==================== block 1
==> block_1/final_clocks.png <==
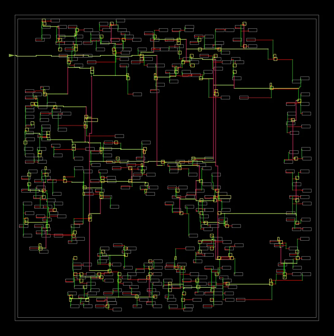

==> config.mk <==
export PLATFORM = sky130hd
export DESIGN_NAME = md5_block_padder
export DESIGN_NICKNAME = d
export VERILOG_FILES = /design/src/rtl/md5_block_padder.sv
export SDC_FILE = /design/constraint.sdc
export NUM_CORES = 1
export LEC_CHECK = 0
export CORE_AREA = 2 2 255 257
export CTS_BUF_LIST = sky130_fd_sc_hd__clkbuf_4
export DETAILED_ROUTE_END_ITERATION = 8
export DIE_AREA = 0 0 257 259
export SLEW_MARGIN = 20
export SYNTH_ARGS = -nofsm -noshare
export SYNTH_HDL_FRONTEND = slang
export SYNTH_SLANG_ARGS = --single-unit
==> constraint.sdc <==
create_clock -name clk -period 4.4 [get_ports clk]
set_input_delay 0.88 -clock clk [delete_from_list [all_inputs] [get_ports clk]]
set_output_delay 0.88 -clock clk [all_outputs]
set_load 0.1 [all_outputs]
==> src/rtl/md5_block_padder.sv <==
// MD5 single-block padder: formats one null-terminated guess into a 512-bit message block
// behind a two-entry (output + skid) registered buffer. Optional counter: PADDER_COUNT_EN.
module md5_block_padder #(
    parameter int MAX_CHARS = 16,
    parameter int CNT_W     = 48
) (
    input  logic                   clk,
    input  logic                   reset,
    input  logic                   in_valid,
    output logic                   in_ready,
    input  logic [8*MAX_CHARS-1:0] in_guess,
    input  logic [4:0]             in_len,
    input  logic                   in_last,
    output logic                   out_valid,
    input  logic                   out_ready,
    output logic [511:0]           out_block,
    output logic                   out_last,
`ifdef PADDER_COUNT_EN
    output logic [CNT_W-1:0]       blk_count,
`endif
    output logic                   len_err
);

    localparam logic [4:0] MAX_LEN = 5'(MAX_CHARS);

    // Message bytes (masked beyond len), 0x80 terminator, bit length in word 14.
    function automatic logic [511:0] pad_block(input logic [8*MAX_CHARS-1:0] guess,
                                               input logic [4:0]             len);
        logic [511:0] blk;
        blk = 512'h0;
        for (int i = 0; i < MAX_CHARS; i++) begin
            if (i < int'(len)) begin
                blk[8*i +: 8] = guess[8*(MAX_CHARS-1-i) +: 8];
            end else begin
                blk[8*i +: 8] = 8'h00;
            end
        end
        blk[8*int'(len) +: 8] = 8'h80;
        blk[448 +: 32]        = {24'h000000, len, 3'b000};
        return blk;
    endfunction

    logic         out_valid_q, out_valid_d;
    logic         out_last_q, out_last_d;
    logic [511:0] out_block_q, out_block_d;
    logic         skid_valid_q, skid_valid_d;
    logic         skid_last_q, skid_last_d;
    logic [511:0] skid_block_q, skid_block_d;
    logic         in_ready_q, in_ready_d;
    logic         len_err_q, len_err_d;
    logic         accept_s;
    logic         consume_s;
    logic         len_over_s;
    logic [4:0]   eff_len_s;
    logic [511:0] new_block_s;

    assign accept_s    = in_valid & in_ready_q;
    assign consume_s   = out_valid_q & out_ready;
    assign len_over_s  = (in_len > MAX_LEN);
    assign eff_len_s   = len_over_s ? MAX_LEN : in_len;
    assign new_block_s = pad_block(in_guess, eff_len_s);

    // Next-state for output register, skid register, ready and sticky length error.
    always_comb begin
        out_valid_d  = out_valid_q;
        out_last_d   = out_last_q;
        out_block_d  = out_block_q;
        skid_valid_d = skid_valid_q;
        skid_last_d  = skid_last_q;
        skid_block_d = skid_block_q;
        if (!out_valid_q || out_ready) begin
            // Output slot frees up: the older skid entry always goes first.
            if (skid_valid_q) begin
                out_valid_d  = 1'b1;
                out_last_d   = skid_last_q;
                out_block_d  = skid_block_q;
                skid_valid_d = 1'b0;
            end else if (accept_s) begin
                out_valid_d = 1'b1;
                out_last_d  = in_last;
                out_block_d = new_block_s;
            end else begin
                out_valid_d = 1'b0;
            end
        end else begin
            if (accept_s) begin
                skid_valid_d = 1'b1;
                skid_last_d  = in_last;
                skid_block_d = new_block_s;
            end else begin
                skid_valid_d = skid_valid_q;
            end
        end
        in_ready_d = ~skid_valid_d;
        len_err_d  = len_err_q | (accept_s & len_over_s);
    end

    // State registers with synchronous reset.
    always_ff @(posedge clk) begin
        if (reset) begin
            out_valid_q  <= 1'b0;
            out_last_q   <= 1'b0;
            out_block_q  <= 512'h0;
            skid_valid_q <= 1'b0;
            skid_last_q  <= 1'b0;
            skid_block_q <= 512'h0;
            in_ready_q   <= 1'b1;
            len_err_q    <= 1'b0;
        end else begin
            out_valid_q  <= out_valid_d;
            out_last_q   <= out_last_d;
            out_block_q  <= out_block_d;
            skid_valid_q <= skid_valid_d;
            skid_last_q  <= skid_last_d;
            skid_block_q <= skid_block_d;
            in_ready_q   <= in_ready_d;
            len_err_q    <= len_err_d;
        end
    end

    assign in_ready  = in_ready_q;
    assign out_valid = out_valid_q;
    assign out_last  = out_last_q;
    assign out_block = out_block_q;
    assign len_err   = len_err_q;

`ifdef PADDER_COUNT_EN
    logic [CNT_W-1:0] cnt_q, cnt_d;

    // Emitted-block counter, wraps naturally at 2^CNT_W.
    always_comb begin
        if (consume_s) begin
            cnt_d = cnt_q + {{(CNT_W-1){1'b0}}, 1'b1};
        end else begin
            cnt_d = cnt_q;
        end
    end

    // Counter register.
    always_ff @(posedge clk) begin
        if (reset) begin
            cnt_q <= {CNT_W{1'b0}};
        end else begin
            cnt_q <= cnt_d;
        end
    end

    assign blk_count = cnt_q;
`else
    logic unused_consume_s;
    assign unused_consume_s = consume_s;
`endif

endmodule

==================== block 2
<file path="config.mk">
export PLATFORM = sky130hd
export DESIGN_NAME = counter_sweep_ctrl
export DESIGN_NICKNAME = d
export VERILOG_FILES = /design/src/rtl/counter_sweep_ctrl_pkg.sv /design/src/rtl/counter_sweep_ctrl.sv
export SDC_FILE = /design/constraint.sdc
export NUM_CORES = 1
export LEC_CHECK = 0
export CORE_ASPECT_RATIO = 0.9
export CORE_MARGIN = 2
export CORE_UTILIZATION = 40
export DETAILED_ROUTE_END_ITERATION = 10
export PLACE_DENSITY = 0.68
export SYNTH_ARGS = -nofsm -noshare
export SYNTH_HDL_FRONTEND = slang
export SYNTH_SLANG_ARGS = --single-unit
</file>
<file path="constraint.sdc">
create_clock -name clk -period 2 [get_ports clk]
set_clock_uncertainty 0.1 [all_clocks]
set_input_delay 0.4 -clock clk [delete_from_list [all_inputs] [get_ports clk]]
set_output_delay 0.4 -clock clk [all_outputs]
set_load 0.01 [all_outputs]
</file>
<file path="src/rtl/counter_sweep_ctrl_pkg.sv">
// Shared definitions for the sweep controller and the up/down counter it drives.
// Holds the FSM state encoding and the default counter width.
package counter_sweep_ctrl_pkg;

    localparam int CNT_WIDTH_DEF = 3;
    localparam int SWP_WIDTH_DEF = 4;

    typedef enum logic [1:0] {
        IDLE = 2'd0,
        LOAD = 2'd1,
        UP   = 2'd2,
        DOWN = 2'd3
    } state_e;

endpackage

</file>
<file path="src/rtl/counter_sweep_ctrl.sv">
// Drives an external up/down loadable counter through num_sweeps
// lo->hi->lo round trips, reversing one count early so the counter turns exactly at the bound.
module counter_sweep_ctrl
    import counter_sweep_ctrl_pkg::*;
#(
    parameter int CNT_WIDTH = CNT_WIDTH_DEF,
    parameter int SWP_WIDTH = SWP_WIDTH_DEF
) (
    input  logic                 clk,
    input  logic                 reset_n,
    input  logic                 start,
    input  logic                 stop,
    input  logic [CNT_WIDTH-1:0] lo,
    input  logic [CNT_WIDTH-1:0] hi,
    input  logic [SWP_WIDTH-1:0] num_sweeps,
    input  logic [CNT_WIDTH-1:0] counter_out,
    output logic                 load_en,
    output logic [CNT_WIDTH-1:0] counter_in,
    output logic                 up_down,
    output logic                 busy,
    output logic                 done,
    output logic                 err,
    output logic [SWP_WIDTH-1:0] sweep_count
);

    state_e               state_q, state_d;
    logic                 load_en_q, load_en_d;
    logic [CNT_WIDTH-1:0] counter_in_q, counter_in_d;
    logic                 up_down_q, up_down_d;
    logic                 busy_q, busy_d;
    logic                 done_q, done_d;
    logic                 err_q, err_d;
    logic [SWP_WIDTH-1:0] sweep_count_q, sweep_count_d;
    logic [CNT_WIDTH-1:0] lo_q, lo_d;
    logic [CNT_WIDTH-1:0] hi_q, hi_d;
    logic [SWP_WIDTH-1:0] num_q, num_d;

    logic [CNT_WIDTH-1:0] hi_turn;
    logic [CNT_WIDTH-1:0] lo_turn;
    logic [SWP_WIDTH-1:0] sweep_inc;

    // Counter output is one edge behind, so reverse when it sits one step short of the bound.
    assign hi_turn   = hi_q - CNT_WIDTH'(1);
    assign lo_turn   = lo_q + CNT_WIDTH'(1);
    assign sweep_inc = sweep_count_q + SWP_WIDTH'(1);

    always_comb begin
        state_d       = state_q;
        load_en_d     = 1'b0;
        counter_in_d  = counter_in_q;
        up_down_d     = up_down_q;
        busy_d        = busy_q;
        done_d        = 1'b0;
        err_d         = 1'b0;
        sweep_count_d = sweep_count_q;
        lo_d          = lo_q;
        hi_d          = hi_q;
        num_d         = num_q;

        unique case (state_q)
            IDLE: begin
                if (start && !stop) begin
                    if (lo < hi && num_sweeps != '0) begin
                        lo_d          = lo;
                        hi_d          = hi;
                        num_d         = num_sweeps;
                        load_en_d     = 1'b1;
                        counter_in_d  = lo;
                        up_down_d     = 1'b1;
                        busy_d        = 1'b1;
                        sweep_count_d = '0;
                        state_d       = LOAD;
                    end else begin
                        err_d = 1'b1;
                    end
                end
            end
            LOAD: begin
                if (stop) begin
                    busy_d  = 1'b0;
                    state_d = IDLE;
                end else begin
                    state_d = UP;
                end
            end
            UP: begin
                if (stop) begin
                    busy_d  = 1'b0;
                    state_d = IDLE;
                end else if (counter_out == hi_turn) begin
                    up_down_d = 1'b0;
                    state_d   = DOWN;
                end
            end
            DOWN: begin
                if (stop) begin
                    busy_d  = 1'b0;
                    state_d = IDLE;
                end else if (counter_out == lo_turn) begin
                    sweep_count_d = sweep_inc;
                    if (sweep_inc == num_q) begin
                        busy_d  = 1'b0;
                        done_d  = 1'b1;
                        state_d = IDLE;
                    end else begin
                        up_down_d = 1'b1;
                        state_d   = UP;
                    end
                end
            end
            default: begin
                busy_d  = 1'b0;
                state_d = IDLE;
            end
        endcase
    end

    always_ff @(posedge clk or negedge reset_n) begin
        if (!reset_n) begin
            state_q       <= IDLE;
            load_en_q     <= 1'b0;
            counter_in_q  <= '0;
            up_down_q     <= 1'b0;
            busy_q        <= 1'b0;
            done_q        <= 1'b0;
            err_q         <= 1'b0;
            sweep_count_q <= '0;
            lo_q          <= '0;
            hi_q          <= '0;
            num_q         <= '0;
        end else begin
            state_q       <= state_d;
            load_en_q     <= load_en_d;
            counter_in_q  <= counter_in_d;
            up_down_q     <= up_down_d;
            busy_q        <= busy_d;
            done_q        <= done_d;
            err_q         <= err_d;
            sweep_count_q <= sweep_count_d;
            lo_q          <= lo_d;
            hi_q          <= hi_d;
            num_q         <= num_d;
        end
    end

    assign load_en     = load_en_q;
    assign counter_in  = counter_in_q;
    assign up_down     = up_down_q;
    assign busy        = busy_q;
    assign done        = done_q;
    assign err         = err_q;
    assign sweep_count = sweep_count_q;

endmodule

</file>
==> block_2/clock_map.png <==
The bar under the picture is 20 um long.
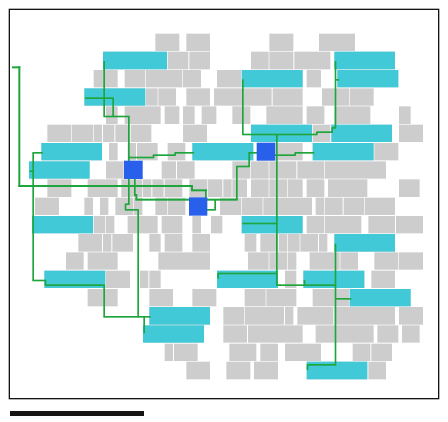
legend:
  clock wires:
    color: green
    length: 305 um
  flip-flops:
    color: cyan
    count: 21
  cells driving clock nets:
    color: blue
    count: 3
flops lie: widely spread
routed clock nets: 4
Clock power frac: 10.0%
Latency at later pin: 0.31 ns
clk pwr: 0.216 mW

==> results_slide.txt, block 2 <==
Implementation Results

Run status
  • Outcome: finished, final reports clean

Logic synthesis
  • Adder share: 8.74%
  • Post-synthesis cell count from yosys: 114
  • Synthesis Warnings: 0

Power and ir drop
  • Cell leakage power: 0.932 nW
  • Power density cells: 1100 mW/mm^2

Global route
  • GRT met3 Usage: 3.69%
  • Vias in the first global route: 1,086

Timing
  • Slew headroom: 80.4%
  • Slew @ Worst Pin: 0.294 ns

Route
  • Met3 Wirelength: 114 um
  • Routed wl met2: 1530 um
  • Starting DRT DRC Count: 48

Critical path
  • Worst-path maximum fanout: 3
  • Launch point of the worst reg-to-reg path: lo_q[1]$_DFFE_PN0P_
  • Critical Path Stages: 6

Hold path
  • Hold endpoint: num_q[2]$_DFFE_PN0P_

Finish
  • Area grow syn2layout: 53.1%
  • Filler cell count: 232
  • Layout cell share with drive strength beyond 1: 35.6%

Clock tree
  • Post-CTS Resized: 18
  • Clock Sinks: 21

Die
  • Core area: 0.00307 sq mm
  • Fp_density: 42.0%
block 2: report_power, final:
group / total, mW / internal (mW) / switching (mW)
Combinational: 1.28 / 0.747 / 0.532
Sequential: 0.669 / 0.561 / 0.108
Clock: 0.216 / 0.0748 / 0.141
Total: 2.16 / 1.38 / 0.781
block 2: placed cells by master (no fill, tap or decap), types with 2 or more instances in the layout:
cell type        netlist  routed
xor3_1                 2       2
o21ai_1                1       2
buf_6                  0       4
mux2_4                 1       9
clkbuf_4               0       3
dlygate4sd2_1          0       4
ha_1                   9       6
nor3_2                 1       2
dlymetal6s2s_1         0       2
dfrtp_1               21      20
nand2b_1               4       4
buf_4                  1      28
inv_1                  8       7
xnor2_1                4       4
a32o_1                 3       3
clkdlybuf4s50_1        0      20
nor2_1                 5       4
a21oi_1                4       3
nand2_1                7       7
xor2_1                 4       3
ha_4                   0       2
o21ai_0                4       3
nand3_1                3       3
block 2: cell type report:
cell class	instances	area, sq um	share of cell area, %
clock buffer	3	22.5	1.14
timing repair buffer	59	520	26.4
tap	42	52.6	2.66
clock inverter	1	5.00	0.254
inverter	8	42.5	2.16
multi-input combinational	82	803	40.7
sequential	21	527	26.7
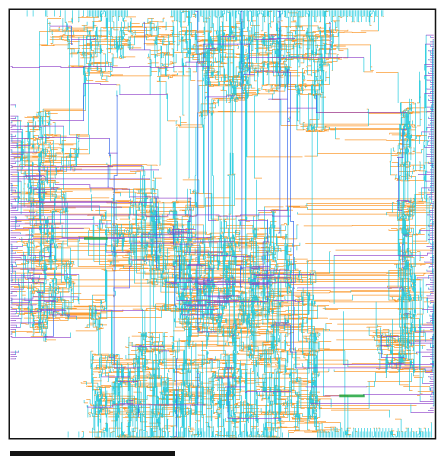
(block_1/metal_stack.png)
The bar under the picture is 100 um long.
legend:
  met2:
    color: cyan
    wire_length: 26.1 mm
  met5:
    color: green
    wire_length: 26.7 um
  met1:
    color: orange
    wire_length: 23.1 mm
  met3:
    color: purple
    wire_length: 4,560 um
  met4:
    color: blue
    wire_length: 1,560 um
final WL: 55,400 um
via count: 14,217

Notes on block_1/final_clocks.png above:
clk pwr: 3.14 mW
final clock skew: 0.0543 ns

==> results_slide.txt, block 1 <==
Implementation Results

Finish
  • Nonclk buf count: 360
  • Post-Layout Cell Count: 3,208
  • Non-clock buffer share: 16.9%
  • Seq area share: 34.6%

Clock tree
  • Post-cts hold buffer count: 0
  • Htree depth: 3

Logic synthesis
  • XOR Share, Synth: 0.217%
  • Main synth FF type: dfxtp_1
  • Syn Area/Cell: 8.55 sq um
  • YS chip area: 0.0167 sq mm
  • Async SR Flop Fraction: 0%

Power and ir drop
  • Power Combinational: 2.92 mW
  • Cell leakage power: 8.28 nW

Die
  • Die area: 0.0666 sq mm

Route
  • Wl on met1: 23,100 um
  • Met3 Wirelength: 4560 um

Timing
  • Max Freq: 295 MHz

Run status
  • Outcome: finished, final reports clean

Hold path
  • Hold endpoint: out_block[287]$_SDFFE_PP0P_

Critical path
  • Critical-path top delay cell: clkdlybuf4s50_1
-- block 1: cell usage after synthesis, types with 36 or more instances --
library cell  number  area share, %
and2_1            36            1.3
buf_4            339             15
nand3_1          108            3.2
a21oi_1          109            3.3
nor3_1            47            1.4
o21ai_0           46            1.4
clkbuf_1         115            2.6
a22oi_1          107            4.8
dfxtp_1          360             43
inv_1             79            1.8
nand2_1          149            3.3
nor2_1           169            3.8
-- block 1: worst max-delay path by stage --
stage	start	to	slack (ns)	depth (start not counted)
after CTS	out_block[15]$_SDFFE_PP0P_	out_block[15]	0.86	1
after global routing	out_block[79]$_SDFFE_PP0P_	out_block[79]	0.91	1
final	out_block[15]$_SDFFE_PP0P_	out_block[15]	1.01	1
after detailed placement	in_len[1]	out_block[28]$_SDFFE_PP0P_	0.37	11
after global placement	in_len[1]	out_block[28]$_SDFFE_PP0P_	0.39	11
after floorplan	in_len[4]	out_block[40]$_SDFFE_PP0P_	0.38	17
-- block 1: sequential cells by signal, indices dropped and copies added (netlist names) --
signal,cells
in_ready,1
skid_last_q,1
skid_block_q,177
out_block,177
len_err,1
out_last,1
out_valid,1
skid_valid_q,1

==================== block 3
==> block_3/registers.png <==
Other sequential cells in the stronger gray, the rest of the logic in the fainter gray.
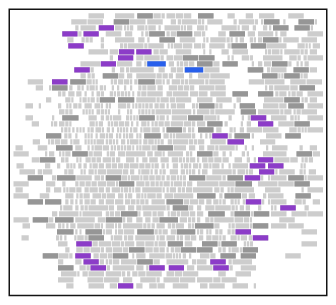

## config.mk

```make
export PLATFORM = sky130hd
export DESIGN_NAME = instr_fetch
export DESIGN_NICKNAME = d
export VERILOG_FILES = /design/src/rtl/instr_fetch.sv
export SDC_FILE = /design/constraint.sdc
export NUM_CORES = 1
export LEC_CHECK = 0
export ABC_AREA = 1
export CAP_MARGIN = 20
export CORE_ASPECT_RATIO = 0.9
export CORE_UTILIZATION = 34
export DETAILED_ROUTE_END_ITERATION = 7
export GPL_ROUTABILITY_DRIVEN = 0
export PLACE_DENSITY = 0.66
export SKIP_LAST_GASP = 1
export SLEW_MARGIN = 0
export SYNTH_ARGS = -nofsm -noshare
export SYNTH_HDL_FRONTEND = slang
export SYNTH_SLANG_ARGS = --single-unit
```

## constraint.sdc

```tcl
create_clock -name clk -period 1.5 [get_ports clk]
set_clock_uncertainty 0.15 [all_clocks]
set_input_delay 0.3 -clock clk [delete_from_list [all_inputs] [get_ports clk]]
set_output_delay 0.3 -clock clk [all_outputs]
set_load 0.1 [all_outputs]
```

## src/rtl/instr_fetch.sv

```systemverilog
// Instruction fetch stage: owns the PC, issues one word read per instruction and hands
// instructions to the handler. Define IFETCH_ALIGN_CHECK_EN to trap misaligned redirects in ERR.
module instr_fetch #(
    parameter logic [31:0] RESET_PC = 32'h0000_0000
) (
    input  logic        clk,
    input  logic        reset,
    output logic [31:0] mem_rd_addr,
    output logic        mem_rd_addr_valid,
    input  logic [31:0] mem_rd_data,
    input  logic        mem_rd_ack,
    output logic [31:0] instr,
    output logic [31:0] instr_pc,
    output logic        instr_valid,
    input  logic        instr_ready,
    input  logic        redirect_valid,
    input  logic [31:0] redirect_pc,
    output logic        fetch_err
);
    typedef enum logic [1:0] {IDLE, REQ, HOLD, ERR} state_t;

    state_t      state_q, state_d;
    logic [31:0] pc_q, pc_d;
    logic [31:0] addr_q, addr_d;
    logic [31:0] instr_q, instr_d;
    logic [31:0] instr_pc_q, instr_pc_d;
    logic        squash_q, squash_d;
    logic        addr_valid_q, addr_valid_d;
    logic        instr_valid_q, instr_valid_d;
    logic        fetch_err_q, fetch_err_d;
    logic [31:0] redir_pc;
    logic        redir_bad;

    // Low address bits are dropped so the fetch address is always word aligned.
    assign redir_pc = redirect_pc & 32'hFFFF_FFFC;
`ifdef IFETCH_ALIGN_CHECK_EN
    assign redir_bad = redirect_valid && (redirect_pc[1:0] != 2'b00);
`else
    assign redir_bad = 1'b0;
`endif

    always_comb begin
        state_d       = state_q;
        pc_d          = pc_q;
        addr_d        = addr_q;
        instr_d       = instr_q;
        instr_pc_d    = instr_pc_q;
        squash_d      = squash_q;
        addr_valid_d  = addr_valid_q;
        instr_valid_d = instr_valid_q;
        fetch_err_d   = fetch_err_q;
        case (state_q)
            IDLE: begin
                if (redirect_valid) begin
                    pc_d = redir_pc;
                end
                addr_d       = pc_d;
                addr_valid_d = 1'b1;
                state_d      = REQ;
            end
            REQ: begin
                if (mem_rd_ack) begin
                    if (squash_q || redirect_valid) begin
                        // Stale data for a redirected stream: drop it and refetch.
                        squash_d = 1'b0;
                        if (redirect_valid) begin
                            pc_d = redir_pc;
                        end
                        addr_d = pc_d;
                    end else begin
                        instr_d       = mem_rd_data;
                        instr_pc_d    = pc_q;
                        pc_d          = pc_q + 32'd4;
                        addr_valid_d  = 1'b0;
                        instr_valid_d = 1'b1;
                        state_d       = HOLD;
                    end
                end else if (redirect_valid) begin
                    pc_d     = redir_pc;
                    squash_d = 1'b1;
                end
            end
            HOLD: begin
                if (redirect_valid) begin
                    instr_valid_d = 1'b0;
                    pc_d          = redir_pc;
                    addr_d        = redir_pc;
                    addr_valid_d  = 1'b1;
                    state_d       = REQ;
                end else if (instr_ready) begin
                    instr_valid_d = 1'b0;
                    addr_d        = pc_q;
                    addr_valid_d  = 1'b1;
                    state_d       = REQ;
                end
            end
            default: begin
            end
        endcase
        // Misaligned redirect overrides everything and parks the stage until reset.
        if (redir_bad) begin
            state_d       = ERR;
            pc_d          = pc_q;
            squash_d      = 1'b0;
            addr_valid_d  = 1'b0;
            instr_valid_d = 1'b0;
            fetch_err_d   = 1'b1;
        end
    end

    always_ff @(posedge clk) begin
        if (reset) begin
            state_q       <= IDLE;
            pc_q          <= RESET_PC;
            addr_q        <= RESET_PC;
            instr_q       <= 32'h0;
            instr_pc_q    <= 32'h0;
            squash_q      <= 1'b0;
            addr_valid_q  <= 1'b0;
            instr_valid_q <= 1'b0;
            fetch_err_q   <= 1'b0;
        end else begin
            state_q       <= state_d;
            pc_q          <= pc_d;
            addr_q        <= addr_d;
            instr_q       <= instr_d;
            instr_pc_q    <= instr_pc_d;
            squash_q      <= squash_d;
            addr_valid_q  <= addr_valid_d;
            instr_valid_q <= instr_valid_d;
            fetch_err_q   <= fetch_err_d;
        end
    end

    assign mem_rd_addr       = addr_q;
    assign mem_rd_addr_valid = addr_valid_q;
    assign instr             = instr_q;
    assign instr_pc          = instr_pc_q;
    assign instr_valid       = instr_valid_q;
    assign fetch_err         = fetch_err_q;
endmodule

```

==================== block 4
### config.mk
export PLATFORM = sky130hd
export DESIGN_NAME = audio_i2s_rx
export DESIGN_NICKNAME = d
export VERILOG_FILES = /design/src/rtl/audio_i2s_rx.sv
export SDC_FILE = /design/constraint.sdc
export NUM_CORES = 1
export LEC_CHECK = 0
export CAP_MARGIN = 20
export CORE_UTILIZATION = 35
export CTS_BUF_LIST = sky130_fd_sc_hd__clkbuf_4
export DETAILED_ROUTE_END_ITERATION = 6
export PLACE_DENSITY = 0.63
export SLEW_MARGIN = 20
export SYNTH_ARGS = -nofsm -noshare
export SYNTH_HDL_FRONTEND = slang
export SYNTH_SLANG_ARGS = --single-unit
### constraint.sdc
create_clock -name clk -period 2.7 [get_ports clk]
set_input_delay 0.405 -clock clk [delete_from_list [all_inputs] [get_ports clk]]
set_output_delay 0.405 -clock clk [all_outputs]
set_load 0.02 [all_outputs]
### src/rtl/audio_i2s_rx.sv
// audio_i2s_rx: I2S receiver that oversamples bclk/lrclk/sdata on clk and emits stereo pairs.
// Also flags framing errors and drops lock when bclk stops.
module audio_i2s_rx #(
    parameter int DATA_W    = 16,
    parameter int TO_CYCLES = 1024
) (
    input  logic                   clk,
    input  logic                   reset,
    input  logic                   i2s_bclk,
    input  logic                   i2s_lrclk,
    input  logic                   i2s_sdata,
    input  logic                   err_clr,
    output logic [1:0][DATA_W-1:0] audio_out,
    output logic                   sample_valid,
    output logic                   locked,
    output logic                   frame_err
);
    localparam int CW = $clog2(DATA_W + 1);
    localparam int TW = $clog2(TO_CYCLES + 1);

    typedef enum logic [1:0] {INIT, HUNT, SHIFT, WAIT} state_t;

    state_t                 state, state_n;
    logic [2:0]             bclk_q, lr_q, sd_q;
    logic                   lr_prev, lr_prev_n, chan, chan_n, left_ok, left_ok_n;
    logic                   locked_n, frame_err_n, valid_n;
    logic [CW-1:0]          bit_cnt, bit_cnt_n;
    logic [TW-1:0]          to_cnt;
    logic [DATA_W-1:0]      shreg, shreg_n, word;
    logic [1:0][DATA_W-1:0] hold, hold_n, audio_n;
    logic                   brise, lr, sd, to_hit, lr_edge, last_bit;

    // lrclk/sdata are taken from their history stage: the value present just before the bclk rise
    assign brise    = bclk_q[1] & ~bclk_q[2];
    assign lr       = lr_q[2];
    assign sd       = sd_q[2];
    assign to_hit   = to_cnt == TW'(TO_CYCLES);
    assign lr_edge  = lr != lr_prev;
    assign last_bit = bit_cnt == CW'(DATA_W - 1);
    assign word     = {shreg[DATA_W-2:0], sd};

    always_ff @(posedge clk or posedge reset) begin
        if (reset) begin
            bclk_q       <= '0;
            lr_q         <= '0;
            sd_q         <= '0;
            to_cnt       <= '0;
            state        <= INIT;
            lr_prev      <= 1'b0;
            chan         <= 1'b0;
            bit_cnt      <= '0;
            shreg        <= '0;
            hold         <= '0;
            audio_out    <= '0;
            left_ok      <= 1'b0;
            locked       <= 1'b0;
            frame_err    <= 1'b0;
            sample_valid <= 1'b0;
        end else begin
            bclk_q       <= {bclk_q[1:0], i2s_bclk};
            lr_q         <= {lr_q[1:0], i2s_lrclk};
            sd_q         <= {sd_q[1:0], i2s_sdata};
            to_cnt       <= brise ? '0 : to_hit ? to_cnt : to_cnt + 1'b1;
            state        <= state_n;
            lr_prev      <= lr_prev_n;
            chan         <= chan_n;
            bit_cnt      <= bit_cnt_n;
            shreg        <= shreg_n;
            hold         <= hold_n;
            audio_out    <= audio_n;
            left_ok      <= left_ok_n;
            locked       <= locked_n;
            frame_err    <= frame_err_n;
            sample_valid <= valid_n;
        end
    end

    always_comb begin
        state_n     = state;
        lr_prev_n   = lr_prev;
        chan_n      = chan;
        bit_cnt_n   = bit_cnt;
        shreg_n     = shreg;
        hold_n      = hold;
        audio_n     = audio_out;
        left_ok_n   = left_ok;
        locked_n    = locked;
        valid_n     = 1'b0;
        frame_err_n = frame_err & ~err_clr;
        if (to_hit) begin
            state_n   = INIT;
            locked_n  = 1'b0;
            left_ok_n = 1'b0;
        end else if (brise) begin
            lr_prev_n = lr;
            case (state)
                INIT: state_n = HUNT;
                HUNT, WAIT: begin
                    if (lr_edge) begin
                        state_n   = SHIFT;
                        bit_cnt_n = '0;
                        chan_n    = lr;
                    end
                end
                SHIFT: begin
                    if (lr_edge) begin
                        frame_err_n = 1'b1;
                        left_ok_n   = 1'b0;
                        locked_n    = 1'b0;
                        bit_cnt_n   = '0;
                        chan_n      = lr;
                    end else begin
                        shreg_n   = word;
                        bit_cnt_n = bit_cnt + 1'b1;
                        if (last_bit) begin
                            state_n      = WAIT;
                            hold_n[chan] = word;
                            if (!chan) begin
                                left_ok_n = 1'b1;
                            end else if (left_ok) begin
                                audio_n   = {word, hold[0]};
                                valid_n   = 1'b1;
                                locked_n  = 1'b1;
                                left_ok_n = 1'b0;
                            end else begin
                                frame_err_n = 1'b1;
                            end
                        end
                    end
                end
                default: state_n = INIT;
            endcase
        end
    end
endmodule
==> block_3/clock_map.png <==
The bar under the picture is 50 um long.
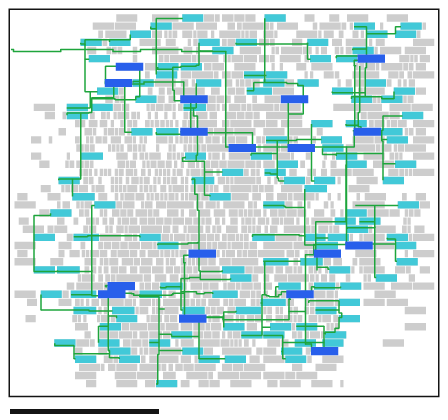
legend:
  clock wires:
    color: green
    length: 1,930 um
  cells driving clock nets:
    color: blue
    count: 17
  flip-flops:
    color: cyan
    count: 132
routed clock nets: 18
flops lie: widely spread
clk pwr: 4.30 mW
Clock power frac: 34.6%

Notes on block_3/registers.png above:
legend:
  instr_pc:
    color: purple
    placed_flops: 32
  state_q:
    color: blue
    placed_flops: 2
register area: 0.00269 sq mm
sequential logic power: 4.09 mW
Seq area share: 22.6%

==> results_slide.txt, block 3 <==
Implementation Results

Run status
  • Outcome: finished, violations left
  • Failing checks: negative setup slack

Route
  • Drt first pass iters: 5
  • Via count: 7,482
  • Routed wl met2: 12,100 um
  • # DRC: 0

Timing
  • Max Freq: 550 MHz
  • Post-layout worst setup margin: -0.319 ns
  • # setup viols final: 51
  • Hold slack: 0.0994 ns

Logic synthesis
  • Logic family by area: simple AND/OR/NAND/NOR gates
  • Gate Count Post-Synth: 865
  • Synthesis Warnings: 0
  • Largest area contributor in the netlist: dfxtp_1

Critical path
  • Launch point of the worst reg-to-reg path: pc_q[2]$_SDFFE_PP0P_
  • Worst-case reg-to-reg path depth: 9
  • Worst EP arrival: 2.01 ns
  • CP Class: reg -> reg

Finish
  • Nets: 1,243
  • Top class by area: non-clock buffers
  • Flip-flops: 132
  • Comb/total area: 30.3%
  • Area grow syn2layout: 95.3%

Die
  • Die area: 0.0185 sq mm
  • Die width: 143 um
  • Die height: 129 um

Global route
  • GRT met3 Usage: 5.40%

Hold path
  • Hold Crit Class: in -> reg

Clock tree
  • Bufs on Longest Clock Path: 2
block 3: state kept, by name (all words and copies together) (netlist names):
| name | count |
|---|---|
| instr | 32 |
| instr_pc | 32 |
| mem_rd_addr | 32 |
| pc_q | 32 |
| state_q | 2 |
| instr_valid | 1 |
| squash_q | 1 |
block 3: critical path, cell delays in order (launching register included):
cell,delay [ns]
dfxtp_4,0.39
ha_4,0.16
nand3_4,0.09
inv_4,0.08
nand2_4,0.07
nor2_4,0.23
nand2_2,0.12
nor3_2,0.18
o21ai_1,0.07
a21oi_1,0.18
block 3: power breakdown:
part | switching [mW] | internal, mW
sequential | 0.318 | 3.77
combinational | 2.42 | 1.62
clock | 1.61 | 2.69
block 3: placed cells by master, fill, tap and decap left out, types with 15 or more instances in the layout:
cell type,count
dfxtp_1,107
a21oi_1,48
buf_12,114
dfxtp_2,17
a211oi_2,15
clkbuf_16,27
nand2_1,134
buf_6,22
buf_4,118
o21ai_0,69
a21oi_2,25
inv_1,39
nor2_2,42
nor2_1,114
o21ai_1,63
clkdlybuf4s50_1,63
nand2_2,15
nor2_4,25
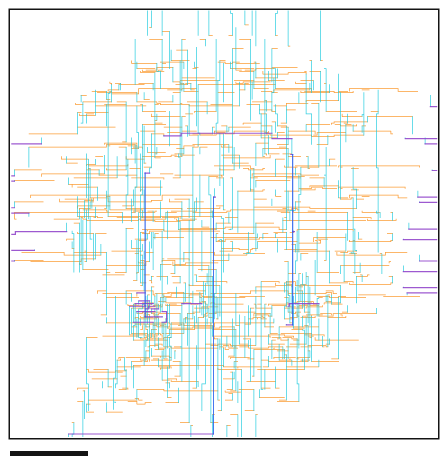
(block_4/metal_stack.png)
The bar under the picture is 20 um long.
legend:
  met4:
    color: blue
    wire_length: 141 um
  met2:
    color: cyan
    wire_length: 3,000 um
  met1:
    color: orange
    wire_length: 3,240 um
  met3:
    color: purple
    wire_length: 228 um
routed len/inst: 14.2 um
GR Util All Layers: 12.2%
via count: 2,232
final WL: 6610 um

==> results_slide.txt, block 4 <==
Implementation Results

Timing
  • Max Freq: 474 MHz
  • Hold violation count in the final report: 0
  • Final clock skew: 0.0172 ns
  • Slew headroom: 54.5%

Critical path
  • Crit path to: audio_out[9]$_DFFE_PP0P_
  • Worst-path maximum fanout: 33
  • Worst setup path start: bit_cnt[0]$_DFFE_PP0P_
  • Critical Path Stages: 7
  • Worst EP arrival: 2.43 ns
  • Launch point of the worst reg-to-reg path: bit_cnt[0]$_DFFE_PP0P_
  • Crit path max-delay family: simple AND/OR/NAND/NOR gates

Route
  • Post-route ant nets: 0
  • Starting DRT DRC Count: 91

Logic synthesis
  • Top cells by area: dfrtp_1 60%, mux2_4 14%, mux2_2 7.3%
  • Largest area contributor in the netlist: dfrtp_1

Global route
  • GRT met3 Usage: 2.73%

Clock tree
  • Bufs on Longest Clock Path: 2
  • CTS Buf Count: 9

Power and ir drop
  • Sequential logic power: 1.66 mW
  • Cell leakage power: 2.26 nW

Finish
  • Area grow syn2layout: 17.0%
  • Layout cell share with drive strength beyond 1: 28.9%

Run status
  • Outcome: finished, final reports clean

Hold path
  • Hold endpoint: lr_q[2]$_DFF_PP0_
  • Hold_sp: lr_q[1]$_DFF_PP0_

Placement
  • Final Wtd Congestion: 0.771

Die
  • Well Taps: 140
==> block 4: cells by family after synthesis <==
| kind of cell | Yosys count | synth area share, % |
|---|---|---|
| compound gates | 23 | 3.63 |
| buf+inv | 18 | 3.10 |
| simple gates | 55 | 8.19 |
| mux | 64 | 21.4 |
| xor+xnor | 11 | 2.85 |
| flops | 96 | 59.6 |
| fa+ha+maj | 4 | 1.24 |
==> block 4: cells in the final DEF (no fill, tap or decap), types with 3 or more instances in the layout <==
cell and instances:
a31oi_1 3, nor4_1 3, nor2_1 13, nand2_1 8, xor2_1 6, o21ai_0 7, clkdlybuf4s50_1 40, dfrtp_1 96
inv_1 7, nand4_1 5, and3_1 4, ha_1 4, nand3_1 7, clkbuf_4 11, a21oi_1 5, mux2_2 26
xnor2_1 4, buf_4 6, mux2_4 38, clkinvlp_4 3
==> block 4: stage by stage <==
stage	std cells	util, %	hold WS (ns)	area, sq um	power, mW
3_5_place_dp	449	41.7	0.335	4600	2.02
6_report	466	42.8	0.365	4720	2.65
4_1_cts	465	42.8	0.361	4720	2.69
5_1_grt	466	42.8	0.368	4720	2.80
2_1_floorplan	271	-	0.331	4040	1.92
3_3_place_gp	449	41.7	0.333	4600	2.00

==================== block 5
==> block_5/final_clocks.png <==
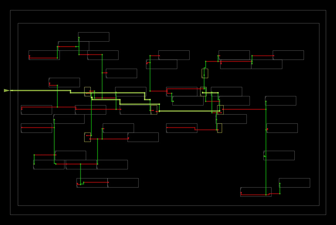

--- src/rtl/apb_i2c_regfile_pkg.sv ---
// Shared constants for the I2C master APB front end: register indices,
// status bit positions (counted down from the MSB) and the access FSM states.
package i2c_apb_pkg;

  localparam logic [2:0] REG_PRESCALE   = 3'd1;
  localparam logic [2:0] REG_SLAVE_ADDR = 3'd2;
  localparam logic [2:0] REG_STATUS     = 3'd3;
  localparam logic [2:0] REG_TX         = 3'd4;
  localparam logic [2:0] REG_RX         = 3'd5;
  localparam logic [2:0] REG_CMD        = 3'd6;

  // Status flags live in the top bits; bit index = DATA_W - offset.
  localparam int STAT_TX_FULL_OFS  = 1;
  localparam int STAT_TX_EMPTY_OFS = 2;
  localparam int STAT_RX_FULL_OFS  = 3;
  localparam int STAT_RX_EMPTY_OFS = 4;

  typedef enum logic {
    ST_IDLE,
    ST_ACCESS
  } apb_state_e;

endpackage

--- src/rtl/apb_access_fsm.sv ---
// APB3 access-phase sequencer: state register plus saturating wait counter.
// PREADY is registered; commit/abort are decoded in the cycle they apply.
module apb_access_fsm
  import i2c_apb_pkg::*;
#(
  parameter int WAIT_CYCLES = 0
) (
  input  logic pclk,
  input  logic presetn,
  input  logic psel,
  input  logic penable,
  output logic pready_o,
  output logic commit_o,
  output logic abort_o
);

  localparam int CNT_W = (WAIT_CYCLES < 1) ? 1 : $clog2(WAIT_CYCLES + 1);
  localparam logic [CNT_W-1:0] CNT_MAX = CNT_W'(WAIT_CYCLES);

  apb_state_e       state_q, state_d;
  logic [CNT_W-1:0] cnt_q, cnt_d;
  logic             pready_q, pready_d;
  logic             active;

  assign active = psel & penable;

  always_comb begin
    state_d  = state_q;
    cnt_d    = cnt_q;
    commit_o = 1'b0;
    abort_o  = 1'b0;
    case (state_q)
      ST_IDLE: begin
        if (psel && !penable) begin
          state_d = ST_ACCESS;
          cnt_d   = '0;
        end
      end
      ST_ACCESS: begin
        if (!active) begin
          abort_o = 1'b1;
          state_d = ST_IDLE;
        end else if (pready_q) begin
          commit_o = 1'b1;
          state_d  = ST_IDLE;
        end else if (cnt_q != CNT_MAX) begin
          cnt_d = cnt_q + 1'b1;
        end
      end
      default: state_d = ST_IDLE;
    endcase
    // PREADY for the coming cycle is known now, so it can be a flop output.
    pready_d = (state_d == ST_ACCESS) && (cnt_d == CNT_MAX);
  end

  always_ff @(posedge pclk or negedge presetn) begin
    if (!presetn) begin
      state_q  <= ST_IDLE;
      cnt_q    <= '0;
      pready_q <= 1'b0;
    end else begin
      state_q  <= state_d;
      cnt_q    <= cnt_d;
      pready_q <= pready_d;
    end
  end

  assign pready_o = pready_q;

endmodule

--- src/rtl/apb_i2c_regfile.sv ---
// CPU-facing APB3 register file of the I2C master: decode, error checks,
// configuration registers, FIFO/command strobes and command self-clear.
module apb_i2c_regfile
  import i2c_apb_pkg::*;
#(
  parameter int                DATA_W       = 8,
  parameter int                ADDR_W       = 8,
  parameter int                WAIT_CYCLES  = 0,
  parameter logic [DATA_W-1:0] PRESCALE_RST = '0,
  parameter logic [DATA_W-1:0] CMD_SELFCLR  = 'h01
) (
  input  logic              PCLK,
  input  logic              PRESETn,
  input  logic              PSEL,
  input  logic              PENABLE,
  input  logic              PWRITE,
  input  logic [ADDR_W-1:0] PADDR,
  input  logic [DATA_W-1:0] PWDATA,
  output logic [DATA_W-1:0] PRDATA,
  output logic              PREADY,
  output logic              PSLVERR,
  input  logic [DATA_W-1:0] status_i,
  input  logic [DATA_W-1:0] rx_data_i,
  output logic [DATA_W-1:0] tx_data_o,
  output logic              tx_push_o,
  output logic              rx_pop_o,
  output logic [DATA_W-1:0] prescale_o,
  output logic [DATA_W-1:0] slave_addr_o,
  output logic [DATA_W-1:0] cmd_o,
  output logic              cmd_valid_o
);

  logic              pready, commit, abort;
  logic [2:0]        reg_idx;
  logic              err, ok_commit;
  logic [DATA_W-1:0] rd_mux;
  logic              unused_ok;

  logic [DATA_W-1:0] prescale_q, prescale_d;
  logic [DATA_W-1:0] slave_addr_q, slave_addr_d;
  logic [DATA_W-1:0] cmd_q, cmd_d;
  logic [DATA_W-1:0] tx_data_q, tx_data_d;
  logic              tx_push_q, tx_push_d;
  logic              rx_pop_q, rx_pop_d;
  logic              cmd_valid_q, cmd_valid_d;

  apb_access_fsm #(.WAIT_CYCLES(WAIT_CYCLES)) u_fsm (
    .pclk     (PCLK),
    .presetn  (PRESETn),
    .psel     (PSEL),
    .penable  (PENABLE),
    .pready_o (pready),
    .commit_o (commit),
    .abort_o  (abort)
  );

  assign reg_idx   = PADDR[ADDR_W-1 -: 3];
  assign unused_ok = ^{abort, PADDR};

  // Error and read mux use status_i live, so a flag change in the
  // completing cycle decides the outcome.
  always_comb begin
    err    = 1'b0;
    rd_mux = '0;
    case (reg_idx)
      REG_PRESCALE:   rd_mux = prescale_q;
      REG_SLAVE_ADDR: rd_mux = slave_addr_q;
      REG_CMD:        rd_mux = cmd_q;
      REG_STATUS: begin
        err    = PWRITE;
        rd_mux = status_i;
      end
      REG_TX: err = !PWRITE || status_i[DATA_W-STAT_TX_FULL_OFS];
      REG_RX: begin
        err    = PWRITE || status_i[DATA_W-STAT_RX_EMPTY_OFS];
        rd_mux = rx_data_i;
      end
      default: err = 1'b1;
    endcase
  end

  assign ok_commit = commit & ~err;
  assign PREADY    = pready;
  assign PSLVERR   = pready & err;
  assign PRDATA    = (pready && PSEL && PENABLE && !PWRITE && !err) ? rd_mux : '0;

  always_comb begin
    prescale_d   = prescale_q;
    slave_addr_d = slave_addr_q;
    cmd_d        = cmd_valid_q ? (cmd_q & ~CMD_SELFCLR) : cmd_q;
    tx_data_d    = tx_data_q;
    tx_push_d    = 1'b0;
    rx_pop_d     = 1'b0;
    cmd_valid_d  = 1'b0;
    if (ok_commit) begin
      if (PWRITE) begin
        case (reg_idx)
          REG_PRESCALE:   prescale_d   = PWDATA;
          REG_SLAVE_ADDR: slave_addr_d = PWDATA;
          REG_TX: begin
            tx_data_d = PWDATA;
            tx_push_d = 1'b1;
          end
          REG_CMD: begin
            cmd_d       = PWDATA;
            cmd_valid_d = 1'b1;
          end
          default: ;
        endcase
      end else if (reg_idx == REG_RX) begin
        rx_pop_d = 1'b1;
      end
    end
  end

  always_ff @(posedge PCLK or negedge PRESETn) begin
    if (!PRESETn) begin
      prescale_q   <= PRESCALE_RST;
      slave_addr_q <= '0;
      cmd_q        <= '0;
      tx_data_q    <= '0;
      tx_push_q    <= 1'b0;
      rx_pop_q     <= 1'b0;
      cmd_valid_q  <= 1'b0;
    end else begin
      prescale_q   <= prescale_d;
      slave_addr_q <= slave_addr_d;
      cmd_q        <= cmd_d;
      tx_data_q    <= tx_data_d;
      tx_push_q    <= tx_push_d;
      rx_pop_q     <= rx_pop_d;
      cmd_valid_q  <= cmd_valid_d;
    end
  end

  assign prescale_o   = prescale_q;
  assign slave_addr_o = slave_addr_q;
  assign cmd_o        = cmd_q;
  assign tx_data_o    = tx_data_q;
  assign tx_push_o    = tx_push_q;
  assign rx_pop_o     = rx_pop_q;
  assign cmd_valid_o  = cmd_valid_q;

endmodule

--- config.mk ---
export PLATFORM = sky130hd
export DESIGN_NAME = apb_i2c_regfile
export DESIGN_NICKNAME = d
export VERILOG_FILES = /design/src/rtl/apb_i2c_regfile_pkg.sv /design/src/rtl/apb_access_fsm.sv /design/src/rtl/apb_i2c_regfile.sv
export SDC_FILE = /design/constraint.sdc
export NUM_CORES = 1
export LEC_CHECK = 0
export CAP_MARGIN = 5
export CORE_AREA = 2 2 92 59
export CTS_BUF_LIST = sky130_fd_sc_hd__clkbuf_2
export DETAILED_ROUTE_END_ITERATION = 10
export DIE_AREA = 0 0 94 61
export HOLD_SLACK_MARGIN = 0.05
export PLACE_DENSITY = 0.85
export SYNTH_ARGS = -nofsm -noshare
export SYNTH_HDL_FRONTEND = slang
export SYNTH_SLANG_ARGS = --single-unit
--- constraint.sdc ---
create_clock -name PCLK -period 3.7 [get_ports PCLK]
set_input_delay 0.74 -clock PCLK [delete_from_list [all_inputs] [get_ports PCLK]]
set_output_delay 0.74 -clock PCLK [all_outputs]
set_load 0.03 [all_outputs]
==================== block 6
<file path="config.mk">
export PLATFORM = sky130hd
export DESIGN_NAME = muldiv_unit
export DESIGN_NICKNAME = d
export VERILOG_FILES = /design/src/rtl/muldiv_unit.sv
export SDC_FILE = /design/constraint.sdc
export NUM_CORES = 1
export LEC_CHECK = 0
export ABC_CLOCK_PERIOD_IN_PS = 7900
export CAP_MARGIN = 20
export CORE_MARGIN = 2
export CORE_UTILIZATION = 45
export CTS_CLUSTER_DIAMETER = 150
export CTS_CLUSTER_SIZE = 30
export DETAILED_ROUTE_END_ITERATION = 8
export PLACE_DENSITY = 0.66
export SLEW_MARGIN = 20
export SYNTH_ARGS = -nofsm -noshare
export SYNTH_HDL_FRONTEND = slang
export SYNTH_SLANG_ARGS = --single-unit
</file>
<file path="constraint.sdc">
create_clock -name clock -period 7.9 [get_ports clock]
set_input_delay 1.58 -clock clock [delete_from_list [all_inputs] [get_ports clock]]
set_output_delay 1.58 -clock clock [all_outputs]
set_load 0.05 [all_outputs]
</file>
<file path="src/rtl/muldiv_unit.sv">
// muldiv_unit: iterative 16-bit multiply/divide unit with LO/HI result
// registers and status flags. One quotient/product bit per CALC cycle.
//
// Handshake: start is a request that is taken only on an edge where busy=0
// and reset=1. Once taken, busy stays high until the WRITE cycle ends.
// done, write_lo and write_hi pulse together for exactly that WRITE cycle,
// and they mark the cycle in which value_lo/value_hi and the flags first
// carry the new result. A start seen while busy=1 (WRITE included) is dropped.
// Nothing is queued.
module muldiv_unit #(
    parameter int WIDTH = 16
) (
    input  logic             clock,
    input  logic             reset,
    input  logic             start,
    input  logic [1:0]       op,
    input  logic [WIDTH-1:0] operand_a,
    input  logic [WIDTH-1:0] operand_b,
    output logic             busy,
    output logic             done,
    output logic             write_lo,
    output logic             write_hi,
    output logic [WIDTH-1:0] value_lo,
    output logic [WIDTH-1:0] value_hi,
    output logic             negative,
    output logic             overflow,
    output logic             carry,
    output logic             zero,
    output logic [1:0]       dbg_state
);

    localparam int CW = $clog2(WIDTH + 1);
    localparam logic [CW-1:0] LAST = CW'(WIDTH);

    typedef enum logic [1:0] {
        S_IDLE  = 2'd0,
        S_CALC  = 2'd1,
        S_WRITE = 2'd2
    } state_t;

    state_t state_q, state_d;

    // op[1] selects divide, op[0] selects signed
    logic [1:0]       op_q;
    logic [WIDTH-1:0] a_q;        // raw dividend, needed for divide-by-zero remainder
    logic [WIDTH-1:0] m_q;        // multiplicand magnitude or divisor magnitude
    logic [WIDTH-1:0] hi_q;       // product high half / partial remainder
    logic [WIDTH-1:0] lo_q;       // multiplier shifting out / quotient shifting in
    logic [CW-1:0]    cnt_q;
    logic             sign_q;     // result sign for signed ops
    logic             a_neg_q;    // dividend sign, which the remainder follows
    logic             b_zero_q;
    logic             ovf_case_q; // most-negative / -1 signed divide

    logic             accept;
    logic             finish;
    logic             a_neg_in, b_neg_in;
    logic [WIDTH-1:0] a_mag_in, b_mag_in;

    logic [WIDTH:0]   mul_sum;
    logic [WIDTH:0]   div_shift;
    logic [WIDTH:0]   div_diff;
    logic             div_ge;

    logic [2*WIDTH-1:0] prod;
    logic [WIDTH-1:0]   quo, rem;
    logic [WIDTH-1:0]   f_lo, f_hi;
    logic               f_neg, f_ovf, f_cy, f_zr;

    assign accept   = (state_q == S_IDLE) && start;
    assign finish   = (state_q == S_CALC) && (cnt_q == LAST);

    assign busy      = (state_q != S_IDLE);
    assign done      = (state_q == S_WRITE);
    assign write_lo  = (state_q == S_WRITE);
    assign write_hi  = (state_q == S_WRITE);
    assign dbg_state = state_q;

    // Operand magnitudes for the signed variants; 16'h8000 maps onto itself,
    // which is the correct unsigned magnitude.
    assign a_neg_in = op[0] & operand_a[WIDTH-1];
    assign b_neg_in = op[0] & operand_b[WIDTH-1];
    assign a_mag_in = a_neg_in ? -operand_a : operand_a;
    assign b_mag_in = b_neg_in ? -operand_b : operand_b;

    // State register
    always_ff @(posedge clock) begin
        if (!reset) state_q <= S_IDLE;
        else        state_q <= state_d;
    end

    // Next-state logic: 17 CALC cycles (16 iterations plus the result fix-up)
    always_comb begin
        state_d = state_q;
        case (state_q)
            S_IDLE:  if (start)  state_d = S_CALC;
            S_CALC:  if (finish) state_d = S_WRITE;
            S_WRITE: state_d = S_IDLE;
            default: state_d = S_IDLE;
        endcase
    end

    // One iteration step: shift-add for multiply, restoring step for divide
    always_comb begin
        mul_sum   = {1'b0, hi_q} + (lo_q[0] ? {1'b0, m_q} : '0);
        div_shift = {hi_q, lo_q[WIDTH-1]};
        div_ge    = (div_shift >= {1'b0, m_q});
        div_diff  = div_shift - {1'b0, m_q};
    end

    // Operand capture on acceptance and the iterative datapath during CALC
    always_ff @(posedge clock) begin
        if (!reset) begin
            op_q       <= '0;
            a_q        <= '0;
            m_q        <= '0;
            hi_q       <= '0;
            lo_q       <= '0;
            cnt_q      <= '0;
            sign_q     <= 1'b0;
            a_neg_q    <= 1'b0;
            b_zero_q   <= 1'b0;
            ovf_case_q <= 1'b0;
        end else if (accept) begin
            op_q       <= op;
            a_q        <= operand_a;
            m_q        <= op[1] ? b_mag_in : a_mag_in;
            lo_q       <= op[1] ? a_mag_in : b_mag_in;
            hi_q       <= '0;
            cnt_q      <= '0;
            sign_q     <= a_neg_in ^ b_neg_in;
            a_neg_q    <= a_neg_in;
            b_zero_q   <= (operand_b == '0);
            ovf_case_q <= (op == 2'b11) && (operand_a == {1'b1, {(WIDTH-1){1'b0}}})
                          && (operand_b == '1);
        end else if ((state_q == S_CALC) && !finish) begin
            cnt_q <= cnt_q + 1'b1;
            if (!op_q[1]) begin
                hi_q <= mul_sum[WIDTH:1];
                lo_q <= {mul_sum[0], lo_q[WIDTH-1:1]};
            end else if (div_ge) begin
                hi_q <= div_diff[WIDTH-1:0];
                lo_q <= {lo_q[WIDTH-2:0], 1'b1};
            end else begin
                hi_q <= div_shift[WIDTH-1:0];
                lo_q <= {lo_q[WIDTH-2:0], 1'b0};
            end
        end
    end

    // Result fix-up: sign restoration, divide-by-zero override and flags
    always_comb begin
        prod = {hi_q, lo_q};
        quo  = lo_q;
        rem  = hi_q;
        f_lo = '0;
        f_hi = '0;
        if (!op_q[1]) begin
            if (op_q[0] && sign_q) {f_hi, f_lo} = -prod;
            else                   {f_hi, f_lo} = prod;
        end else begin
            if (op_q[0]) begin
                if (sign_q)  quo = -lo_q;
                if (a_neg_q) rem = -hi_q;
            end
            if (b_zero_q) begin
                quo = '1;
                rem = a_q;
            end
            f_lo = quo;
            f_hi = rem;
        end
        f_ovf = op_q[1] & (b_zero_q | ovf_case_q);
        f_zr  = op_q[1] ? (f_lo == '0) : ({f_hi, f_lo} == '0);
        f_neg = op_q[0] & (op_q[1] ? f_lo[WIDTH-1] : f_hi[WIDTH-1]);
        if (op_q[1])      f_cy = 1'b0;
        else if (op_q[0]) f_cy = (f_hi != {WIDTH{f_lo[WIDTH-1]}});
        else              f_cy = (f_hi != '0);
    end

    // Result registers: loaded on entry to WRITE, held until the next one
    always_ff @(posedge clock) begin
        if (!reset) begin
            value_lo <= '0;
            value_hi <= '0;
            negative <= 1'b0;
            overflow <= 1'b0;
            carry    <= 1'b0;
            zero     <= 1'b0;
        end else if (finish) begin
            value_lo <= f_lo;
            value_hi <= f_hi;
            negative <= f_neg;
            overflow <= f_ovf;
            carry    <= f_cy;
            zero     <= f_zr;
        end
    end

endmodule

</file>
==================== block 7
$ cat src/rtl/stall_ctrl.sv
// stall_ctrl: turns hazard/branch/halt requests from decode into PC, IF/ID and ID/EX
// enables and bubble controls, with a saturating stall counter and halt drain sequencing.
module stall_ctrl #(
    parameter int CNT_W     = 16,
    parameter int DRAIN_CYC = 3
) (
    input  logic             clk,
    input  logic             rst,
    input  logic             haz_req,
    input  logic [1:0]       haz_dist,
    input  logic             br_taken,
    input  logic             halt_req,
    output logic             pc_wr_en,
    output logic             if_id_wr_en,
    output logic             if_id_flush,
    output logic             id_ex_nop,
    output logic             halted,
    output logic [CNT_W-1:0] stall_cycles
);
    typedef enum logic [1:0] {RUN, STALL, DRAIN, HALTED} state_t;
    state_t           state_q, state_d;
    logic [1:0]       bub_q, bub_d;
    logic [2:0]       drain_q, drain_d;
    logic             halted_q, halted_d;
    logic [CNT_W-1:0] cnt_q, cnt_d;
    logic             haz, haz_bub, halt_go, wr;
    always_comb begin
        haz      = haz_req && haz_dist != 2'd0;
        haz_bub  = (state_q == RUN && haz) || state_q == STALL;
        halt_go  = state_q == RUN && !haz && halt_req;
        wr       = state_q == RUN && !haz && !halt_req;
        state_d  = state_q;
        bub_d    = bub_q;
        drain_d  = drain_q;
        if (state_q == RUN) begin
            if (haz && haz_dist > 2'd1) begin
                state_d = STALL;
                bub_d   = haz_dist - 2'd1;
            end else if (halt_go) begin
                state_d = DRAIN;
                drain_d = 3'(DRAIN_CYC);
            end
        end else if (state_q == STALL) begin
            bub_d   = bub_q - 2'd1;
            state_d = bub_q == 2'd1 ? RUN : STALL;
        end else if (state_q == DRAIN) begin
            drain_d = drain_q - 3'd1;
            state_d = drain_q == 3'd1 ? HALTED : DRAIN;
        end
        halted_d = halted_q || (state_q == DRAIN && drain_q == 3'd1);
        cnt_d    = cnt_q + {{(CNT_W-1){1'b0}}, haz_bub && cnt_q != '1};
    end
    // reset overrides the Mealy outputs asynchronously, not just the state
    assign pc_wr_en     = !rst && wr;
    assign if_id_wr_en  = !rst && wr;
    assign if_id_flush  = rst || (wr && br_taken);
    assign id_ex_nop    = rst || haz_bub || state_q == DRAIN || state_q == HALTED;
    assign halted       = halted_q;
    assign stall_cycles = cnt_q;
    always_ff @(posedge clk or posedge rst) begin
        if (rst) begin
            state_q  <= RUN;
            bub_q    <= 2'd0;
            drain_q  <= 3'd0;
            halted_q <= 1'b0;
            cnt_q    <= '0;
        end else begin
            state_q  <= state_d;
            bub_q    <= bub_d;
            drain_q  <= drain_d;
            halted_q <= halted_d;
            cnt_q    <= cnt_d;
        end
    end
endmodule

$ cat config.mk
export PLATFORM = sky130hd
export DESIGN_NAME = stall_ctrl
export DESIGN_NICKNAME = d
export VERILOG_FILES = /design/src/rtl/stall_ctrl.sv
export SDC_FILE = /design/constraint.sdc
export NUM_CORES = 1
export LEC_CHECK = 0
export CAP_MARGIN = 0
export CORE_UTILIZATION = 44
export CTS_CLUSTER_DIAMETER = 100
export CTS_CLUSTER_SIZE = 28
export DETAILED_ROUTE_END_ITERATION = 6
export PLACE_DENSITY = 0.79
export SYNTH_ARGS = -nofsm -noshare
export SYNTH_HDL_FRONTEND = slang
export SYNTH_SLANG_ARGS = --single-unit
$ cat constraint.sdc
create_clock -name clk -period 2 [get_ports clk]
set_input_delay 0.2 -clock clk [delete_from_list [all_inputs] [get_ports clk]]
set_output_delay 0.2 -clock clk [all_outputs]
set_load 0.01 [all_outputs]
==================== block 8
### src/rtl/spatz_pkg.sv
// Shared Spatz types and constants used by the VRF write-port arbiter and its
// round-robin picker.
package spatz_pkg;

  localparam int unsigned NrVRFWriters = 3;

  typedef logic [9:0]  vreg_addr_t;
  typedef logic [63:0] vreg_data_t;
  typedef logic [7:0]  vreg_be_t;

  typedef enum logic [1:0] {
    VFU_W  = 2'd0,
    VLSU_W = 2'd1,
    SLD_W  = 2'd2
  } vrf_writer_e;

  typedef enum logic {
    IDLE = 1'b0,
    LOCK = 1'b1
  } warb_state_e;

  function automatic int unsigned idx_width(input int unsigned n);
    return (n > 1) ? $clog2(n) : 1;
  endfunction

endpackage

### src/rtl/spatz_rr_pick.sv
// Combinational round-robin picker: first set request at or above ptr_i,
// wrapping modulo NrReq. Shared with the future read-port arbiter.
module spatz_rr_pick
  import spatz_pkg::*;
#(
  parameter int unsigned NrReq    = 2,
  parameter int unsigned IdxWidth = idx_width(NrReq)
) (
  input  logic [NrReq-1:0]    req_i,
  input  logic [IdxWidth-1:0] ptr_i,
  output logic [IdxWidth-1:0] idx_o,
  output logic                found_o
);

  logic [IdxWidth:0] cand;

  // Scan from the farthest offset down so the nearest hit to ptr_i wins last.
  always_comb begin
    found_o = 1'b0;
    idx_o   = '0;
    cand    = '0;
    for (int i = NrReq - 1; i >= 0; i--) begin
      cand = {1'b0, ptr_i} + (IdxWidth+1)'(i);
      if (cand >= (IdxWidth+1)'(NrReq)) cand = cand - (IdxWidth+1)'(NrReq);
      if (req_i[cand[IdxWidth-1:0]]) begin
        found_o = 1'b1;
        idx_o   = cand[IdxWidth-1:0];
      end
    end
  end

endmodule

### src/rtl/spatz_vrf_wport_arbiter.sv
// Round-robin arbiter sharing the single VRF write port; a grant holds until the
// VRF acks. Optional counters are enabled by SPATZ_VRF_WARB_PERF_EN.
module spatz_vrf_wport_arbiter
  import spatz_pkg::*;
#(
  parameter int unsigned NrReq    = NrVRFWriters,
  parameter int unsigned IdxWidth = idx_width(NrReq)
) (
  input  logic                     clk_i,
  input  logic                     rst_i,
  input  logic [NrReq-1:0]         req_we_i,
  input  vreg_addr_t [NrReq-1:0]   req_waddr_i,
  input  vreg_data_t [NrReq-1:0]   req_wdata_i,
  input  vreg_be_t   [NrReq-1:0]   req_wbe_i,
  output logic [NrReq-1:0]         req_wvalid_o,
  output logic                     vrf_we_o,
  output vreg_addr_t               vrf_waddr_o,
  output vreg_data_t               vrf_wdata_o,
  output vreg_be_t                 vrf_wbe_o,
  input  logic                     vrf_wvalid_i,
  output logic [IdxWidth-1:0]      gnt_idx_o,
  output logic                     busy_o
`ifdef SPATZ_VRF_WARB_PERF_EN
  ,
  output logic [NrReq-1:0][31:0]   perf_cnt_o,
  output logic [31:0]              stall_cnt_o
`endif
);

  warb_state_e         state_q, state_d;
  logic [IdxWidth-1:0] rr_ptr_q, rr_ptr_d;
  logic [IdxWidth-1:0] lock_idx_q, lock_idx_d;
  logic [IdxWidth-1:0] win_idx, sel_idx;
  logic                win_found, drive;

  spatz_rr_pick #(
    .NrReq    (NrReq),
    .IdxWidth (IdxWidth)
  ) i_rr_pick (
    .req_i   (req_we_i),
    .ptr_i   (rr_ptr_q),
    .idx_o   (win_idx),
    .found_o (win_found)
  );

  function automatic logic [IdxWidth-1:0] rr_next(input logic [IdxWidth-1:0] i);
    return (i == IdxWidth'(NrReq - 1)) ? '0 : i + 1'b1;
  endfunction

  always_comb begin
    state_d    = state_q;
    rr_ptr_d   = rr_ptr_q;
    lock_idx_d = lock_idx_q;
    sel_idx    = '0;
    drive      = 1'b0;
    case (state_q)
      IDLE: begin
        if (win_found) begin
          drive   = 1'b1;
          sel_idx = win_idx;
          if (vrf_wvalid_i) rr_ptr_d = rr_next(win_idx);
          else begin
            lock_idx_d = win_idx;
            state_d    = LOCK;
          end
        end
      end
      LOCK: begin
        // A locked requester dropping its request is a protocol error: release without writing.
        if (req_we_i[lock_idx_q]) begin
          drive   = 1'b1;
          sel_idx = lock_idx_q;
          if (vrf_wvalid_i) begin
            rr_ptr_d = rr_next(lock_idx_q);
            state_d  = IDLE;
          end
        end else begin
          state_d = IDLE;
        end
      end
      default: state_d = IDLE;
    endcase
  end

  always_ff @(posedge clk_i or posedge rst_i) begin
    if (rst_i) begin
      state_q    <= IDLE;
      rr_ptr_q   <= '0;
      lock_idx_q <= '0;
    end else begin
      state_q    <= state_d;
      rr_ptr_q   <= rr_ptr_d;
      lock_idx_q <= lock_idx_d;
    end
  end

  assign vrf_we_o     = drive && !rst_i;
  assign vrf_waddr_o  = vrf_we_o ? req_waddr_i[sel_idx] : '0;
  assign vrf_wdata_o  = vrf_we_o ? req_wdata_i[sel_idx] : '0;
  assign vrf_wbe_o    = vrf_we_o ? req_wbe_i[sel_idx]   : '0;
  assign gnt_idx_o    = vrf_we_o ? sel_idx : '0;
  assign req_wvalid_o = (vrf_we_o && vrf_wvalid_i) ? (NrReq'(1) << sel_idx) : '0;
  assign busy_o       = (state_q == LOCK) && !rst_i;

`ifdef SPATZ_VRF_WARB_PERF_EN
  logic [31:0] perf_q [NrReq];

  for (genvar g = 0; g < NrReq; g++) begin : g_perf
    always_ff @(posedge clk_i or posedge rst_i) begin
      if (rst_i) perf_q[g] <= '0;
      else if (req_wvalid_o[g] && perf_q[g] != '1) perf_q[g] <= perf_q[g] + 32'd1;
    end
    assign perf_cnt_o[g] = perf_q[g];
  end

  always_ff @(posedge clk_i or posedge rst_i) begin
    if (rst_i) stall_cnt_o <= '0;
    else if (vrf_we_o && !vrf_wvalid_i && stall_cnt_o != '1) stall_cnt_o <= stall_cnt_o + 32'd1;
  end
`endif

`ifndef SYNTHESIS
  a_lock_held: assert property (@(posedge clk_i) disable iff (rst_i)
    (state_q == LOCK) |-> req_we_i[lock_idx_q])
    else $error("locked requester dropped its write request before ack");
  a_stray_ack: assert property (@(posedge clk_i) disable iff (rst_i)
    vrf_wvalid_i |-> vrf_we_o)
    else $warning("vrf_wvalid_i asserted with no write in flight");
`endif

endmodule

### config.mk
export PLATFORM = sky130hd
export DESIGN_NAME = spatz_vrf_wport_arbiter
export DESIGN_NICKNAME = d
export VERILOG_FILES = /design/src/rtl/spatz_pkg.sv /design/src/rtl/spatz_rr_pick.sv /design/src/rtl/spatz_vrf_wport_arbiter.sv
export SDC_FILE = /design/constraint.sdc
export NUM_CORES = 1
export LEC_CHECK = 0
export CAP_MARGIN = 25
export CORE_AREA = 2 2 133 135
export CTS_CLUSTER_DIAMETER = 40
export CTS_CLUSTER_SIZE = 10
export DETAILED_ROUTE_END_ITERATION = 8
export DIE_AREA = 0 0 135 137
export GPL_TIMING_DRIVEN = 0
export PLACE_DENSITY_LB_ADDON = 0.12
export SYNTH_ARGS = -nofsm -noshare
export SYNTH_HDL_FRONTEND = slang
export SYNTH_SLANG_ARGS = --single-unit
### constraint.sdc
create_clock -name clk_i -period 2.7 [get_ports clk_i]
set_input_delay 0.27 -clock clk_i [delete_from_list [all_inputs] [get_ports clk_i]]
set_output_delay 0.27 -clock clk_i [all_outputs]
set_load 0.1 [all_outputs]
==> block_6/final_clocks.png <==
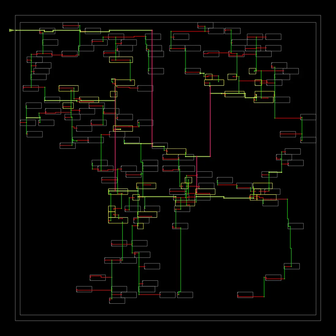
final clock skew: 0.0140 ns
CTS Buf Count: 17
Clock Sinks: 113
clk pwr: 0.767 mW

==> results_slide.txt, block 6 <==
Implementation Results

Finish
  • Layout cell share with drive strength beyond 1: 5.75%
  • # diodes: 0
  • Most used logic cell in the final layout: nand2_1
  • Register area: 0.00226 sq mm

Global route
  • GR Util All Layers: 28.7%

Power and ir drop
  • Peak VDD IR: 144 uV

Route
  • Final WL: 29,700 um
  • Routed wl met2: 13,600 um
  • Starting DRT DRC Count: 909

Run status
  • Outcome: finished, final reports clean

Timing
  • Hold slack: 0.452 ns
  • Slew headroom: 37.3%

Logic synthesis
  • XOR Share, Synth: 6.48%
  • MUX area fraction: 3.35%

Run
  • Max Cap Violations: 0
-- block 6: final timing paths --
path	start	to	slack [ns]
worst max-delay path	op_q[1]$_SDFFE_PN0P_	carry$_SDFFE_PN0P_	3.81
worst min-delay path	m_q[8]$_SDFFE_PN0P_	m_q[8]$_SDFFE_PN0P_	0.45
worst max register to register	op_q[1]$_SDFFE_PN0P_	carry$_SDFFE_PN0P_	3.81
worst min register to register	m_q[8]$_SDFFE_PN0P_	m_q[8]$_SDFFE_PN0P_	0.45
-- block 6: worst max-delay path: stages, from the launching register on --
cell	delay, ns
dfxtp_2	0.81
buf_4	0.55
nand2_1	0.52
o21ai_0	0.33
a21oi_1	0.06
o211a_1	0.27
or4_1	0.50
nor4_1	0.35
o221ai_1	0.21
a221oi_2	0.21
o41ai_1	0.10
-- block 6: synth_stat cells, types with 10 or more instances --
cell type and count:
nor4_1 22, dfxtp_1 113, a21oi_1 116, nand4_1 16
inv_1 45, nor3_1 29, o21ai_0 41, buf_1 12
or3_1 14, xnor2_1 36, o31ai_1 13, nand2_1 173
nand3_1 28, a211oi_1 28, mux2i_1 25, ha_1 39
o21a_1 10, o211ai_1 53, nor2_1 126, and2_1 15
clkbuf_1 72, xor2_1 30
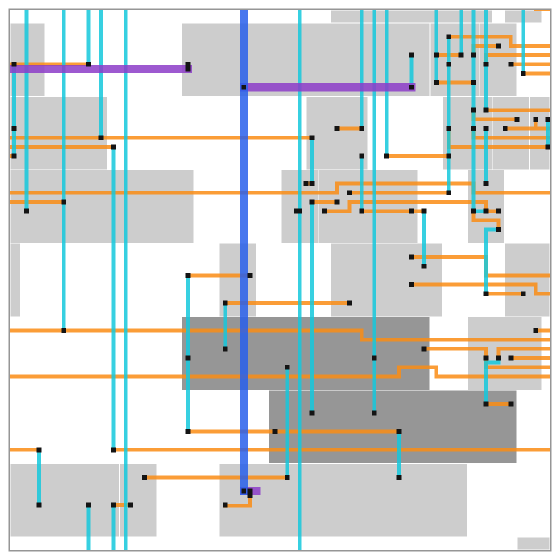
(block_8/zoom.png)
Region (24, 24) to (44, 44) um. Cells in gray, sequential cells in the stronger gray; small squares are vias.
legend:
  met1:
    color: orange
  met4:
    color: blue
  met3:
    color: purple
  met2:
    color: cyan
netlist names of flops here include: lock_idx_q (2)
sequential cells in the window: 2
most frequent: inv_1 (3)
cells with their middle in the window: 19

==> results_slide.txt, block 8 <==
Implementation Results

Critical path
  • Critical Path Stages: 9
  • FF-to-FF setup slack: 0.50 ns
  • Worst EP arrival: 2.50 ns
  • Launch point of the worst reg-to-reg path: rr_ptr_q[0]$_DFFE_PP0P_

Timing
  • Post-layout worst setup margin: -0.0733 ns
  • # setup viols final: 82
  • Max Freq: 361 MHz
  • Hold slack: 0.315 ns
  • Final clock skew: 0.00129 ns

Logic synthesis
  • YS chip area: 0.00213 sq mm
  • Gate Count Post-Synth: 352
  • Seq share, synth: 5.88%
  • Post-synthesis cell area: 0.00213 sq mm
  • Max-area cell share: 29.3%
  • Async SR Flop Fraction: 100%

Global route
  • Busiest grt layer: met2
  • GR Util All Layers: 17.3%
  • Global-route wire length before repair: 25,200 um

Run status
  • Outcome: finished, violations left
  • Failing checks: negative setup slack

Clock tree
  • Bufs on Longest Clock Path: 2
  • CTS tree: built

Placement
  • Placed Area: 0.00677 sq mm
  • Number of port buffers: 340

Route
  • Final WL: 17,900 um
block 8: layout make-up:
class | instances | area (sq um) | share of cell area (%)
timing repair buffer | 364 | 4510 | 52.2
multi-input combinational | 302 | 3110 | 36.0
buffer | 35 | 493 | 5.71
tap | 225 | 282 | 3.26
sequential | 5 | 125 | 1.45
clock buffer | 4 | 78.8 | 0.913
inverter | 8 | 33.8 | 0.391
block 8: repair_timing:
item	CTS	global route
buffers inserted	4	11
pin swaps	5	8
resized	875	82
cloned	0	9
setup endpoints to repair	88	88
block 8: layer usage:
| layer | share of wire (%) | wire (um) | vias to the layer above |
|---|---|---|---|
| met2 | 55 | 9820 | 232 |
| met4 | 1.7 | 298 | 0 |
| li1 | - | - | 2048 |
| met3 | 8.5 | 1520 | 21 |
| met1 | 35 | 6290 | 2026 |
| met5 | 0 | 0 | - |
block 8: power by group:
part           total [mW]  internal (mW)  switching [mW]
sequential          0.145          0.106          0.0392
combinational        11.8           4.54            7.31
clock               0.244          0.196          0.0482
block 8: state kept, by name (all words and copies together), names as in the netlist:
signal	flops
lock_idx_q	2
state_q	1
rr_ptr_q	2
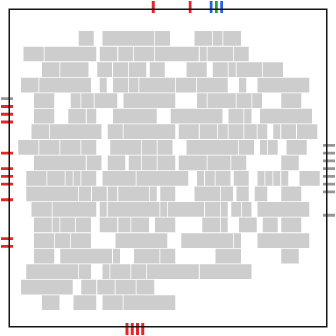
(block_7/pins.png)
Pins as bars across the die edge, other pins in gray.
legend:
  haz_dist:
    color: blue
    pins: 2
    direction: input
    edge: top
  haz_req:
    color: green
    pins: 1
    direction: input
    edge: top
  stall_cycles:
    color: red
    pins: 16
    direction: output
    edge: 10 left, 4 bottom, 2 top
all pins by edge: 11 left, 8 right, 5 top, 4 bottom
die height: 55.3 um
number of port buffers: 27
die width: 55.3 um

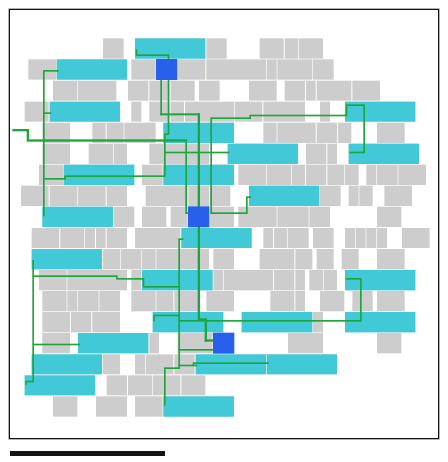
(block_7/clock_map.png)
The bar under the picture is 20 um long.
legend:
  clock wires:
    color: green
    length: 312 um
  cells driving clock nets:
    color: blue
    count: 3
  flip-flops:
    color: cyan
    count: 24
routed clock nets: 4
clk pwr: 0.265 mW
final clock skew: 0.00113 ns
Clock power frac: 17.5%
Latency at later pin: 0.32 ns

==> results_slide.txt, block 7 <==
Implementation Results

Clock tree
  • CTS tree: built
  • CTS Buf Count: 3
  • Root Driver: clkbuf_4

Run status
  • Outcome: finished, final reports clean

Timing
  • Post-layout worst setup margin: 0.102 ns

Logic synthesis
  • Post-synthesis cell area: 0.00125 sq mm
  • EDFF count, synth: 0
  • Async SR Flop Fraction: 100%
  • Main synth FF type: dfrtp_1

Route
  • Starting DRT DRC Count: 26
  • Final WL: 3040 um
  • # DRC: 0

Die
  • Cell Rows: 18
  • Well Taps: 30

Finish
  • Largest register FFs: 16
  • Register area: 601 sq um

Critical path
  • Critical Path End Type: register
  • Critical-path top delay cell: or3_4
  • Worst EP arrival: 2.12 ns
  • Crit path to: stall_cycles[10]$_DFF_PP0_
  • CP max stage delay: 0.42 ns
  • CP Class: reg -> reg

Global route
  • Largest net degree at the start of global routing: 25

Power and ir drop
  • Peak VDD IR: 758 uV

Hold path
  • Hold Crit Class: in -> async
==> block 7: report_power, final <==
part / switching (mW) / internal [mW] / total, mW
combinational: 0.267 / 0.302 / 0.569
sequential: 0.0911 / 0.590 / 0.681
clock: 0.153 / 0.112 / 0.265
==> block 7: cells in the mapped netlist (all sizes together) (2+ instances only) <==
cell type | number | area, sq um
nand2b | 2 | 12.5
nor4 | 2 | 18.8
inv | 6 | 22.5
a22oi | 2 | 15.0
nor2b | 5 | 31.3
ha | 7 | 87.6
nor2 | 9 | 33.8
a21oi | 3 | 15.0
o21ai | 4 | 20.0
nand3 | 7 | 35.0
dfrtp | 24 | 601
buf | 3 | 16.3
xnor2 | 11 | 96.3
a21o | 2 | 15.0
nor3 | 4 | 30.0
nand4 | 4 | 46.3
xor2 | 5 | 43.8
nand2 | 10 | 40.0
==> block 7: per-layer routing <==
layer  vias up  wire (um)  GRT usage (%)
li1        505          -              -
met2        36       1630           37.7
met4         0         30           7.86
met3         3        120           3.51
met5         -          0              0
met1       531       1260           25.1
==> block 7: repair_timing <==
action	in CTS	in global routing
pin swaps	3	6
buffers inserted	1	3
setup endpoints to repair	15	13
resized	16	10
cloned	0	0
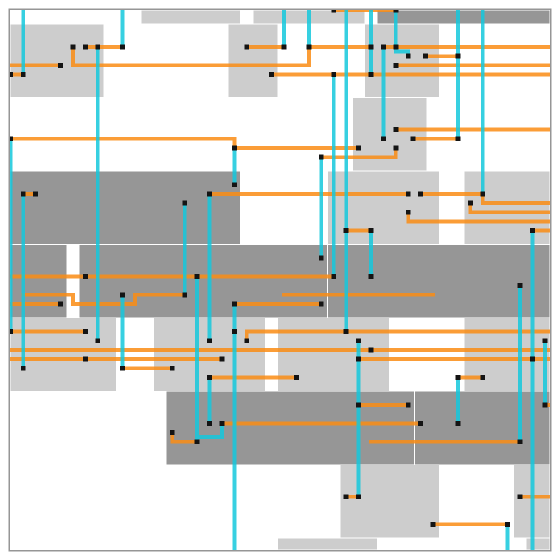
(block_5/zoom.png)
Region (14, 5) to (34, 25) um. Cells in gray, sequential cells in the stronger gray; small squares are vias.
legend:
  met2:
    color: cyan
  met1:
    color: orange
most frequent: mux2_2 (6), dfrtp_1 (5)
sequential cells in the window: 5
cells with their middle in the window: 16
netlist names of flops here include: cmd_o (2)

Notes on block_5/final_clocks.png above:
flip-flops: 37
clock buf count: 6
clk pwr: 0.173 mW
CTS Buf Count: 5
Clock Sinks: 37

==> results_slide.txt, block 5 <==
Implementation Results

Finish
  • Final clock-cell share: 1.25%
  • Cell area after layout: 0.00270 sq mm

Die
  • Well Taps: 66
  • Cell Rows: 20
  • Die width: 94 um

Route
  • # DRC: 0
  • Post-route ant nets: 0
  • Routed len/inst: 18.2 um
  • Starting DRT DRC Count: 62

Critical path
  • Kind of start point of the critical path: primary input
  • Worst EP arrival: 2.68 ns
  • Launch point of the worst reg-to-reg path: u_fsm.pready_o$_DFF_PN0_
  • Worst-case reg-to-reg path depth: 3
  • CP Class: in -> out

Logic synthesis
  • Seq share, synth: 49.0%
  • Synth Net Count: 178
  • Post-Synth Simple-Gate Area: 9.68%
  • Async SR Flop Fraction: 100%

Clock tree
  • Root Driver: clkbuf_2

Run status
  • Outcome: finished, final reports clean

Power and ir drop
  • Clock power frac: 23.7%
  • Sw power: 0.203 mW
[block 5: synthesized netlist by cell type, drive strengths merged (2+ instances only)]
cell type / count / area (sq um)
mux2: 41 / 465
and3b: 3 / 26.3
nor3b: 2 / 31.3
a211oi: 8 / 60.1
nand3: 2 / 35.0
buf: 8 / 60.1
dfrtp: 37 / 926
nand2: 3 / 11.3
nor2b: 3 / 18.8
o21a: 2 / 15.0
inv: 4 / 15.0
a22oi: 14 / 105
nand4b: 2 / 32.5
[block 5: worst max-delay path by stage]
stage	start	to	slack, ns	depth (start not counted)
6_report	PADDR[6]	PRDATA[4]	0.28	5
4_1_cts	PADDR[6]	PRDATA[4]	0.26	5
2_1_floorplan	PADDR[7]	PRDATA[0]	0.81	4
3_3_place_gp	PADDR[6]	PRDATA[4]	0.29	5
5_1_grt	PADDR[6]	PRDATA[4]	0.14	5
3_5_place_dp	PADDR[6]	PRDATA[4]	0.26	5
[block 5: logic make-up (layout without fill, tap and decap cells)]
kind of cell           count (synthesis)  count (layout)
AND/OR/NAND/NOR                       19              19
AND-OR/OR-AND                         30              30
multiplexers                          42              42
buffers and inverters                 13              90
flip-flops                            37              37

==================== block 9
==> block_9/registers.png <==
Other sequential cells in the stronger gray, the rest of the logic in the fainter gray.
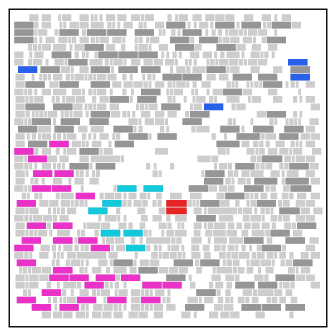

===== config.mk =====
export PLATFORM = sky130hd
export DESIGN_NAME = instr_wb_master
export DESIGN_NICKNAME = d
export VERILOG_FILES = /design/src/rtl/instr_pkg.sv /design/src/rtl/instr_wb_master.sv
export SDC_FILE = /design/constraint.sdc
export NUM_CORES = 1
export LEC_CHECK = 0
export CAP_MARGIN = 40
export CORE_UTILIZATION = 44
export CTS_BUF_LIST = sky130_fd_sc_hd__clkbuf_4 sky130_fd_sc_hd__clkbuf_8
export DETAILED_ROUTE_END_ITERATION = 10
export GPL_TIMING_DRIVEN = 0
export HOLD_SLACK_MARGIN = 0.08
export PLACE_DENSITY = 0.83
export SETUP_SLACK_MARGIN = 0.1
export SKIP_CTS_REPAIR_TIMING = 1
export SLEW_MARGIN = 20
export SYNTH_ARGS = -nofsm -noshare
export SYNTH_HDL_FRONTEND = slang
export SYNTH_SLANG_ARGS = --single-unit

===== constraint.sdc =====
create_clock -name clk_i -period 2.2 [get_ports clk_i]
set_input_delay 0.22 -clock clk_i [delete_from_list [all_inputs] [get_ports clk_i]]
set_output_delay 0.22 -clock clk_i [all_outputs]
set_load 0.03 [all_outputs]

===== src/rtl/instr_pkg.sv =====
// Shared types and bus widths for the instrumented Wishbone initiator.
package instr_pkg;

    localparam int WB_ADR_W = 32;
    localparam int WB_DAT_W = 32;
    localparam int WB_SEL_W = 4;

    typedef enum logic [1:0] {
        ST_IDLE     = 2'd0,
        ST_REQUEST  = 2'd1,
        ST_WAIT_ACK = 2'd2
    } instr_wb_master_state_t;

endpackage


===== src/rtl/instr_wb_master.sv =====
// Single-outstanding Wishbone B4 pipelined initiator driven by a valid/ready request port.
// Latency: stb issued the cycle after accept; rsp_valid_o the cycle after ack (or timeout).
// Backpressure: req_ready_o low while a transaction is open; stb held while wb_stall_i is high.
module instr_wb_master
    import instr_pkg::*;
#(
    parameter int TIMEOUT_CYCLES = 64
) (
    input  logic                clk_i,
    input  logic                rst_i,
    output logic [WB_ADR_W-1:0] wb_adr_o,
    output logic [WB_DAT_W-1:0] wb_dat_o,
    input  logic [WB_DAT_W-1:0] wb_dat_i,
    output logic                wb_we_o,
    output logic [WB_SEL_W-1:0] wb_sel_o,
    output logic                wb_stb_o,
    input  logic                wb_ack_i,
    output logic                wb_cyc_o,
    input  logic                wb_stall_i,
    input  logic                req_valid_i,
    output logic                req_ready_o,
    input  logic                req_we_i,
    input  logic [WB_ADR_W-1:0] req_adr_i,
    input  logic [WB_DAT_W-1:0] req_dat_i,
    input  logic [WB_SEL_W-1:0] req_sel_i,
    output logic                rsp_valid_o,
    output logic [WB_DAT_W-1:0] rsp_dat_o,
    output logic                rsp_err_o,
    output logic [31:0]         txn_count_o
);

    localparam int CW = (TIMEOUT_CYCLES < 1) ? 1 : $clog2(TIMEOUT_CYCLES + 1);
    localparam logic [CW-1:0] TO_LIM  = CW'(TIMEOUT_CYCLES);
    localparam logic [CW-1:0] CNT_MAX = '1;

    instr_wb_master_state_t r_state;
    logic [CW-1:0]          r_cnt;
    logic [WB_ADR_W-1:0]    r_adr;
    logic [WB_DAT_W-1:0]    r_dat;
    logic                   r_we;
    logic [WB_SEL_W-1:0]    r_sel;
    logic                   r_stb;
    logic                   r_cyc;
    logic                   r_rsp_vld;
    logic [WB_DAT_W-1:0]    r_rsp_dat;
    logic                   r_rsp_err;
    logic [31:0]            r_txn_cnt;

    logic [CW-1:0]          w_cnt_next;
    logic                   w_timeout;
    logic                   w_ack_ok;

    assign w_cnt_next = (r_cnt == CNT_MAX) ? r_cnt : r_cnt + 1'b1;
    assign w_timeout  = (TIMEOUT_CYCLES != 0) && (w_cnt_next >= TO_LIM);
    // An ack only counts once the strobe has been (or is being) accepted.
    assign w_ack_ok   = wb_ack_i &&
                        ((r_state == ST_WAIT_ACK) || ((r_state == ST_REQUEST) && !wb_stall_i));

    always_ff @(posedge clk_i) begin
        if (rst_i) begin
            r_state   <= ST_IDLE;
            r_cnt     <= '0;
            r_adr     <= '0;
            r_dat     <= '0;
            r_we      <= 1'b0;
            r_sel     <= '0;
            r_stb     <= 1'b0;
            r_cyc     <= 1'b0;
            r_rsp_vld <= 1'b0;
            r_rsp_dat <= '0;
            r_rsp_err <= 1'b0;
            r_txn_cnt <= '0;
        end else begin
            r_rsp_vld <= 1'b0;
            case (r_state)
                ST_IDLE: begin
                    if (req_valid_i) begin
                        r_adr   <= req_adr_i;
                        r_dat   <= req_dat_i;
                        r_we    <= req_we_i;
                        r_sel   <= req_sel_i;
                        r_stb   <= 1'b1;
                        r_cyc   <= 1'b1;
                        r_cnt   <= '0;
                        r_state <= ST_REQUEST;
                    end
                end
                ST_REQUEST, ST_WAIT_ACK: begin
                    r_cnt <= w_cnt_next;
                    if (w_ack_ok) begin
                        r_stb     <= 1'b0;
                        r_cyc     <= 1'b0;
                        r_rsp_vld <= 1'b1;
                        r_rsp_err <= 1'b0;
                        r_rsp_dat <= wb_dat_i;
                        r_txn_cnt <= r_txn_cnt + 32'd1;
                        r_state   <= ST_IDLE;
                    end else if (w_timeout) begin
                        r_stb     <= 1'b0;
                        r_cyc     <= 1'b0;
                        r_rsp_vld <= 1'b1;
                        r_rsp_err <= 1'b1;
                        r_state   <= ST_IDLE;
                    end else if ((r_state == ST_REQUEST) && !wb_stall_i) begin
                        r_stb   <= 1'b0;
                        r_state <= ST_WAIT_ACK;
                    end
                end
                default: r_state <= ST_IDLE;
            endcase
        end
    end

    assign req_ready_o = (r_state == ST_IDLE);
    assign wb_adr_o    = r_adr;
    assign wb_dat_o    = r_dat;
    assign wb_we_o     = r_we;
    assign wb_sel_o    = r_sel;
    assign wb_stb_o    = r_stb;
    assign wb_cyc_o    = r_cyc;
    assign rsp_valid_o = r_rsp_vld;
    assign rsp_dat_o   = r_rsp_dat;
    assign rsp_err_o   = r_rsp_err;
    assign txn_count_o = r_txn_cnt;

endmodule


==================== block 10
[src/rtl/sha256_msg_schedule.sv]
// sha256_msg_schedule
// Expands one padded 512-bit SHA-256 block into the 64-word message schedule
// W0..W63. The words go out one per handshake. Only a 16-word sliding window
// is stored. Each accepted output word shifts the window down by one, and the
// next schedule word is computed into the top slot.
//
// Ports:
//   clk           rising-edge system clock
//   rst           asynchronous active-high reset
//   processedMsg  padded block, [511:480] = W0 ... [31:0] = W15
//   msg_valid     upstream offers a block
//   msg_ready     block is taken on an edge with msg_valid & msg_ready
//   w_out         current schedule word W[t]
//   w_index       t of w_out (0..63)
//   w_valid       w_out / w_index / w_last are meaningful
//   w_last        marks W63
//   w_ready       consumer takes the word on an edge with w_valid & w_ready
//   busy          a block is being streamed
module sha256_msg_schedule (
   input  logic         clk,
   input  logic         rst,
   input  logic [511:0] processedMsg,
   input  logic         msg_valid,
   output logic         msg_ready,
   output logic [31:0]  w_out,
   output logic [5:0]   w_index,
   output logic         w_valid,
   output logic         w_last,
   input  logic         w_ready,
   output logic         busy
);

   typedef enum logic {
      IDLE,
      RUN
   } state_t;

   state_t      state;
   state_t      nextState;
   logic [31:0] window [16];
   logic [5:0]  wordCount;
   logic        acceptBlock;
   logic        advanceWord;
   logic [31:0] newWord;

   // Small sigma functions of the SHA-256 schedule, written as rotations by
   // concatenation so they map to pure wiring plus XOR.
   function automatic logic [31:0] smallSigma0(input logic [31:0] x);
      smallSigma0 = {x[6:0], x[31:7]} ^ {x[17:0], x[31:18]} ^ {3'b000, x[31:3]};
   endfunction

   function automatic logic [31:0] smallSigma1(input logic [31:0] x);
      smallSigma1 = {x[16:0], x[31:17]} ^ {x[18:0], x[31:19]} ^ {10'b0, x[31:10]};
   endfunction

   assign acceptBlock = (state == IDLE) && msg_valid;
   assign advanceWord = (state == RUN) && w_ready;

   // The window holds W[t]..W[t+15]. So W[t+16] is built from window slots
   // 14, 9, 1 and 0. The 32-bit sum drops the carries, which gives mod 2^32.
   assign newWord = smallSigma1(window[14]) + window[9] + smallSigma0(window[1]) + window[0];

   // State register. Reset drops any partial block and returns to IDLE.
   always_ff @(posedge clk or posedge rst) begin
      if (rst) begin
         state <= IDLE;
      end else begin
         state <= nextState;
      end
   end

   // Next-state decode. IDLE waits for a block. RUN leaves after the
   // handshake that consumes W63.
   always_comb begin
      nextState = state;
      case (state)
         IDLE: begin
            if (acceptBlock) begin
               nextState = RUN;
            end
         end
         RUN: begin
            if (advanceWord && (wordCount == 6'd63)) begin
               nextState = IDLE;
            end
         end
         default: nextState = IDLE;
      endcase
   end

   // Sliding window. It loads all sixteen words on the accept edge and shifts
   // on every output handshake. The word computed on the final handshake is
   // never shown, but it is harmless and keeps the shift logic uniform.
   always_ff @(posedge clk or posedge rst) begin
      if (rst) begin
         for (int i = 0; i < 16; i++) begin
            window[i] <= '0;
         end
      end else if (acceptBlock) begin
         for (int i = 0; i < 16; i++) begin
            window[i] <= processedMsg[511 - 32*i -: 32];
         end
      end else if (advanceWord) begin
         for (int i = 0; i < 15; i++) begin
            window[i] <= window[i + 1];
         end
         window[15] <= newWord;
      end
   end

   // Word index t. It wraps naturally from 63 back to 0 as the block ends.
   always_ff @(posedge clk or posedge rst) begin
      if (rst) begin
         wordCount <= '0;
      end else if (acceptBlock) begin
         wordCount <= '0;
      end else if (advanceWord) begin
         wordCount <= wordCount + 6'd1;
      end
   end

   // Every output comes from a register or from the state decode. None of
   // them depends combinationally on msg_valid or w_ready.
   assign msg_ready = (state == IDLE);
   assign w_valid   = (state == RUN);
   assign busy      = (state == RUN);
   assign w_out     = window[0];
   assign w_index   = wordCount;
   assign w_last    = (state == RUN) && (wordCount == 6'd63);

endmodule
[config.mk]
export PLATFORM = sky130hd
export DESIGN_NAME = sha256_msg_schedule
export DESIGN_NICKNAME = d
export VERILOG_FILES = /design/src/rtl/sha256_msg_schedule.sv
export SDC_FILE = /design/constraint.sdc
export NUM_CORES = 2
export LEC_CHECK = 0
export ABC_AREA = 1
export CAP_MARGIN = 10
export CORE_MARGIN = 1.5
export CORE_UTILIZATION = 50
export DETAILED_ROUTE_END_ITERATION = 8
export PLACE_DENSITY_LB_ADDON = 0.08
export SLEW_MARGIN = 40
export SYNTH_ARGS = -nofsm -noshare
export SYNTH_HDL_FRONTEND = slang
export SYNTH_SLANG_ARGS = --single-unit
[constraint.sdc]
create_clock -name clk -period 53.9 [get_ports clk]
set_input_delay 13.475 -clock clk [delete_from_list [all_inputs] [get_ports clk]]
set_output_delay 13.475 -clock clk [all_outputs]
set_load 0.05 [all_outputs]
==================== block 11
File: config.mk
export PLATFORM = sky130hd
export DESIGN_NAME = instr_fetch_flat
export DESIGN_NICKNAME = d
export VERILOG_FILES = /design/src/rtl/instr_fetch_if.sv /design/src/rtl/instr_fetch.sv /design/src/flat_wrapper.sv
export SDC_FILE = /design/constraint.sdc
export NUM_CORES = 1
export LEC_CHECK = 0
export CORE_AREA = 4 4 86 88
export CTS_CLUSTER_DIAMETER = 150
export CTS_CLUSTER_SIZE = 10
export DETAILED_ROUTE_END_ITERATION = 8
export DIE_AREA = 0 0 90 92
export PLACE_DENSITY = 0.79
export SLEW_MARGIN = 10
export SYNTH_ARGS = -nofsm -noshare
export SYNTH_HDL_FRONTEND = slang
export SYNTH_SLANG_ARGS = --single-unit
File: constraint.sdc
create_clock -name clk -period 2.55 [get_ports clk]
set_clock_uncertainty 0.2 [all_clocks]
set_input_delay 0.51 -clock clk [delete_from_list [all_inputs] [get_ports clk]]
set_output_delay 0.51 -clock clk [all_outputs]
set_load 0.05 [all_outputs]
File: src/rtl/instr_fetch_if.sv
// Fetch-unit bus bundle: instruction memory port, decode handshake, core control.
// Latency: pure wiring, no state.
// Backpressure: out_ready from decode gates the out_valid/out_instr/out_pc slot.
//
// Signals:
//   Instr_Addr / Instruction        byte address out, same-cycle big-endian word back
//   out_valid / out_ready           decode handshake; out_instr / out_pc are the payload
//   redirect_valid / redirect_pc    one-cycle PC load request from the core
//   halt                            level request to stop fetching
//   fault                           trapped illegal redirect (only when the trap is built)
// master = fetch unit, slave = memory/decode/core side.
interface instr_fetch_if;
  logic [31:0] Instr_Addr;
  logic [31:0] Instruction;
  logic        out_valid;
  logic        out_ready;
  logic [31:0] out_instr;
  logic [31:0] out_pc;
  logic        redirect_valid;
  logic [31:0] redirect_pc;
  logic        halt;
  logic        fault;

  modport master (
    output Instr_Addr, out_valid, out_instr, out_pc, fault,
    input  Instruction, out_ready, redirect_valid, redirect_pc, halt
  );

  modport slave (
    input  Instr_Addr, out_valid, out_instr, out_pc, fault,
    output Instruction, out_ready, redirect_valid, redirect_pc, halt
  );
endinterface

File: src/rtl/instr_fetch.sv
// Instruction fetch: owns the PC, reads memory combinationally, registers one word for decode.
// Latency: word at PC appears on out_instr one cycle after Instr_Addr shows it; redirect-to-valid is 2 cycles.
// Backpressure: with out_valid=1 and out_ready=0 the PC and output slot hold; halt stops new captures.
//
// Ports: clk, rst (async, active-high); bus (instr_fetch_if.master) carrying the memory port,
// the decode valid/ready slot, redirect_valid/redirect_pc, halt and fault.
// Optional macro FETCH_ALIGN_TRAP_EN: illegal redirect targets enter FAULT and raise fault;
// without it, targets are wrapped to the memory size and word-aligned, and fault is tied to 0.
module instr_fetch #(
  parameter int INSTR_MEM_SIZE = 128,
  parameter int RESET_PC       = 0
) (
  input  logic          clk,
  input  logic          rst,
  instr_fetch_if.master bus
);

  localparam int AW = $clog2(INSTR_MEM_SIZE);

  typedef logic [AW-1:0] pc_t;

  typedef struct packed {
    logic [31:0] instr;
    logic [31:0] pc;
  } out_t;

`ifdef FETCH_ALIGN_TRAP_EN
  typedef enum logic [1:0] {RUN, HALT, FAULT} state_t;
`else
  typedef enum logic {RUN, HALT} state_t;
`endif

  state_t state_q, state_d;
  pc_t    pc_q, pc_d;
  logic   out_vld_q, out_vld_d;
  out_t   out_q, out_d;
  logic   slot_free;
  logic   accepted;
  state_t run_nxt;

`ifdef FETCH_ALIGN_TRAP_EN
  logic   fault_q, fault_d;
  logic   redirect_bad;

  // Target is illegal if not word-aligned or beyond the memory.
  assign redirect_bad = (|bus.redirect_pc[1:0]) || (|bus.redirect_pc[31:AW]);
`else
  // Masked-target mode only uses the in-range word-address bits.
  logic unused_redirect_bits;
  assign unused_redirect_bits = ^{bus.redirect_pc[31:AW], bus.redirect_pc[1:0]};
`endif

  assign slot_free = !out_vld_q || bus.out_ready;
  assign accepted  = out_vld_q && bus.out_ready;
  // RUN/HALT simply tracks the halt level one cycle late; redirects never change it.
  assign run_nxt   = bus.halt ? HALT : RUN;

  always_ff @(posedge clk or posedge rst) begin
    if (rst) begin
      state_q   <= RUN;
      pc_q      <= pc_t'(RESET_PC);
      out_vld_q <= 1'b0;
      out_q     <= '0;
`ifdef FETCH_ALIGN_TRAP_EN
      fault_q   <= 1'b0;
`endif
    end else begin
      state_q   <= state_d;
      pc_q      <= pc_d;
      out_vld_q <= out_vld_d;
      out_q     <= out_d;
`ifdef FETCH_ALIGN_TRAP_EN
      fault_q   <= fault_d;
`endif
    end
  end

  always_comb begin
    state_d   = state_q;
    pc_d      = pc_q;
    out_vld_d = out_vld_q;
    out_d     = out_q;
`ifdef FETCH_ALIGN_TRAP_EN
    fault_d   = fault_q;
`endif

    if (bus.redirect_valid) begin
      // Redirect flushes the slot; a same-cycle handshake is still consumed by decode.
      out_vld_d = 1'b0;
`ifdef FETCH_ALIGN_TRAP_EN
      if (redirect_bad) begin
        state_d = FAULT;
        fault_d = 1'b1;
      end else begin
        pc_d    = bus.redirect_pc[AW-1:0];
        state_d = run_nxt;
        fault_d = 1'b0;
      end
`else
      pc_d    = {bus.redirect_pc[AW-1:2], 2'b00};
      state_d = run_nxt;
`endif
    end else begin
      case (state_q)
        RUN: begin
          state_d = run_nxt;
          // halt blocks the capture in the very cycle it is raised.
          if (!bus.halt && slot_free) begin
            out_d.instr = bus.Instruction;
            out_d.pc    = {{(32-AW){1'b0}}, pc_q};
            out_vld_d   = 1'b1;
            pc_d        = pc_q + pc_t'(4);  // natural wrap at INSTR_MEM_SIZE
          end else if (accepted) begin
            out_vld_d = 1'b0;
          end
        end
        HALT: begin
          state_d = run_nxt;
          if (accepted) begin
            out_vld_d = 1'b0;
          end
        end
`ifdef FETCH_ALIGN_TRAP_EN
        FAULT: begin
          state_d   = FAULT;
          out_vld_d = 1'b0;
        end
`endif
        default: state_d = RUN;
      endcase
    end
  end

  assign bus.Instr_Addr = {{(32-AW){1'b0}}, pc_q};
  assign bus.out_valid  = out_vld_q;
  assign bus.out_instr  = out_q.instr;
  assign bus.out_pc     = out_q.pc;
`ifdef FETCH_ALIGN_TRAP_EN
  assign bus.fault      = fault_q;
`else
  assign bus.fault      = 1'b0;
`endif

endmodule

File: src/flat_wrapper.sv
// flat-port wrapper written by rule: the top's interface ports become plain ports
module instr_fetch_flat 
#(
  parameter int INSTR_MEM_SIZE = 128,
  parameter int RESET_PC       = 0
)
  (clk, rst, bus_Instr_Addr, bus_out_valid, bus_out_instr, bus_out_pc, bus_fault, bus_Instruction, bus_out_ready, bus_redirect_valid, bus_redirect_pc, bus_halt);
  instr_fetch_if bus_i ();
  input  logic clk;
  input  logic rst;
  output wire logic [$bits(bus_i.Instr_Addr)-1:0] bus_Instr_Addr;
  output wire logic [$bits(bus_i.out_valid)-1:0] bus_out_valid;
  output wire logic [$bits(bus_i.out_instr)-1:0] bus_out_instr;
  output wire logic [$bits(bus_i.out_pc)-1:0] bus_out_pc;
  output wire logic [$bits(bus_i.fault)-1:0] bus_fault;
  input wire logic [$bits(bus_i.Instruction)-1:0] bus_Instruction;
  input wire logic [$bits(bus_i.out_ready)-1:0] bus_out_ready;
  input wire logic [$bits(bus_i.redirect_valid)-1:0] bus_redirect_valid;
  input wire logic [$bits(bus_i.redirect_pc)-1:0] bus_redirect_pc;
  input wire logic [$bits(bus_i.halt)-1:0] bus_halt;
  assign bus_Instr_Addr = bus_i.Instr_Addr;
  assign bus_out_valid = bus_i.out_valid;
  assign bus_out_instr = bus_i.out_instr;
  assign bus_out_pc = bus_i.out_pc;
  assign bus_fault = bus_i.fault;
  assign bus_i.Instruction = bus_Instruction;
  assign bus_i.out_ready = bus_out_ready;
  assign bus_i.redirect_valid = bus_redirect_valid;
  assign bus_i.redirect_pc = bus_redirect_pc;
  assign bus_i.halt = bus_halt;
  instr_fetch #(.INSTR_MEM_SIZE(INSTR_MEM_SIZE), .RESET_PC(RESET_PC)) u_core (.clk(clk), .rst(rst), .bus(bus_i));
endmodule
==================== block 12
[src/rtl/muldiv_unit_if.sv]
// Handshake bundle between the MIPS control/datapath and the mult/div unit.
interface muldiv_unit_if #(
  parameter int WIDTH = 32
);
  logic             start;
  logic [1:0]       op;
  logic [WIDTH-1:0] src_a;
  logic [WIDTH-1:0] src_b;
  logic             hi_we;
  logic             lo_we;
  logic [WIDTH-1:0] wr_data;
  logic             busy;
  logic             done;
  logic             div_zero;
  logic [WIDTH-1:0] hi;
  logic [WIDTH-1:0] lo;

  modport master (
    output start, op, src_a, src_b, hi_we, lo_we, wr_data,
    input  busy, done, div_zero, hi, lo
  );

  modport slave (
    input  start, op, src_a, src_b, hi_we, lo_we, wr_data,
    output busy, done, div_zero, hi, lo
  );
endinterface

[src/rtl/muldiv_unit.sv]
// Iterative MULT/MULTU/DIV/DIVU unit owning the architectural HI/LO registers.
// Works on operand magnitudes for WIDTH cycles, then fixes signs in one cycle.
module muldiv_unit #(
  parameter int WIDTH = 32,
  parameter int CNT_W = 6
) (
  input  logic          clk,
  input  logic          rst_n,
  muldiv_unit_if.slave  bus
);
  localparam int W2 = 2 * WIDTH;

  typedef enum logic [1:0] {IDLE, CALC, FIX} state_e;

  state_e            state_q, state_d;
  logic [CNT_W-1:0]  cnt_q, cnt_d;
  logic [1:0]        op_q, op_d;
  logic [WIDTH-1:0]  a_q, a_d, b_q, b_d;
  logic              a_neg_q, a_neg_d, b_neg_q, b_neg_d;
  logic [W2-1:0]     acc_q, acc_d;
  logic [WIDTH-1:0]  hi_q, hi_d, lo_q, lo_d;
  logic              done_q, done_d, div_zero_q, div_zero_d;

  logic              sgn_in;
  logic [WIDTH-1:0]  a_abs, b_abs;
  logic [WIDTH:0]    sum, rem_try;
  logic [W2:0]       sh;
  logic [W2-1:0]     prod;
  logic [WIDTH-1:0]  quo, rem, a_raw;

  always_comb begin
    state_d    = state_q;
    cnt_d      = cnt_q;
    op_d       = op_q;
    a_d        = a_q;
    b_d        = b_q;
    a_neg_d    = a_neg_q;
    b_neg_d    = b_neg_q;
    acc_d      = acc_q;
    hi_d       = hi_q;
    lo_d       = lo_q;
    done_d     = 1'b0;
    div_zero_d = div_zero_q;

    // Ops with op[0]==0 are the signed flavours; -0x80000000 wraps to itself.
    sgn_in  = ~bus.op[0];
    a_abs   = (sgn_in && bus.src_a[WIDTH-1]) ? -bus.src_a : bus.src_a;
    b_abs   = (sgn_in && bus.src_b[WIDTH-1]) ? -bus.src_b : bus.src_b;
    sum     = '0;
    rem_try = '0;
    sh      = '0;
    prod    = acc_q;
    quo     = acc_q[WIDTH-1:0];
    rem     = acc_q[W2-1:WIDTH];
    a_raw   = a_neg_q ? -a_q : a_q;

    case (state_q)
      IDLE: begin
        if (bus.hi_we) hi_d = bus.wr_data;
        if (bus.lo_we) lo_d = bus.wr_data;
        if (bus.start) begin
          state_d = CALC;
          cnt_d   = '0;
          op_d    = bus.op;
          a_d     = a_abs;
          b_d     = b_abs;
          a_neg_d = sgn_in & bus.src_a[WIDTH-1];
          b_neg_d = sgn_in & bus.src_b[WIDTH-1];
          // Multiplier or dividend sits in the low half and shifts out as we go.
          acc_d   = {{WIDTH{1'b0}}, (bus.op[1] ? a_abs : b_abs)};
        end
      end
      CALC: begin
        if (!op_q[1]) begin
          sum   = {1'b0, acc_q[W2-1:WIDTH]} + (acc_q[0] ? {1'b0, a_q} : '0);
          acc_d = {sum, acc_q[WIDTH-1:1]};
        end else begin
          sh      = {acc_q, 1'b0};
          rem_try = sh[W2:WIDTH] - {1'b0, b_q};
          if (sh[W2:WIDTH] >= {1'b0, b_q}) begin
            sh[W2:WIDTH] = rem_try;
            sh[0]        = 1'b1;
          end
          acc_d = sh[W2-1:0];
        end
        cnt_d = cnt_q + CNT_W'(1);
        if (cnt_q == CNT_W'(WIDTH - 1)) state_d = FIX;
      end
      FIX: begin
        state_d = IDLE;
        done_d  = 1'b1;
        if (!op_q[1]) begin
          if (a_neg_q ^ b_neg_q) prod = -acc_q;
          hi_d       = prod[W2-1:WIDTH];
          lo_d       = prod[WIDTH-1:0];
          div_zero_d = 1'b0;
        end else if (b_q == '0) begin
          hi_d       = a_raw;
          lo_d       = '1;
          div_zero_d = 1'b1;
        end else begin
          if (a_neg_q ^ b_neg_q) quo = -acc_q[WIDTH-1:0];
          if (a_neg_q)           rem = -acc_q[W2-1:WIDTH];
          hi_d       = rem;
          lo_d       = quo;
          div_zero_d = 1'b0;
        end
      end
      default: state_d = IDLE;
    endcase
  end

  always_ff @(posedge clk) begin
    if (!rst_n) begin
      state_q    <= IDLE;
      cnt_q      <= '0;
      op_q       <= '0;
      a_q        <= '0;
      b_q        <= '0;
      a_neg_q    <= 1'b0;
      b_neg_q    <= 1'b0;
      acc_q      <= '0;
      hi_q       <= '0;
      lo_q       <= '0;
      done_q     <= 1'b0;
      div_zero_q <= 1'b0;
    end else begin
      state_q    <= state_d;
      cnt_q      <= cnt_d;
      op_q       <= op_d;
      a_q        <= a_d;
      b_q        <= b_d;
      a_neg_q    <= a_neg_d;
      b_neg_q    <= b_neg_d;
      acc_q      <= acc_d;
      hi_q       <= hi_d;
      lo_q       <= lo_d;
      done_q     <= done_d;
      div_zero_q <= div_zero_d;
    end
  end

  assign bus.busy     = (state_q != IDLE);
  assign bus.done     = done_q;
  assign bus.div_zero = div_zero_q;
  assign bus.hi       = hi_q;
  assign bus.lo       = lo_q;
endmodule

[src/flat_wrapper.sv]
// flat-port wrapper written by rule: the top's interface ports become plain ports
module muldiv_unit_flat 
#(
  parameter int WIDTH = 32,
  parameter int CNT_W = 6
)
  (clk, rst_n, bus_start, bus_op, bus_src_a, bus_src_b, bus_hi_we, bus_lo_we, bus_wr_data, bus_busy, bus_done, bus_div_zero, bus_hi, bus_lo);
  muldiv_unit_if #(.WIDTH(WIDTH)) bus_i ();
  input  logic clk;
  input  logic rst_n;
  input wire logic [$bits(bus_i.start)-1:0] bus_start;
  input wire logic [$bits(bus_i.op)-1:0] bus_op;
  input wire logic [$bits(bus_i.src_a)-1:0] bus_src_a;
  input wire logic [$bits(bus_i.src_b)-1:0] bus_src_b;
  input wire logic [$bits(bus_i.hi_we)-1:0] bus_hi_we;
  input wire logic [$bits(bus_i.lo_we)-1:0] bus_lo_we;
  input wire logic [$bits(bus_i.wr_data)-1:0] bus_wr_data;
  output wire logic [$bits(bus_i.busy)-1:0] bus_busy;
  output wire logic [$bits(bus_i.done)-1:0] bus_done;
  output wire logic [$bits(bus_i.div_zero)-1:0] bus_div_zero;
  output wire logic [$bits(bus_i.hi)-1:0] bus_hi;
  output wire logic [$bits(bus_i.lo)-1:0] bus_lo;
  assign bus_i.start = bus_start;
  assign bus_i.op = bus_op;
  assign bus_i.src_a = bus_src_a;
  assign bus_i.src_b = bus_src_b;
  assign bus_i.hi_we = bus_hi_we;
  assign bus_i.lo_we = bus_lo_we;
  assign bus_i.wr_data = bus_wr_data;
  assign bus_busy = bus_i.busy;
  assign bus_done = bus_i.done;
  assign bus_div_zero = bus_i.div_zero;
  assign bus_hi = bus_i.hi;
  assign bus_lo = bus_i.lo;
  muldiv_unit #(.WIDTH(WIDTH), .CNT_W(CNT_W)) u_core (.clk(clk), .rst_n(rst_n), .bus(bus_i));
endmodule
[config.mk]
export PLATFORM = sky130hd
export DESIGN_NAME = muldiv_unit_flat
export DESIGN_NICKNAME = d
export VERILOG_FILES = /design/src/rtl/muldiv_unit_if.sv /design/src/rtl/muldiv_unit.sv /design/src/flat_wrapper.sv
export SDC_FILE = /design/constraint.sdc
export NUM_CORES = 1
export LEC_CHECK = 0
export ABC_AREA = 1
export CAP_MARGIN = 20
export CELL_PAD_IN_SITES_DETAIL_PLACEMENT = 1
export CELL_PAD_IN_SITES_GLOBAL_PLACEMENT = 1
export CORE_MARGIN = 3
export CORE_UTILIZATION = 38
export CTS_BUF_LIST = sky130_fd_sc_hd__clkbuf_8
export CTS_CLUSTER_DIAMETER = 60
export DETAILED_ROUTE_END_ITERATION = 10
export PLACE_DENSITY_LB_ADDON = 0.1
export SETUP_SLACK_MARGIN = 0.15
export SYNTH_ARGS = -nofsm -noshare
export SYNTH_HDL_FRONTEND = slang
export SYNTH_SLANG_ARGS = --single-unit
[constraint.sdc]
create_clock -name clk -period 2.5 [get_ports clk]
set_input_delay 0.5 -clock clk [delete_from_list [all_inputs] [get_ports clk]]
set_output_delay 0.5 -clock clk [all_outputs]
set_load 0.02 [all_outputs]
==> block_12/pins.png <==
Pins as bars across the die edge, other pins in gray.
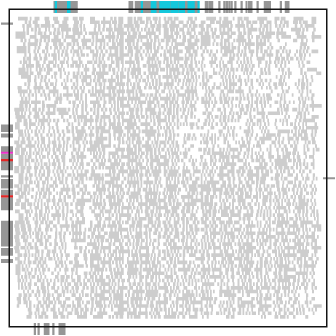
legend:
  bus_wr_data:
    color: cyan
    pins: 32
    direction: input
    edge: top
  bus_start:
    color: magenta
    pins: 1
    direction: input
    edge: left
  bus_op:
    color: red
    pins: 2
    direction: input
    edge: left
all pins by edge: 100 top, 57 left, 12 bottom, 1 right
die width: 236 um
die height: 236 um
number of port buffers: 169

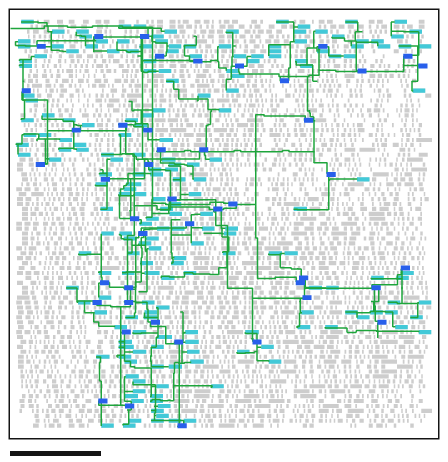
(block_12/clock_map.png)
The bar under the picture is 50 um long.
legend:
  cells driving clock nets:
    color: blue
    count: 45
  clock wires:
    color: green
    length: 4,250 um
  flip-flops:
    color: cyan
    count: 205
routed clock nets: 46
flops lie: widely spread
clk pwr: 4.27 mW
Latency at later pin: 0.68 ns
Clock power frac: 27.5%
final clock skew: 0.0463 ns

==> results_slide.txt, block 12 <==
Implementation Results

Run status
  • Outcome: finished, violations left
  • Failing checks: negative setup slack

Die
  • Top Ports: 170
  • Fp_density: 38.8%

Finish
  • Flip-flops: 205
  • Filler cell count: 7,033
  • Nets: 4,342
  • Most used logic cell in the final layout: nand2_1
  • Logic inverters: 494

Timing
  • Slew headroom: 32.3%
  • Post-layout worst setup margin: -0.164 ns
  • # setup viols final: 23
  • Max Transition Viols Final: 0
  • Final Critical Period: 2.66 ns
  • Hold slack: 0.446 ns

Logic synthesis
  • XOR Share, Synth: 3.35%
  • Distinct lib cells: 51
  • Post-synthesis cell area: 0.0202 sq mm
  • Logic family by area: simple AND/OR/NAND/NOR gates

Global route
  • GR Util All Layers: 40.0%
  • GRT met3 Usage: 7.54%

Placement
  • DPL Wire Length: 92,300 um
  • Placement Setup Slack: -0.328 ns

Clock tree
  • Post-cts hold buffer count: 0
==> block 12: final timing paths <==
check / end
worst max-delay path: u_core.bus.hi[1]$_SDFFE_PN0P_
worst max register to register: u_core.bus.hi[1]$_SDFFE_PN0P_
worst min register to register: u_core.cnt_q[3]$_SDFFE_PN0P_
worst min-delay path: u_core.cnt_q[1]$_SDFFE_PN0P_
==> block 12: registers in the layout (all words and copies together) (netlist names) <==
register / count
u_core.a_neg_q: 1
u_core.a_q: 32
u_core.acc_q: 64
u_core.b_neg_q: 1
u_core.b_q: 32
u_core.bus.div_zero: 1
u_core.bus.done: 1
u_core.bus.hi: 32
u_core.bus.lo: 32
u_core.cnt_q: 6
u_core.op_q: 1
u_core.state_q: 2
==> block 12: worst max-delay path, stage by stage (launching register included) <==
cell,delay [ns]
dfxtp_1,0.32
inv_2,0.14
buf_4,0.15
nand4_1,0.12
nor2_1,0.24
nand2_1,0.15
nor2_4,0.27
inv_1,0.13
buf_4,0.18
a21oi_1,0.24
a21oi_1,0.11
o21ai_0,0.32
nand2_1,0.10
a21oi_1,0.14
==> block 12: timing repair <==
item	in CTS	in global routing
endpoints found under the setup margin	70	81
cloned	2	8
buffers inserted	13	41
pin swaps	32	88
resized	230	436
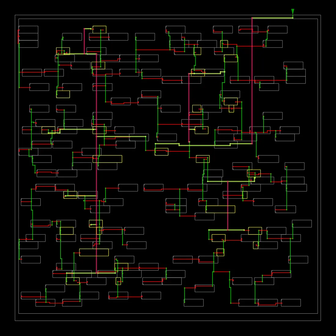
(block_9/final_clocks.png)
clock buf count: 22
final clock skew: 0.00714 ns

## Picture notes: block_9/registers.png
legend:
  rsp_dat_o:
    color: magenta
    placed_flops: 32
  r_cnt:
    color: cyan
    placed_flops: 7
  r_state:
    color: red
    placed_flops: 2
  wb_sel_o:
    color: blue
    placed_flops: 4
Seq area share: 33.0%
register area: 0.00295 sq mm

==> results_slide.txt, block 9 <==
Implementation Results

Run status
  • Outcome: finished, final reports clean

Global route
  • Busiest grt layer: met2
  • GR Util All Layers: 26.0%
  • Global-route wire length before repair: 26,500 um
  • Grt met2 use: 42.5%
  • GRT met3 Usage: 8.68%

Power and ir drop
  • Cell leakage power: 3.12 nW

Logic synthesis
  • Top cells by count: 218 x nand2_1, 146 x dfxtp_1, 131 x a21oi_1, 42 x clkbuf_1, 18 x nor2_1
  • Top cells by area: dfxtp_1 51%, nand2_1 14%, a21oi_1 12%
  • Syn Area/Cell: 8.11 sq um
  • Gate Count Post-Synth: 701
  • Distinct lib cells: 43
  • Main synth FF type: dfxtp_1
  • Synthesized registers: 146

Finish
  • Non-clock buffer share: 30.4%
  • Filler cell count: 998
  • Flip-flops: 146
  • Top class by area: registers

Timing
  • Hold violation count in the final report: 0
  • Post-layout worst setup margin: 0.184 ns

Critical path
  • CP Class: reg -> reg
  • Kind of start point of the critical path: register
  • Crit path to: txn_count_o[17]$_SDFFE_PP0P_
  • Crit path max-delay family: simple AND/OR/NAND/NOR gates

Route
  • Via-to-Cell Ratio: 5.08

Placement
  • Final Wtd Congestion: 0.822

Clock tree
  • Clock Sinks: 146
  • CTS tree: built

Die
  • Die width: 116 um
## block 9: flip-flops by register name (all words and copies together), names as in the netlist
name / flops
r_cnt: 7
r_state: 2
rsp_dat_o: 32
rsp_err_o: 1
rsp_valid_o: 1
txn_count_o: 32
wb_adr_o: 32
wb_cyc_o: 1
wb_dat_o: 32
wb_sel_o: 4
wb_stb_o: 1
wb_we_o: 1
## block 9: power breakdown
group          switching (mW)  internal (mW)
clock network           0.989           1.23
registers              0.0593           2.75
logic                   0.580          0.466
total                    1.63           4.44
## block 9: stage by stage
| step | hold slack, ns | TNS, ns | power (mW) | util [%] | std cells |
|---|---|---|---|---|---|
| 2_1_floorplan | 0.356 | 0 | 3.38 | - | 701 |
| 3_3_place_gp | 0.441 | -5.47 | 3.88 | 66.0 | 1115 |
| 3_5_place_dp | 0.445 | -6.72 | 3.89 | 66.0 | 1115 |
| 4_1_cts | 0.190 | -6.58 | 6.09 | 69.3 | 1147 |
| 5_1_grt | 0.262 | 0 | 6.30 | 70.7 | 1154 |
| 6_report | 0.209 | 0 | 6.07 | 70.7 | 1154 |
## block 9: routing by layer
layer	wire length, um	up-vias
li1	-	2933
met1	7480	2709
met2	8680	192
met3	1230	25
met4	344	0
met5	0	-
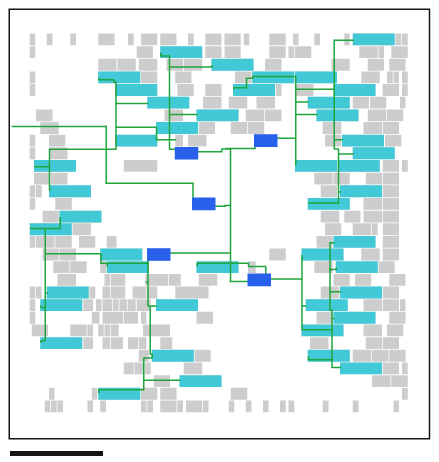
(block_11/clock_map.png)
The bar under the picture is 20 um long.
legend:
  flip-flops:
    color: cyan
    count: 44
  cells driving clock nets:
    color: blue
    count: 5
  clock wires:
    color: green
    length: 558 um
flops lie: widely spread
routed clock nets: 6
Clock power frac: 17.5%
clk pwr: 0.445 mW
Latency at later pin: 0.29 ns

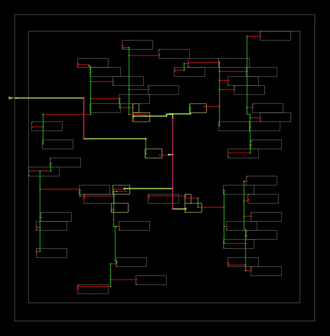
(block_11/final_clocks.png)
CTS Buf Count: 5
flip-flops: 44

==> results_slide.txt, block 11 <==
Implementation Results

Run status
  • Outcome: finished, final reports clean

Route
  • Routed len/inst: 13.0 um
  • Via-to-Cell Ratio: 4.20
  • Starting DRT DRC Count: 16

Timing
  • Max Freq: 434 MHz
  • Period utilization: 90.5%

Finish
  • Cell area after layout: 0.00303 sq mm
  • Fin util: 45.5%
  • Combinational gates: 123
  • Top Layout Cells: 84 x clkdlybuf4s50_1, 55 x conb_1, 44 x dfrtp_1
  • Filler cell count: 621
  • Layout cell share with drive strength beyond 1: 19.1%

Clock tree
  • Post-CTS Resized: 0
  • Htree depth: 2
  • CTS tree: built

Critical path
  • Worst setup path start: u_core.pc_q[4]$_DFFE_PP0P_
  • Worst EP arrival: 1.60 ns
  • WP buf/inv: 1

Hold path
  • Hold Crit Class: reg -> reg

Run
  • Log Warnings: 53

Global route
  • GR Util All Layers: 10.6%
  • Initial antenna violation count: 0
  • Grt total ovfl: 0

Die
  • Core area: 0.00664 sq mm

Power and ir drop
  • Total power: 2.54 mW
  • Cell leakage power: 1.32 nW

Logic synthesis
  • Synthesized registers: 44
## block 11: synth_stat cells, drive strengths merged, types with 2 or more instances
cell | number | share of area, %
a31oi | 2 | 0.57
buf | 59 | 21
dfrtp | 44 | 50
inv | 3 | 0.52
mux2 | 37 | 19
nand2 | 4 | 0.69
nand3 | 4 | 0.92
nor2 | 4 | 0.69
o21ai | 2 | 0.46
o311ai | 5 | 2.0
or2 | 3 | 0.86
## block 11: where the power goes
| group | switching, mW | total [mW] | leakage, nW | internal [mW] |
|---|---|---|---|---|
| logic | 0.803 | 1.19 | 0.745 | 0.389 |
| clock network | 0.228 | 0.445 | 0.0510 | 0.216 |
| registers | 0.0707 | 0.903 | 0.523 | 0.832 |
| total | 1.10 | 2.54 | 1.32 | 1.44 |
## block 11: sequential cells by signal (all words and copies together), names as in the netlist
register / flops
u_core.state_q: 1
u_core.bus.out_valid: 1
u_core.pc_q: 5
u_core.bus.out_instr: 32
u_core.bus.out_pc: 5
## block 11: layer usage
metal | GRT usage (%) | wire length (um) | vias to the layer above
li1 | - | - | 666
met1 | 12.9 | 1850 | 701
met2 | 17.8 | 2170 | 86
met3 | 3.77 | 452 | 6
met4 | 2.68 | 39 | 0
met5 | 0 | 0 | -
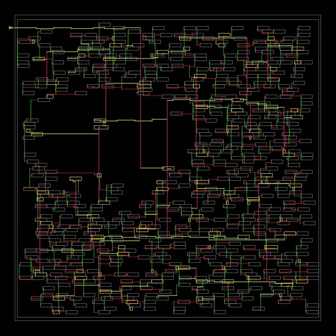
(block_10/final_clocks.png)
Latency at later pin: 0.64 ns
final clock skew: 0.0358 ns

==> results_slide.txt, block 10 <==
Implementation Results

Run status
  • Outcome: finished, final reports clean

Timing
  • Hold violation count in the final report: 0
  • Final Critical Period: 17.15 ns
  • Period utilization: 31.8%

Global route
  • Vias in the first global route: 24,978
  • Global-route wire length before repair: 156,000 um
  • Grt total ovfl: 0

Critical path
  • CP max stage delay: 0.68 ns
  • Launch point of the worst reg-to-reg path: busy$_DFF_PP0_
  • Critical Path End Type: register

Logic synthesis
  • Distinct lib cells: 29
  • Gate Count Post-Synth: 3,628

Die
  • Core area: 0.0567 sq mm
  • Fp_density: 50.8%

Power and ir drop
  • Clk pwr: 0.404 mW
  • Seq pwr share: 23.1%

Finish
  • Clock buf count: 91
  • Filler cell count: 5,038
  • Non-clock buffer share: 16.2%
  • Top class by area: registers

Clock tree
  • CTS tree: built
  • Root Driver: clkbuf_16

Placement
  • Placed Area: 0.0344 sq mm
block 10: how the worst max path moves through the flow:
stage                         start                      end  slack, ns  depth (start not counted)
final                       w_ready  window[176]$_DFFE_PP0P_      36.75                          8
after global routing        w_ready  window[162]$_DFFE_PP0P_      36.60                          8
after CTS                 msg_valid  window[254]$_DFFE_PP0P_      36.67                          8
after detailed placement    w_ready  window[176]$_DFFE_PP0P_      35.98                          8
after global placement      w_ready  window[285]$_DFFE_PP0P_      35.53                          8
after floorplan                 rst           busy$_DFF_PP0_      25.93                          1
block 10: kinds of logic (layout without fill, tap and decap cells):
group	Yosys count	count (layout)	synth area share, %
AOI/OAI and AO/OA	1496	1496	26.2
buffers and inverters	940	1365	12.9
DFF	519	519	45.1
and+or+nand+nor	451	451	6.27
xor gates and xnor gates	128	128	3.89
adders and majority gates	94	94	5.70
other	0	15	0
block 10: sequential cells by signal, summed over array words and instances (netlist names):
signal   flops
w_index      6
busy         1
window     480
w_out       32
block 10: per-layer routing:
layer  global-route usage, %  vias up  share of wire, %
met5                       0        -             0.082
met4                    9.35       12               2.5
met3                    6.77      152               9.0
met2                    54.9     1143                46
met1                    50.8    12935                43
li1                        -    12474                 -


==> gallery <==
Sequential cells colored by netlist name.
Other sequential cells in the stronger gray, the rest of the logic in the fainter gray.
picture 1
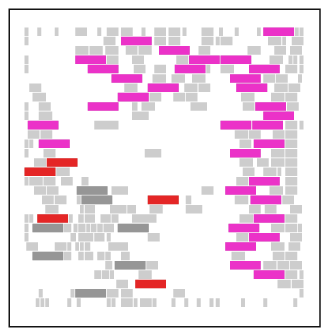
picture 2
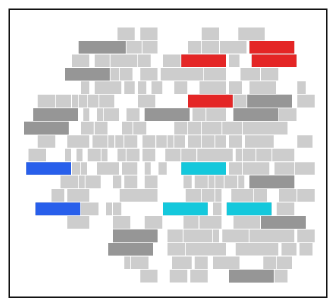
picture 3
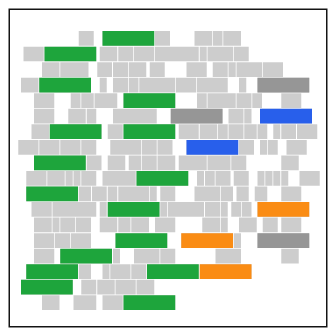
picture 4
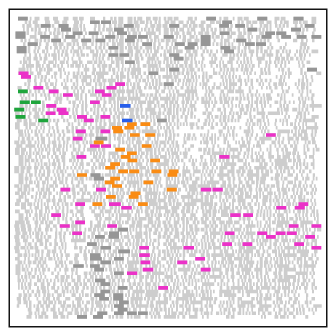
picture 5
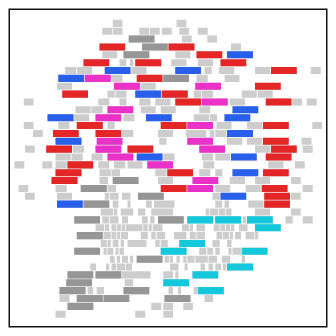
picture 6
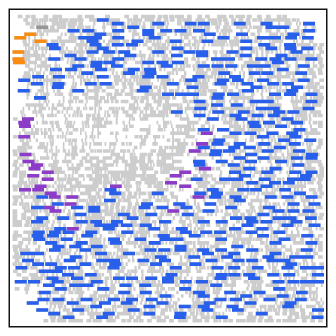
- block 12 = picture 4
- block 2 = picture 2
- block 7 = picture 3
- block 10 = picture 6
- block 4 = picture 5
- block 11 = picture 1
- most sequential cells: picture 6

Key to picture 4:
legend:
  u_core.acc_q:
    color: magenta
    placed_flops: 64
  u_core.cnt_q:
    color: green
    placed_flops: 6
  u_core.state_q:
    color: blue
    placed_flops: 2
  u_core.a_q:
    color: orange
    placed_flops: 32
    where: middle


==> gallery <==
Ports around the boundary.
Pins as bars across the die edge, other pins in gray.
panel A
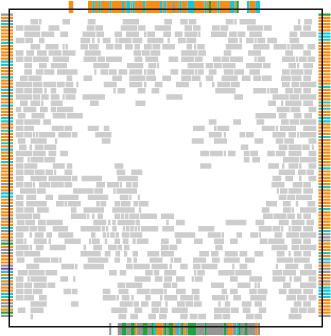
panel B
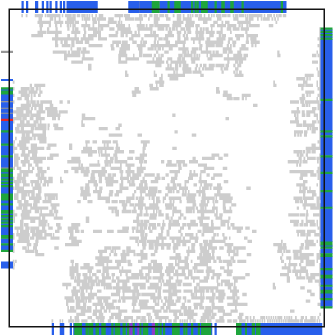
panel C
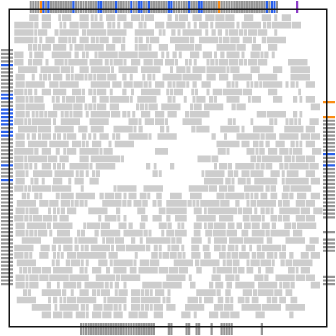
panel D
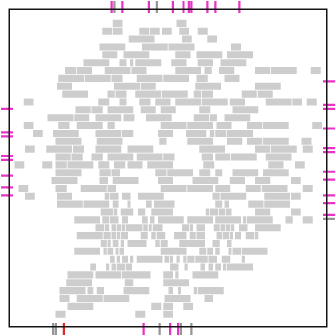
panel E
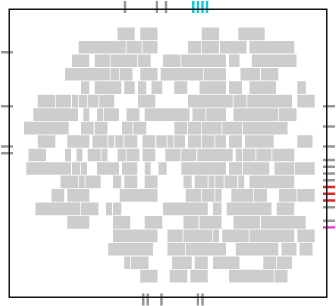
panel F
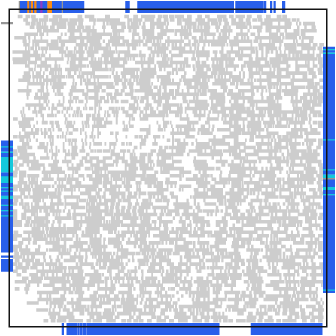
Panel D comes from block 4.
Panel B comes from block 1.
Panel F comes from block 10.
Panel A comes from block 8.
Panel C comes from block 9.
Panel E comes from block 2.
Of these, most pins: panel B
Of these, fewest pins: panel E

Key to panel B:
legend:
  in_len:
    color: purple
    pins: 5
    direction: input
    edge: bottom
  in_guess:
    color: green
    pins: 128
    direction: input
    edge: 53 bottom, 28 left, 24 right, 23 top
  out_block:
    color: blue
    pins: 512
    direction: output
    edge: 150 top, 146 bottom, 145 right, 71 left
  out_ready:
    color: red
    pins: 1
    direction: input
    edge: left

Power figures rest on the tool's default switching activity, not on a simulated workload.
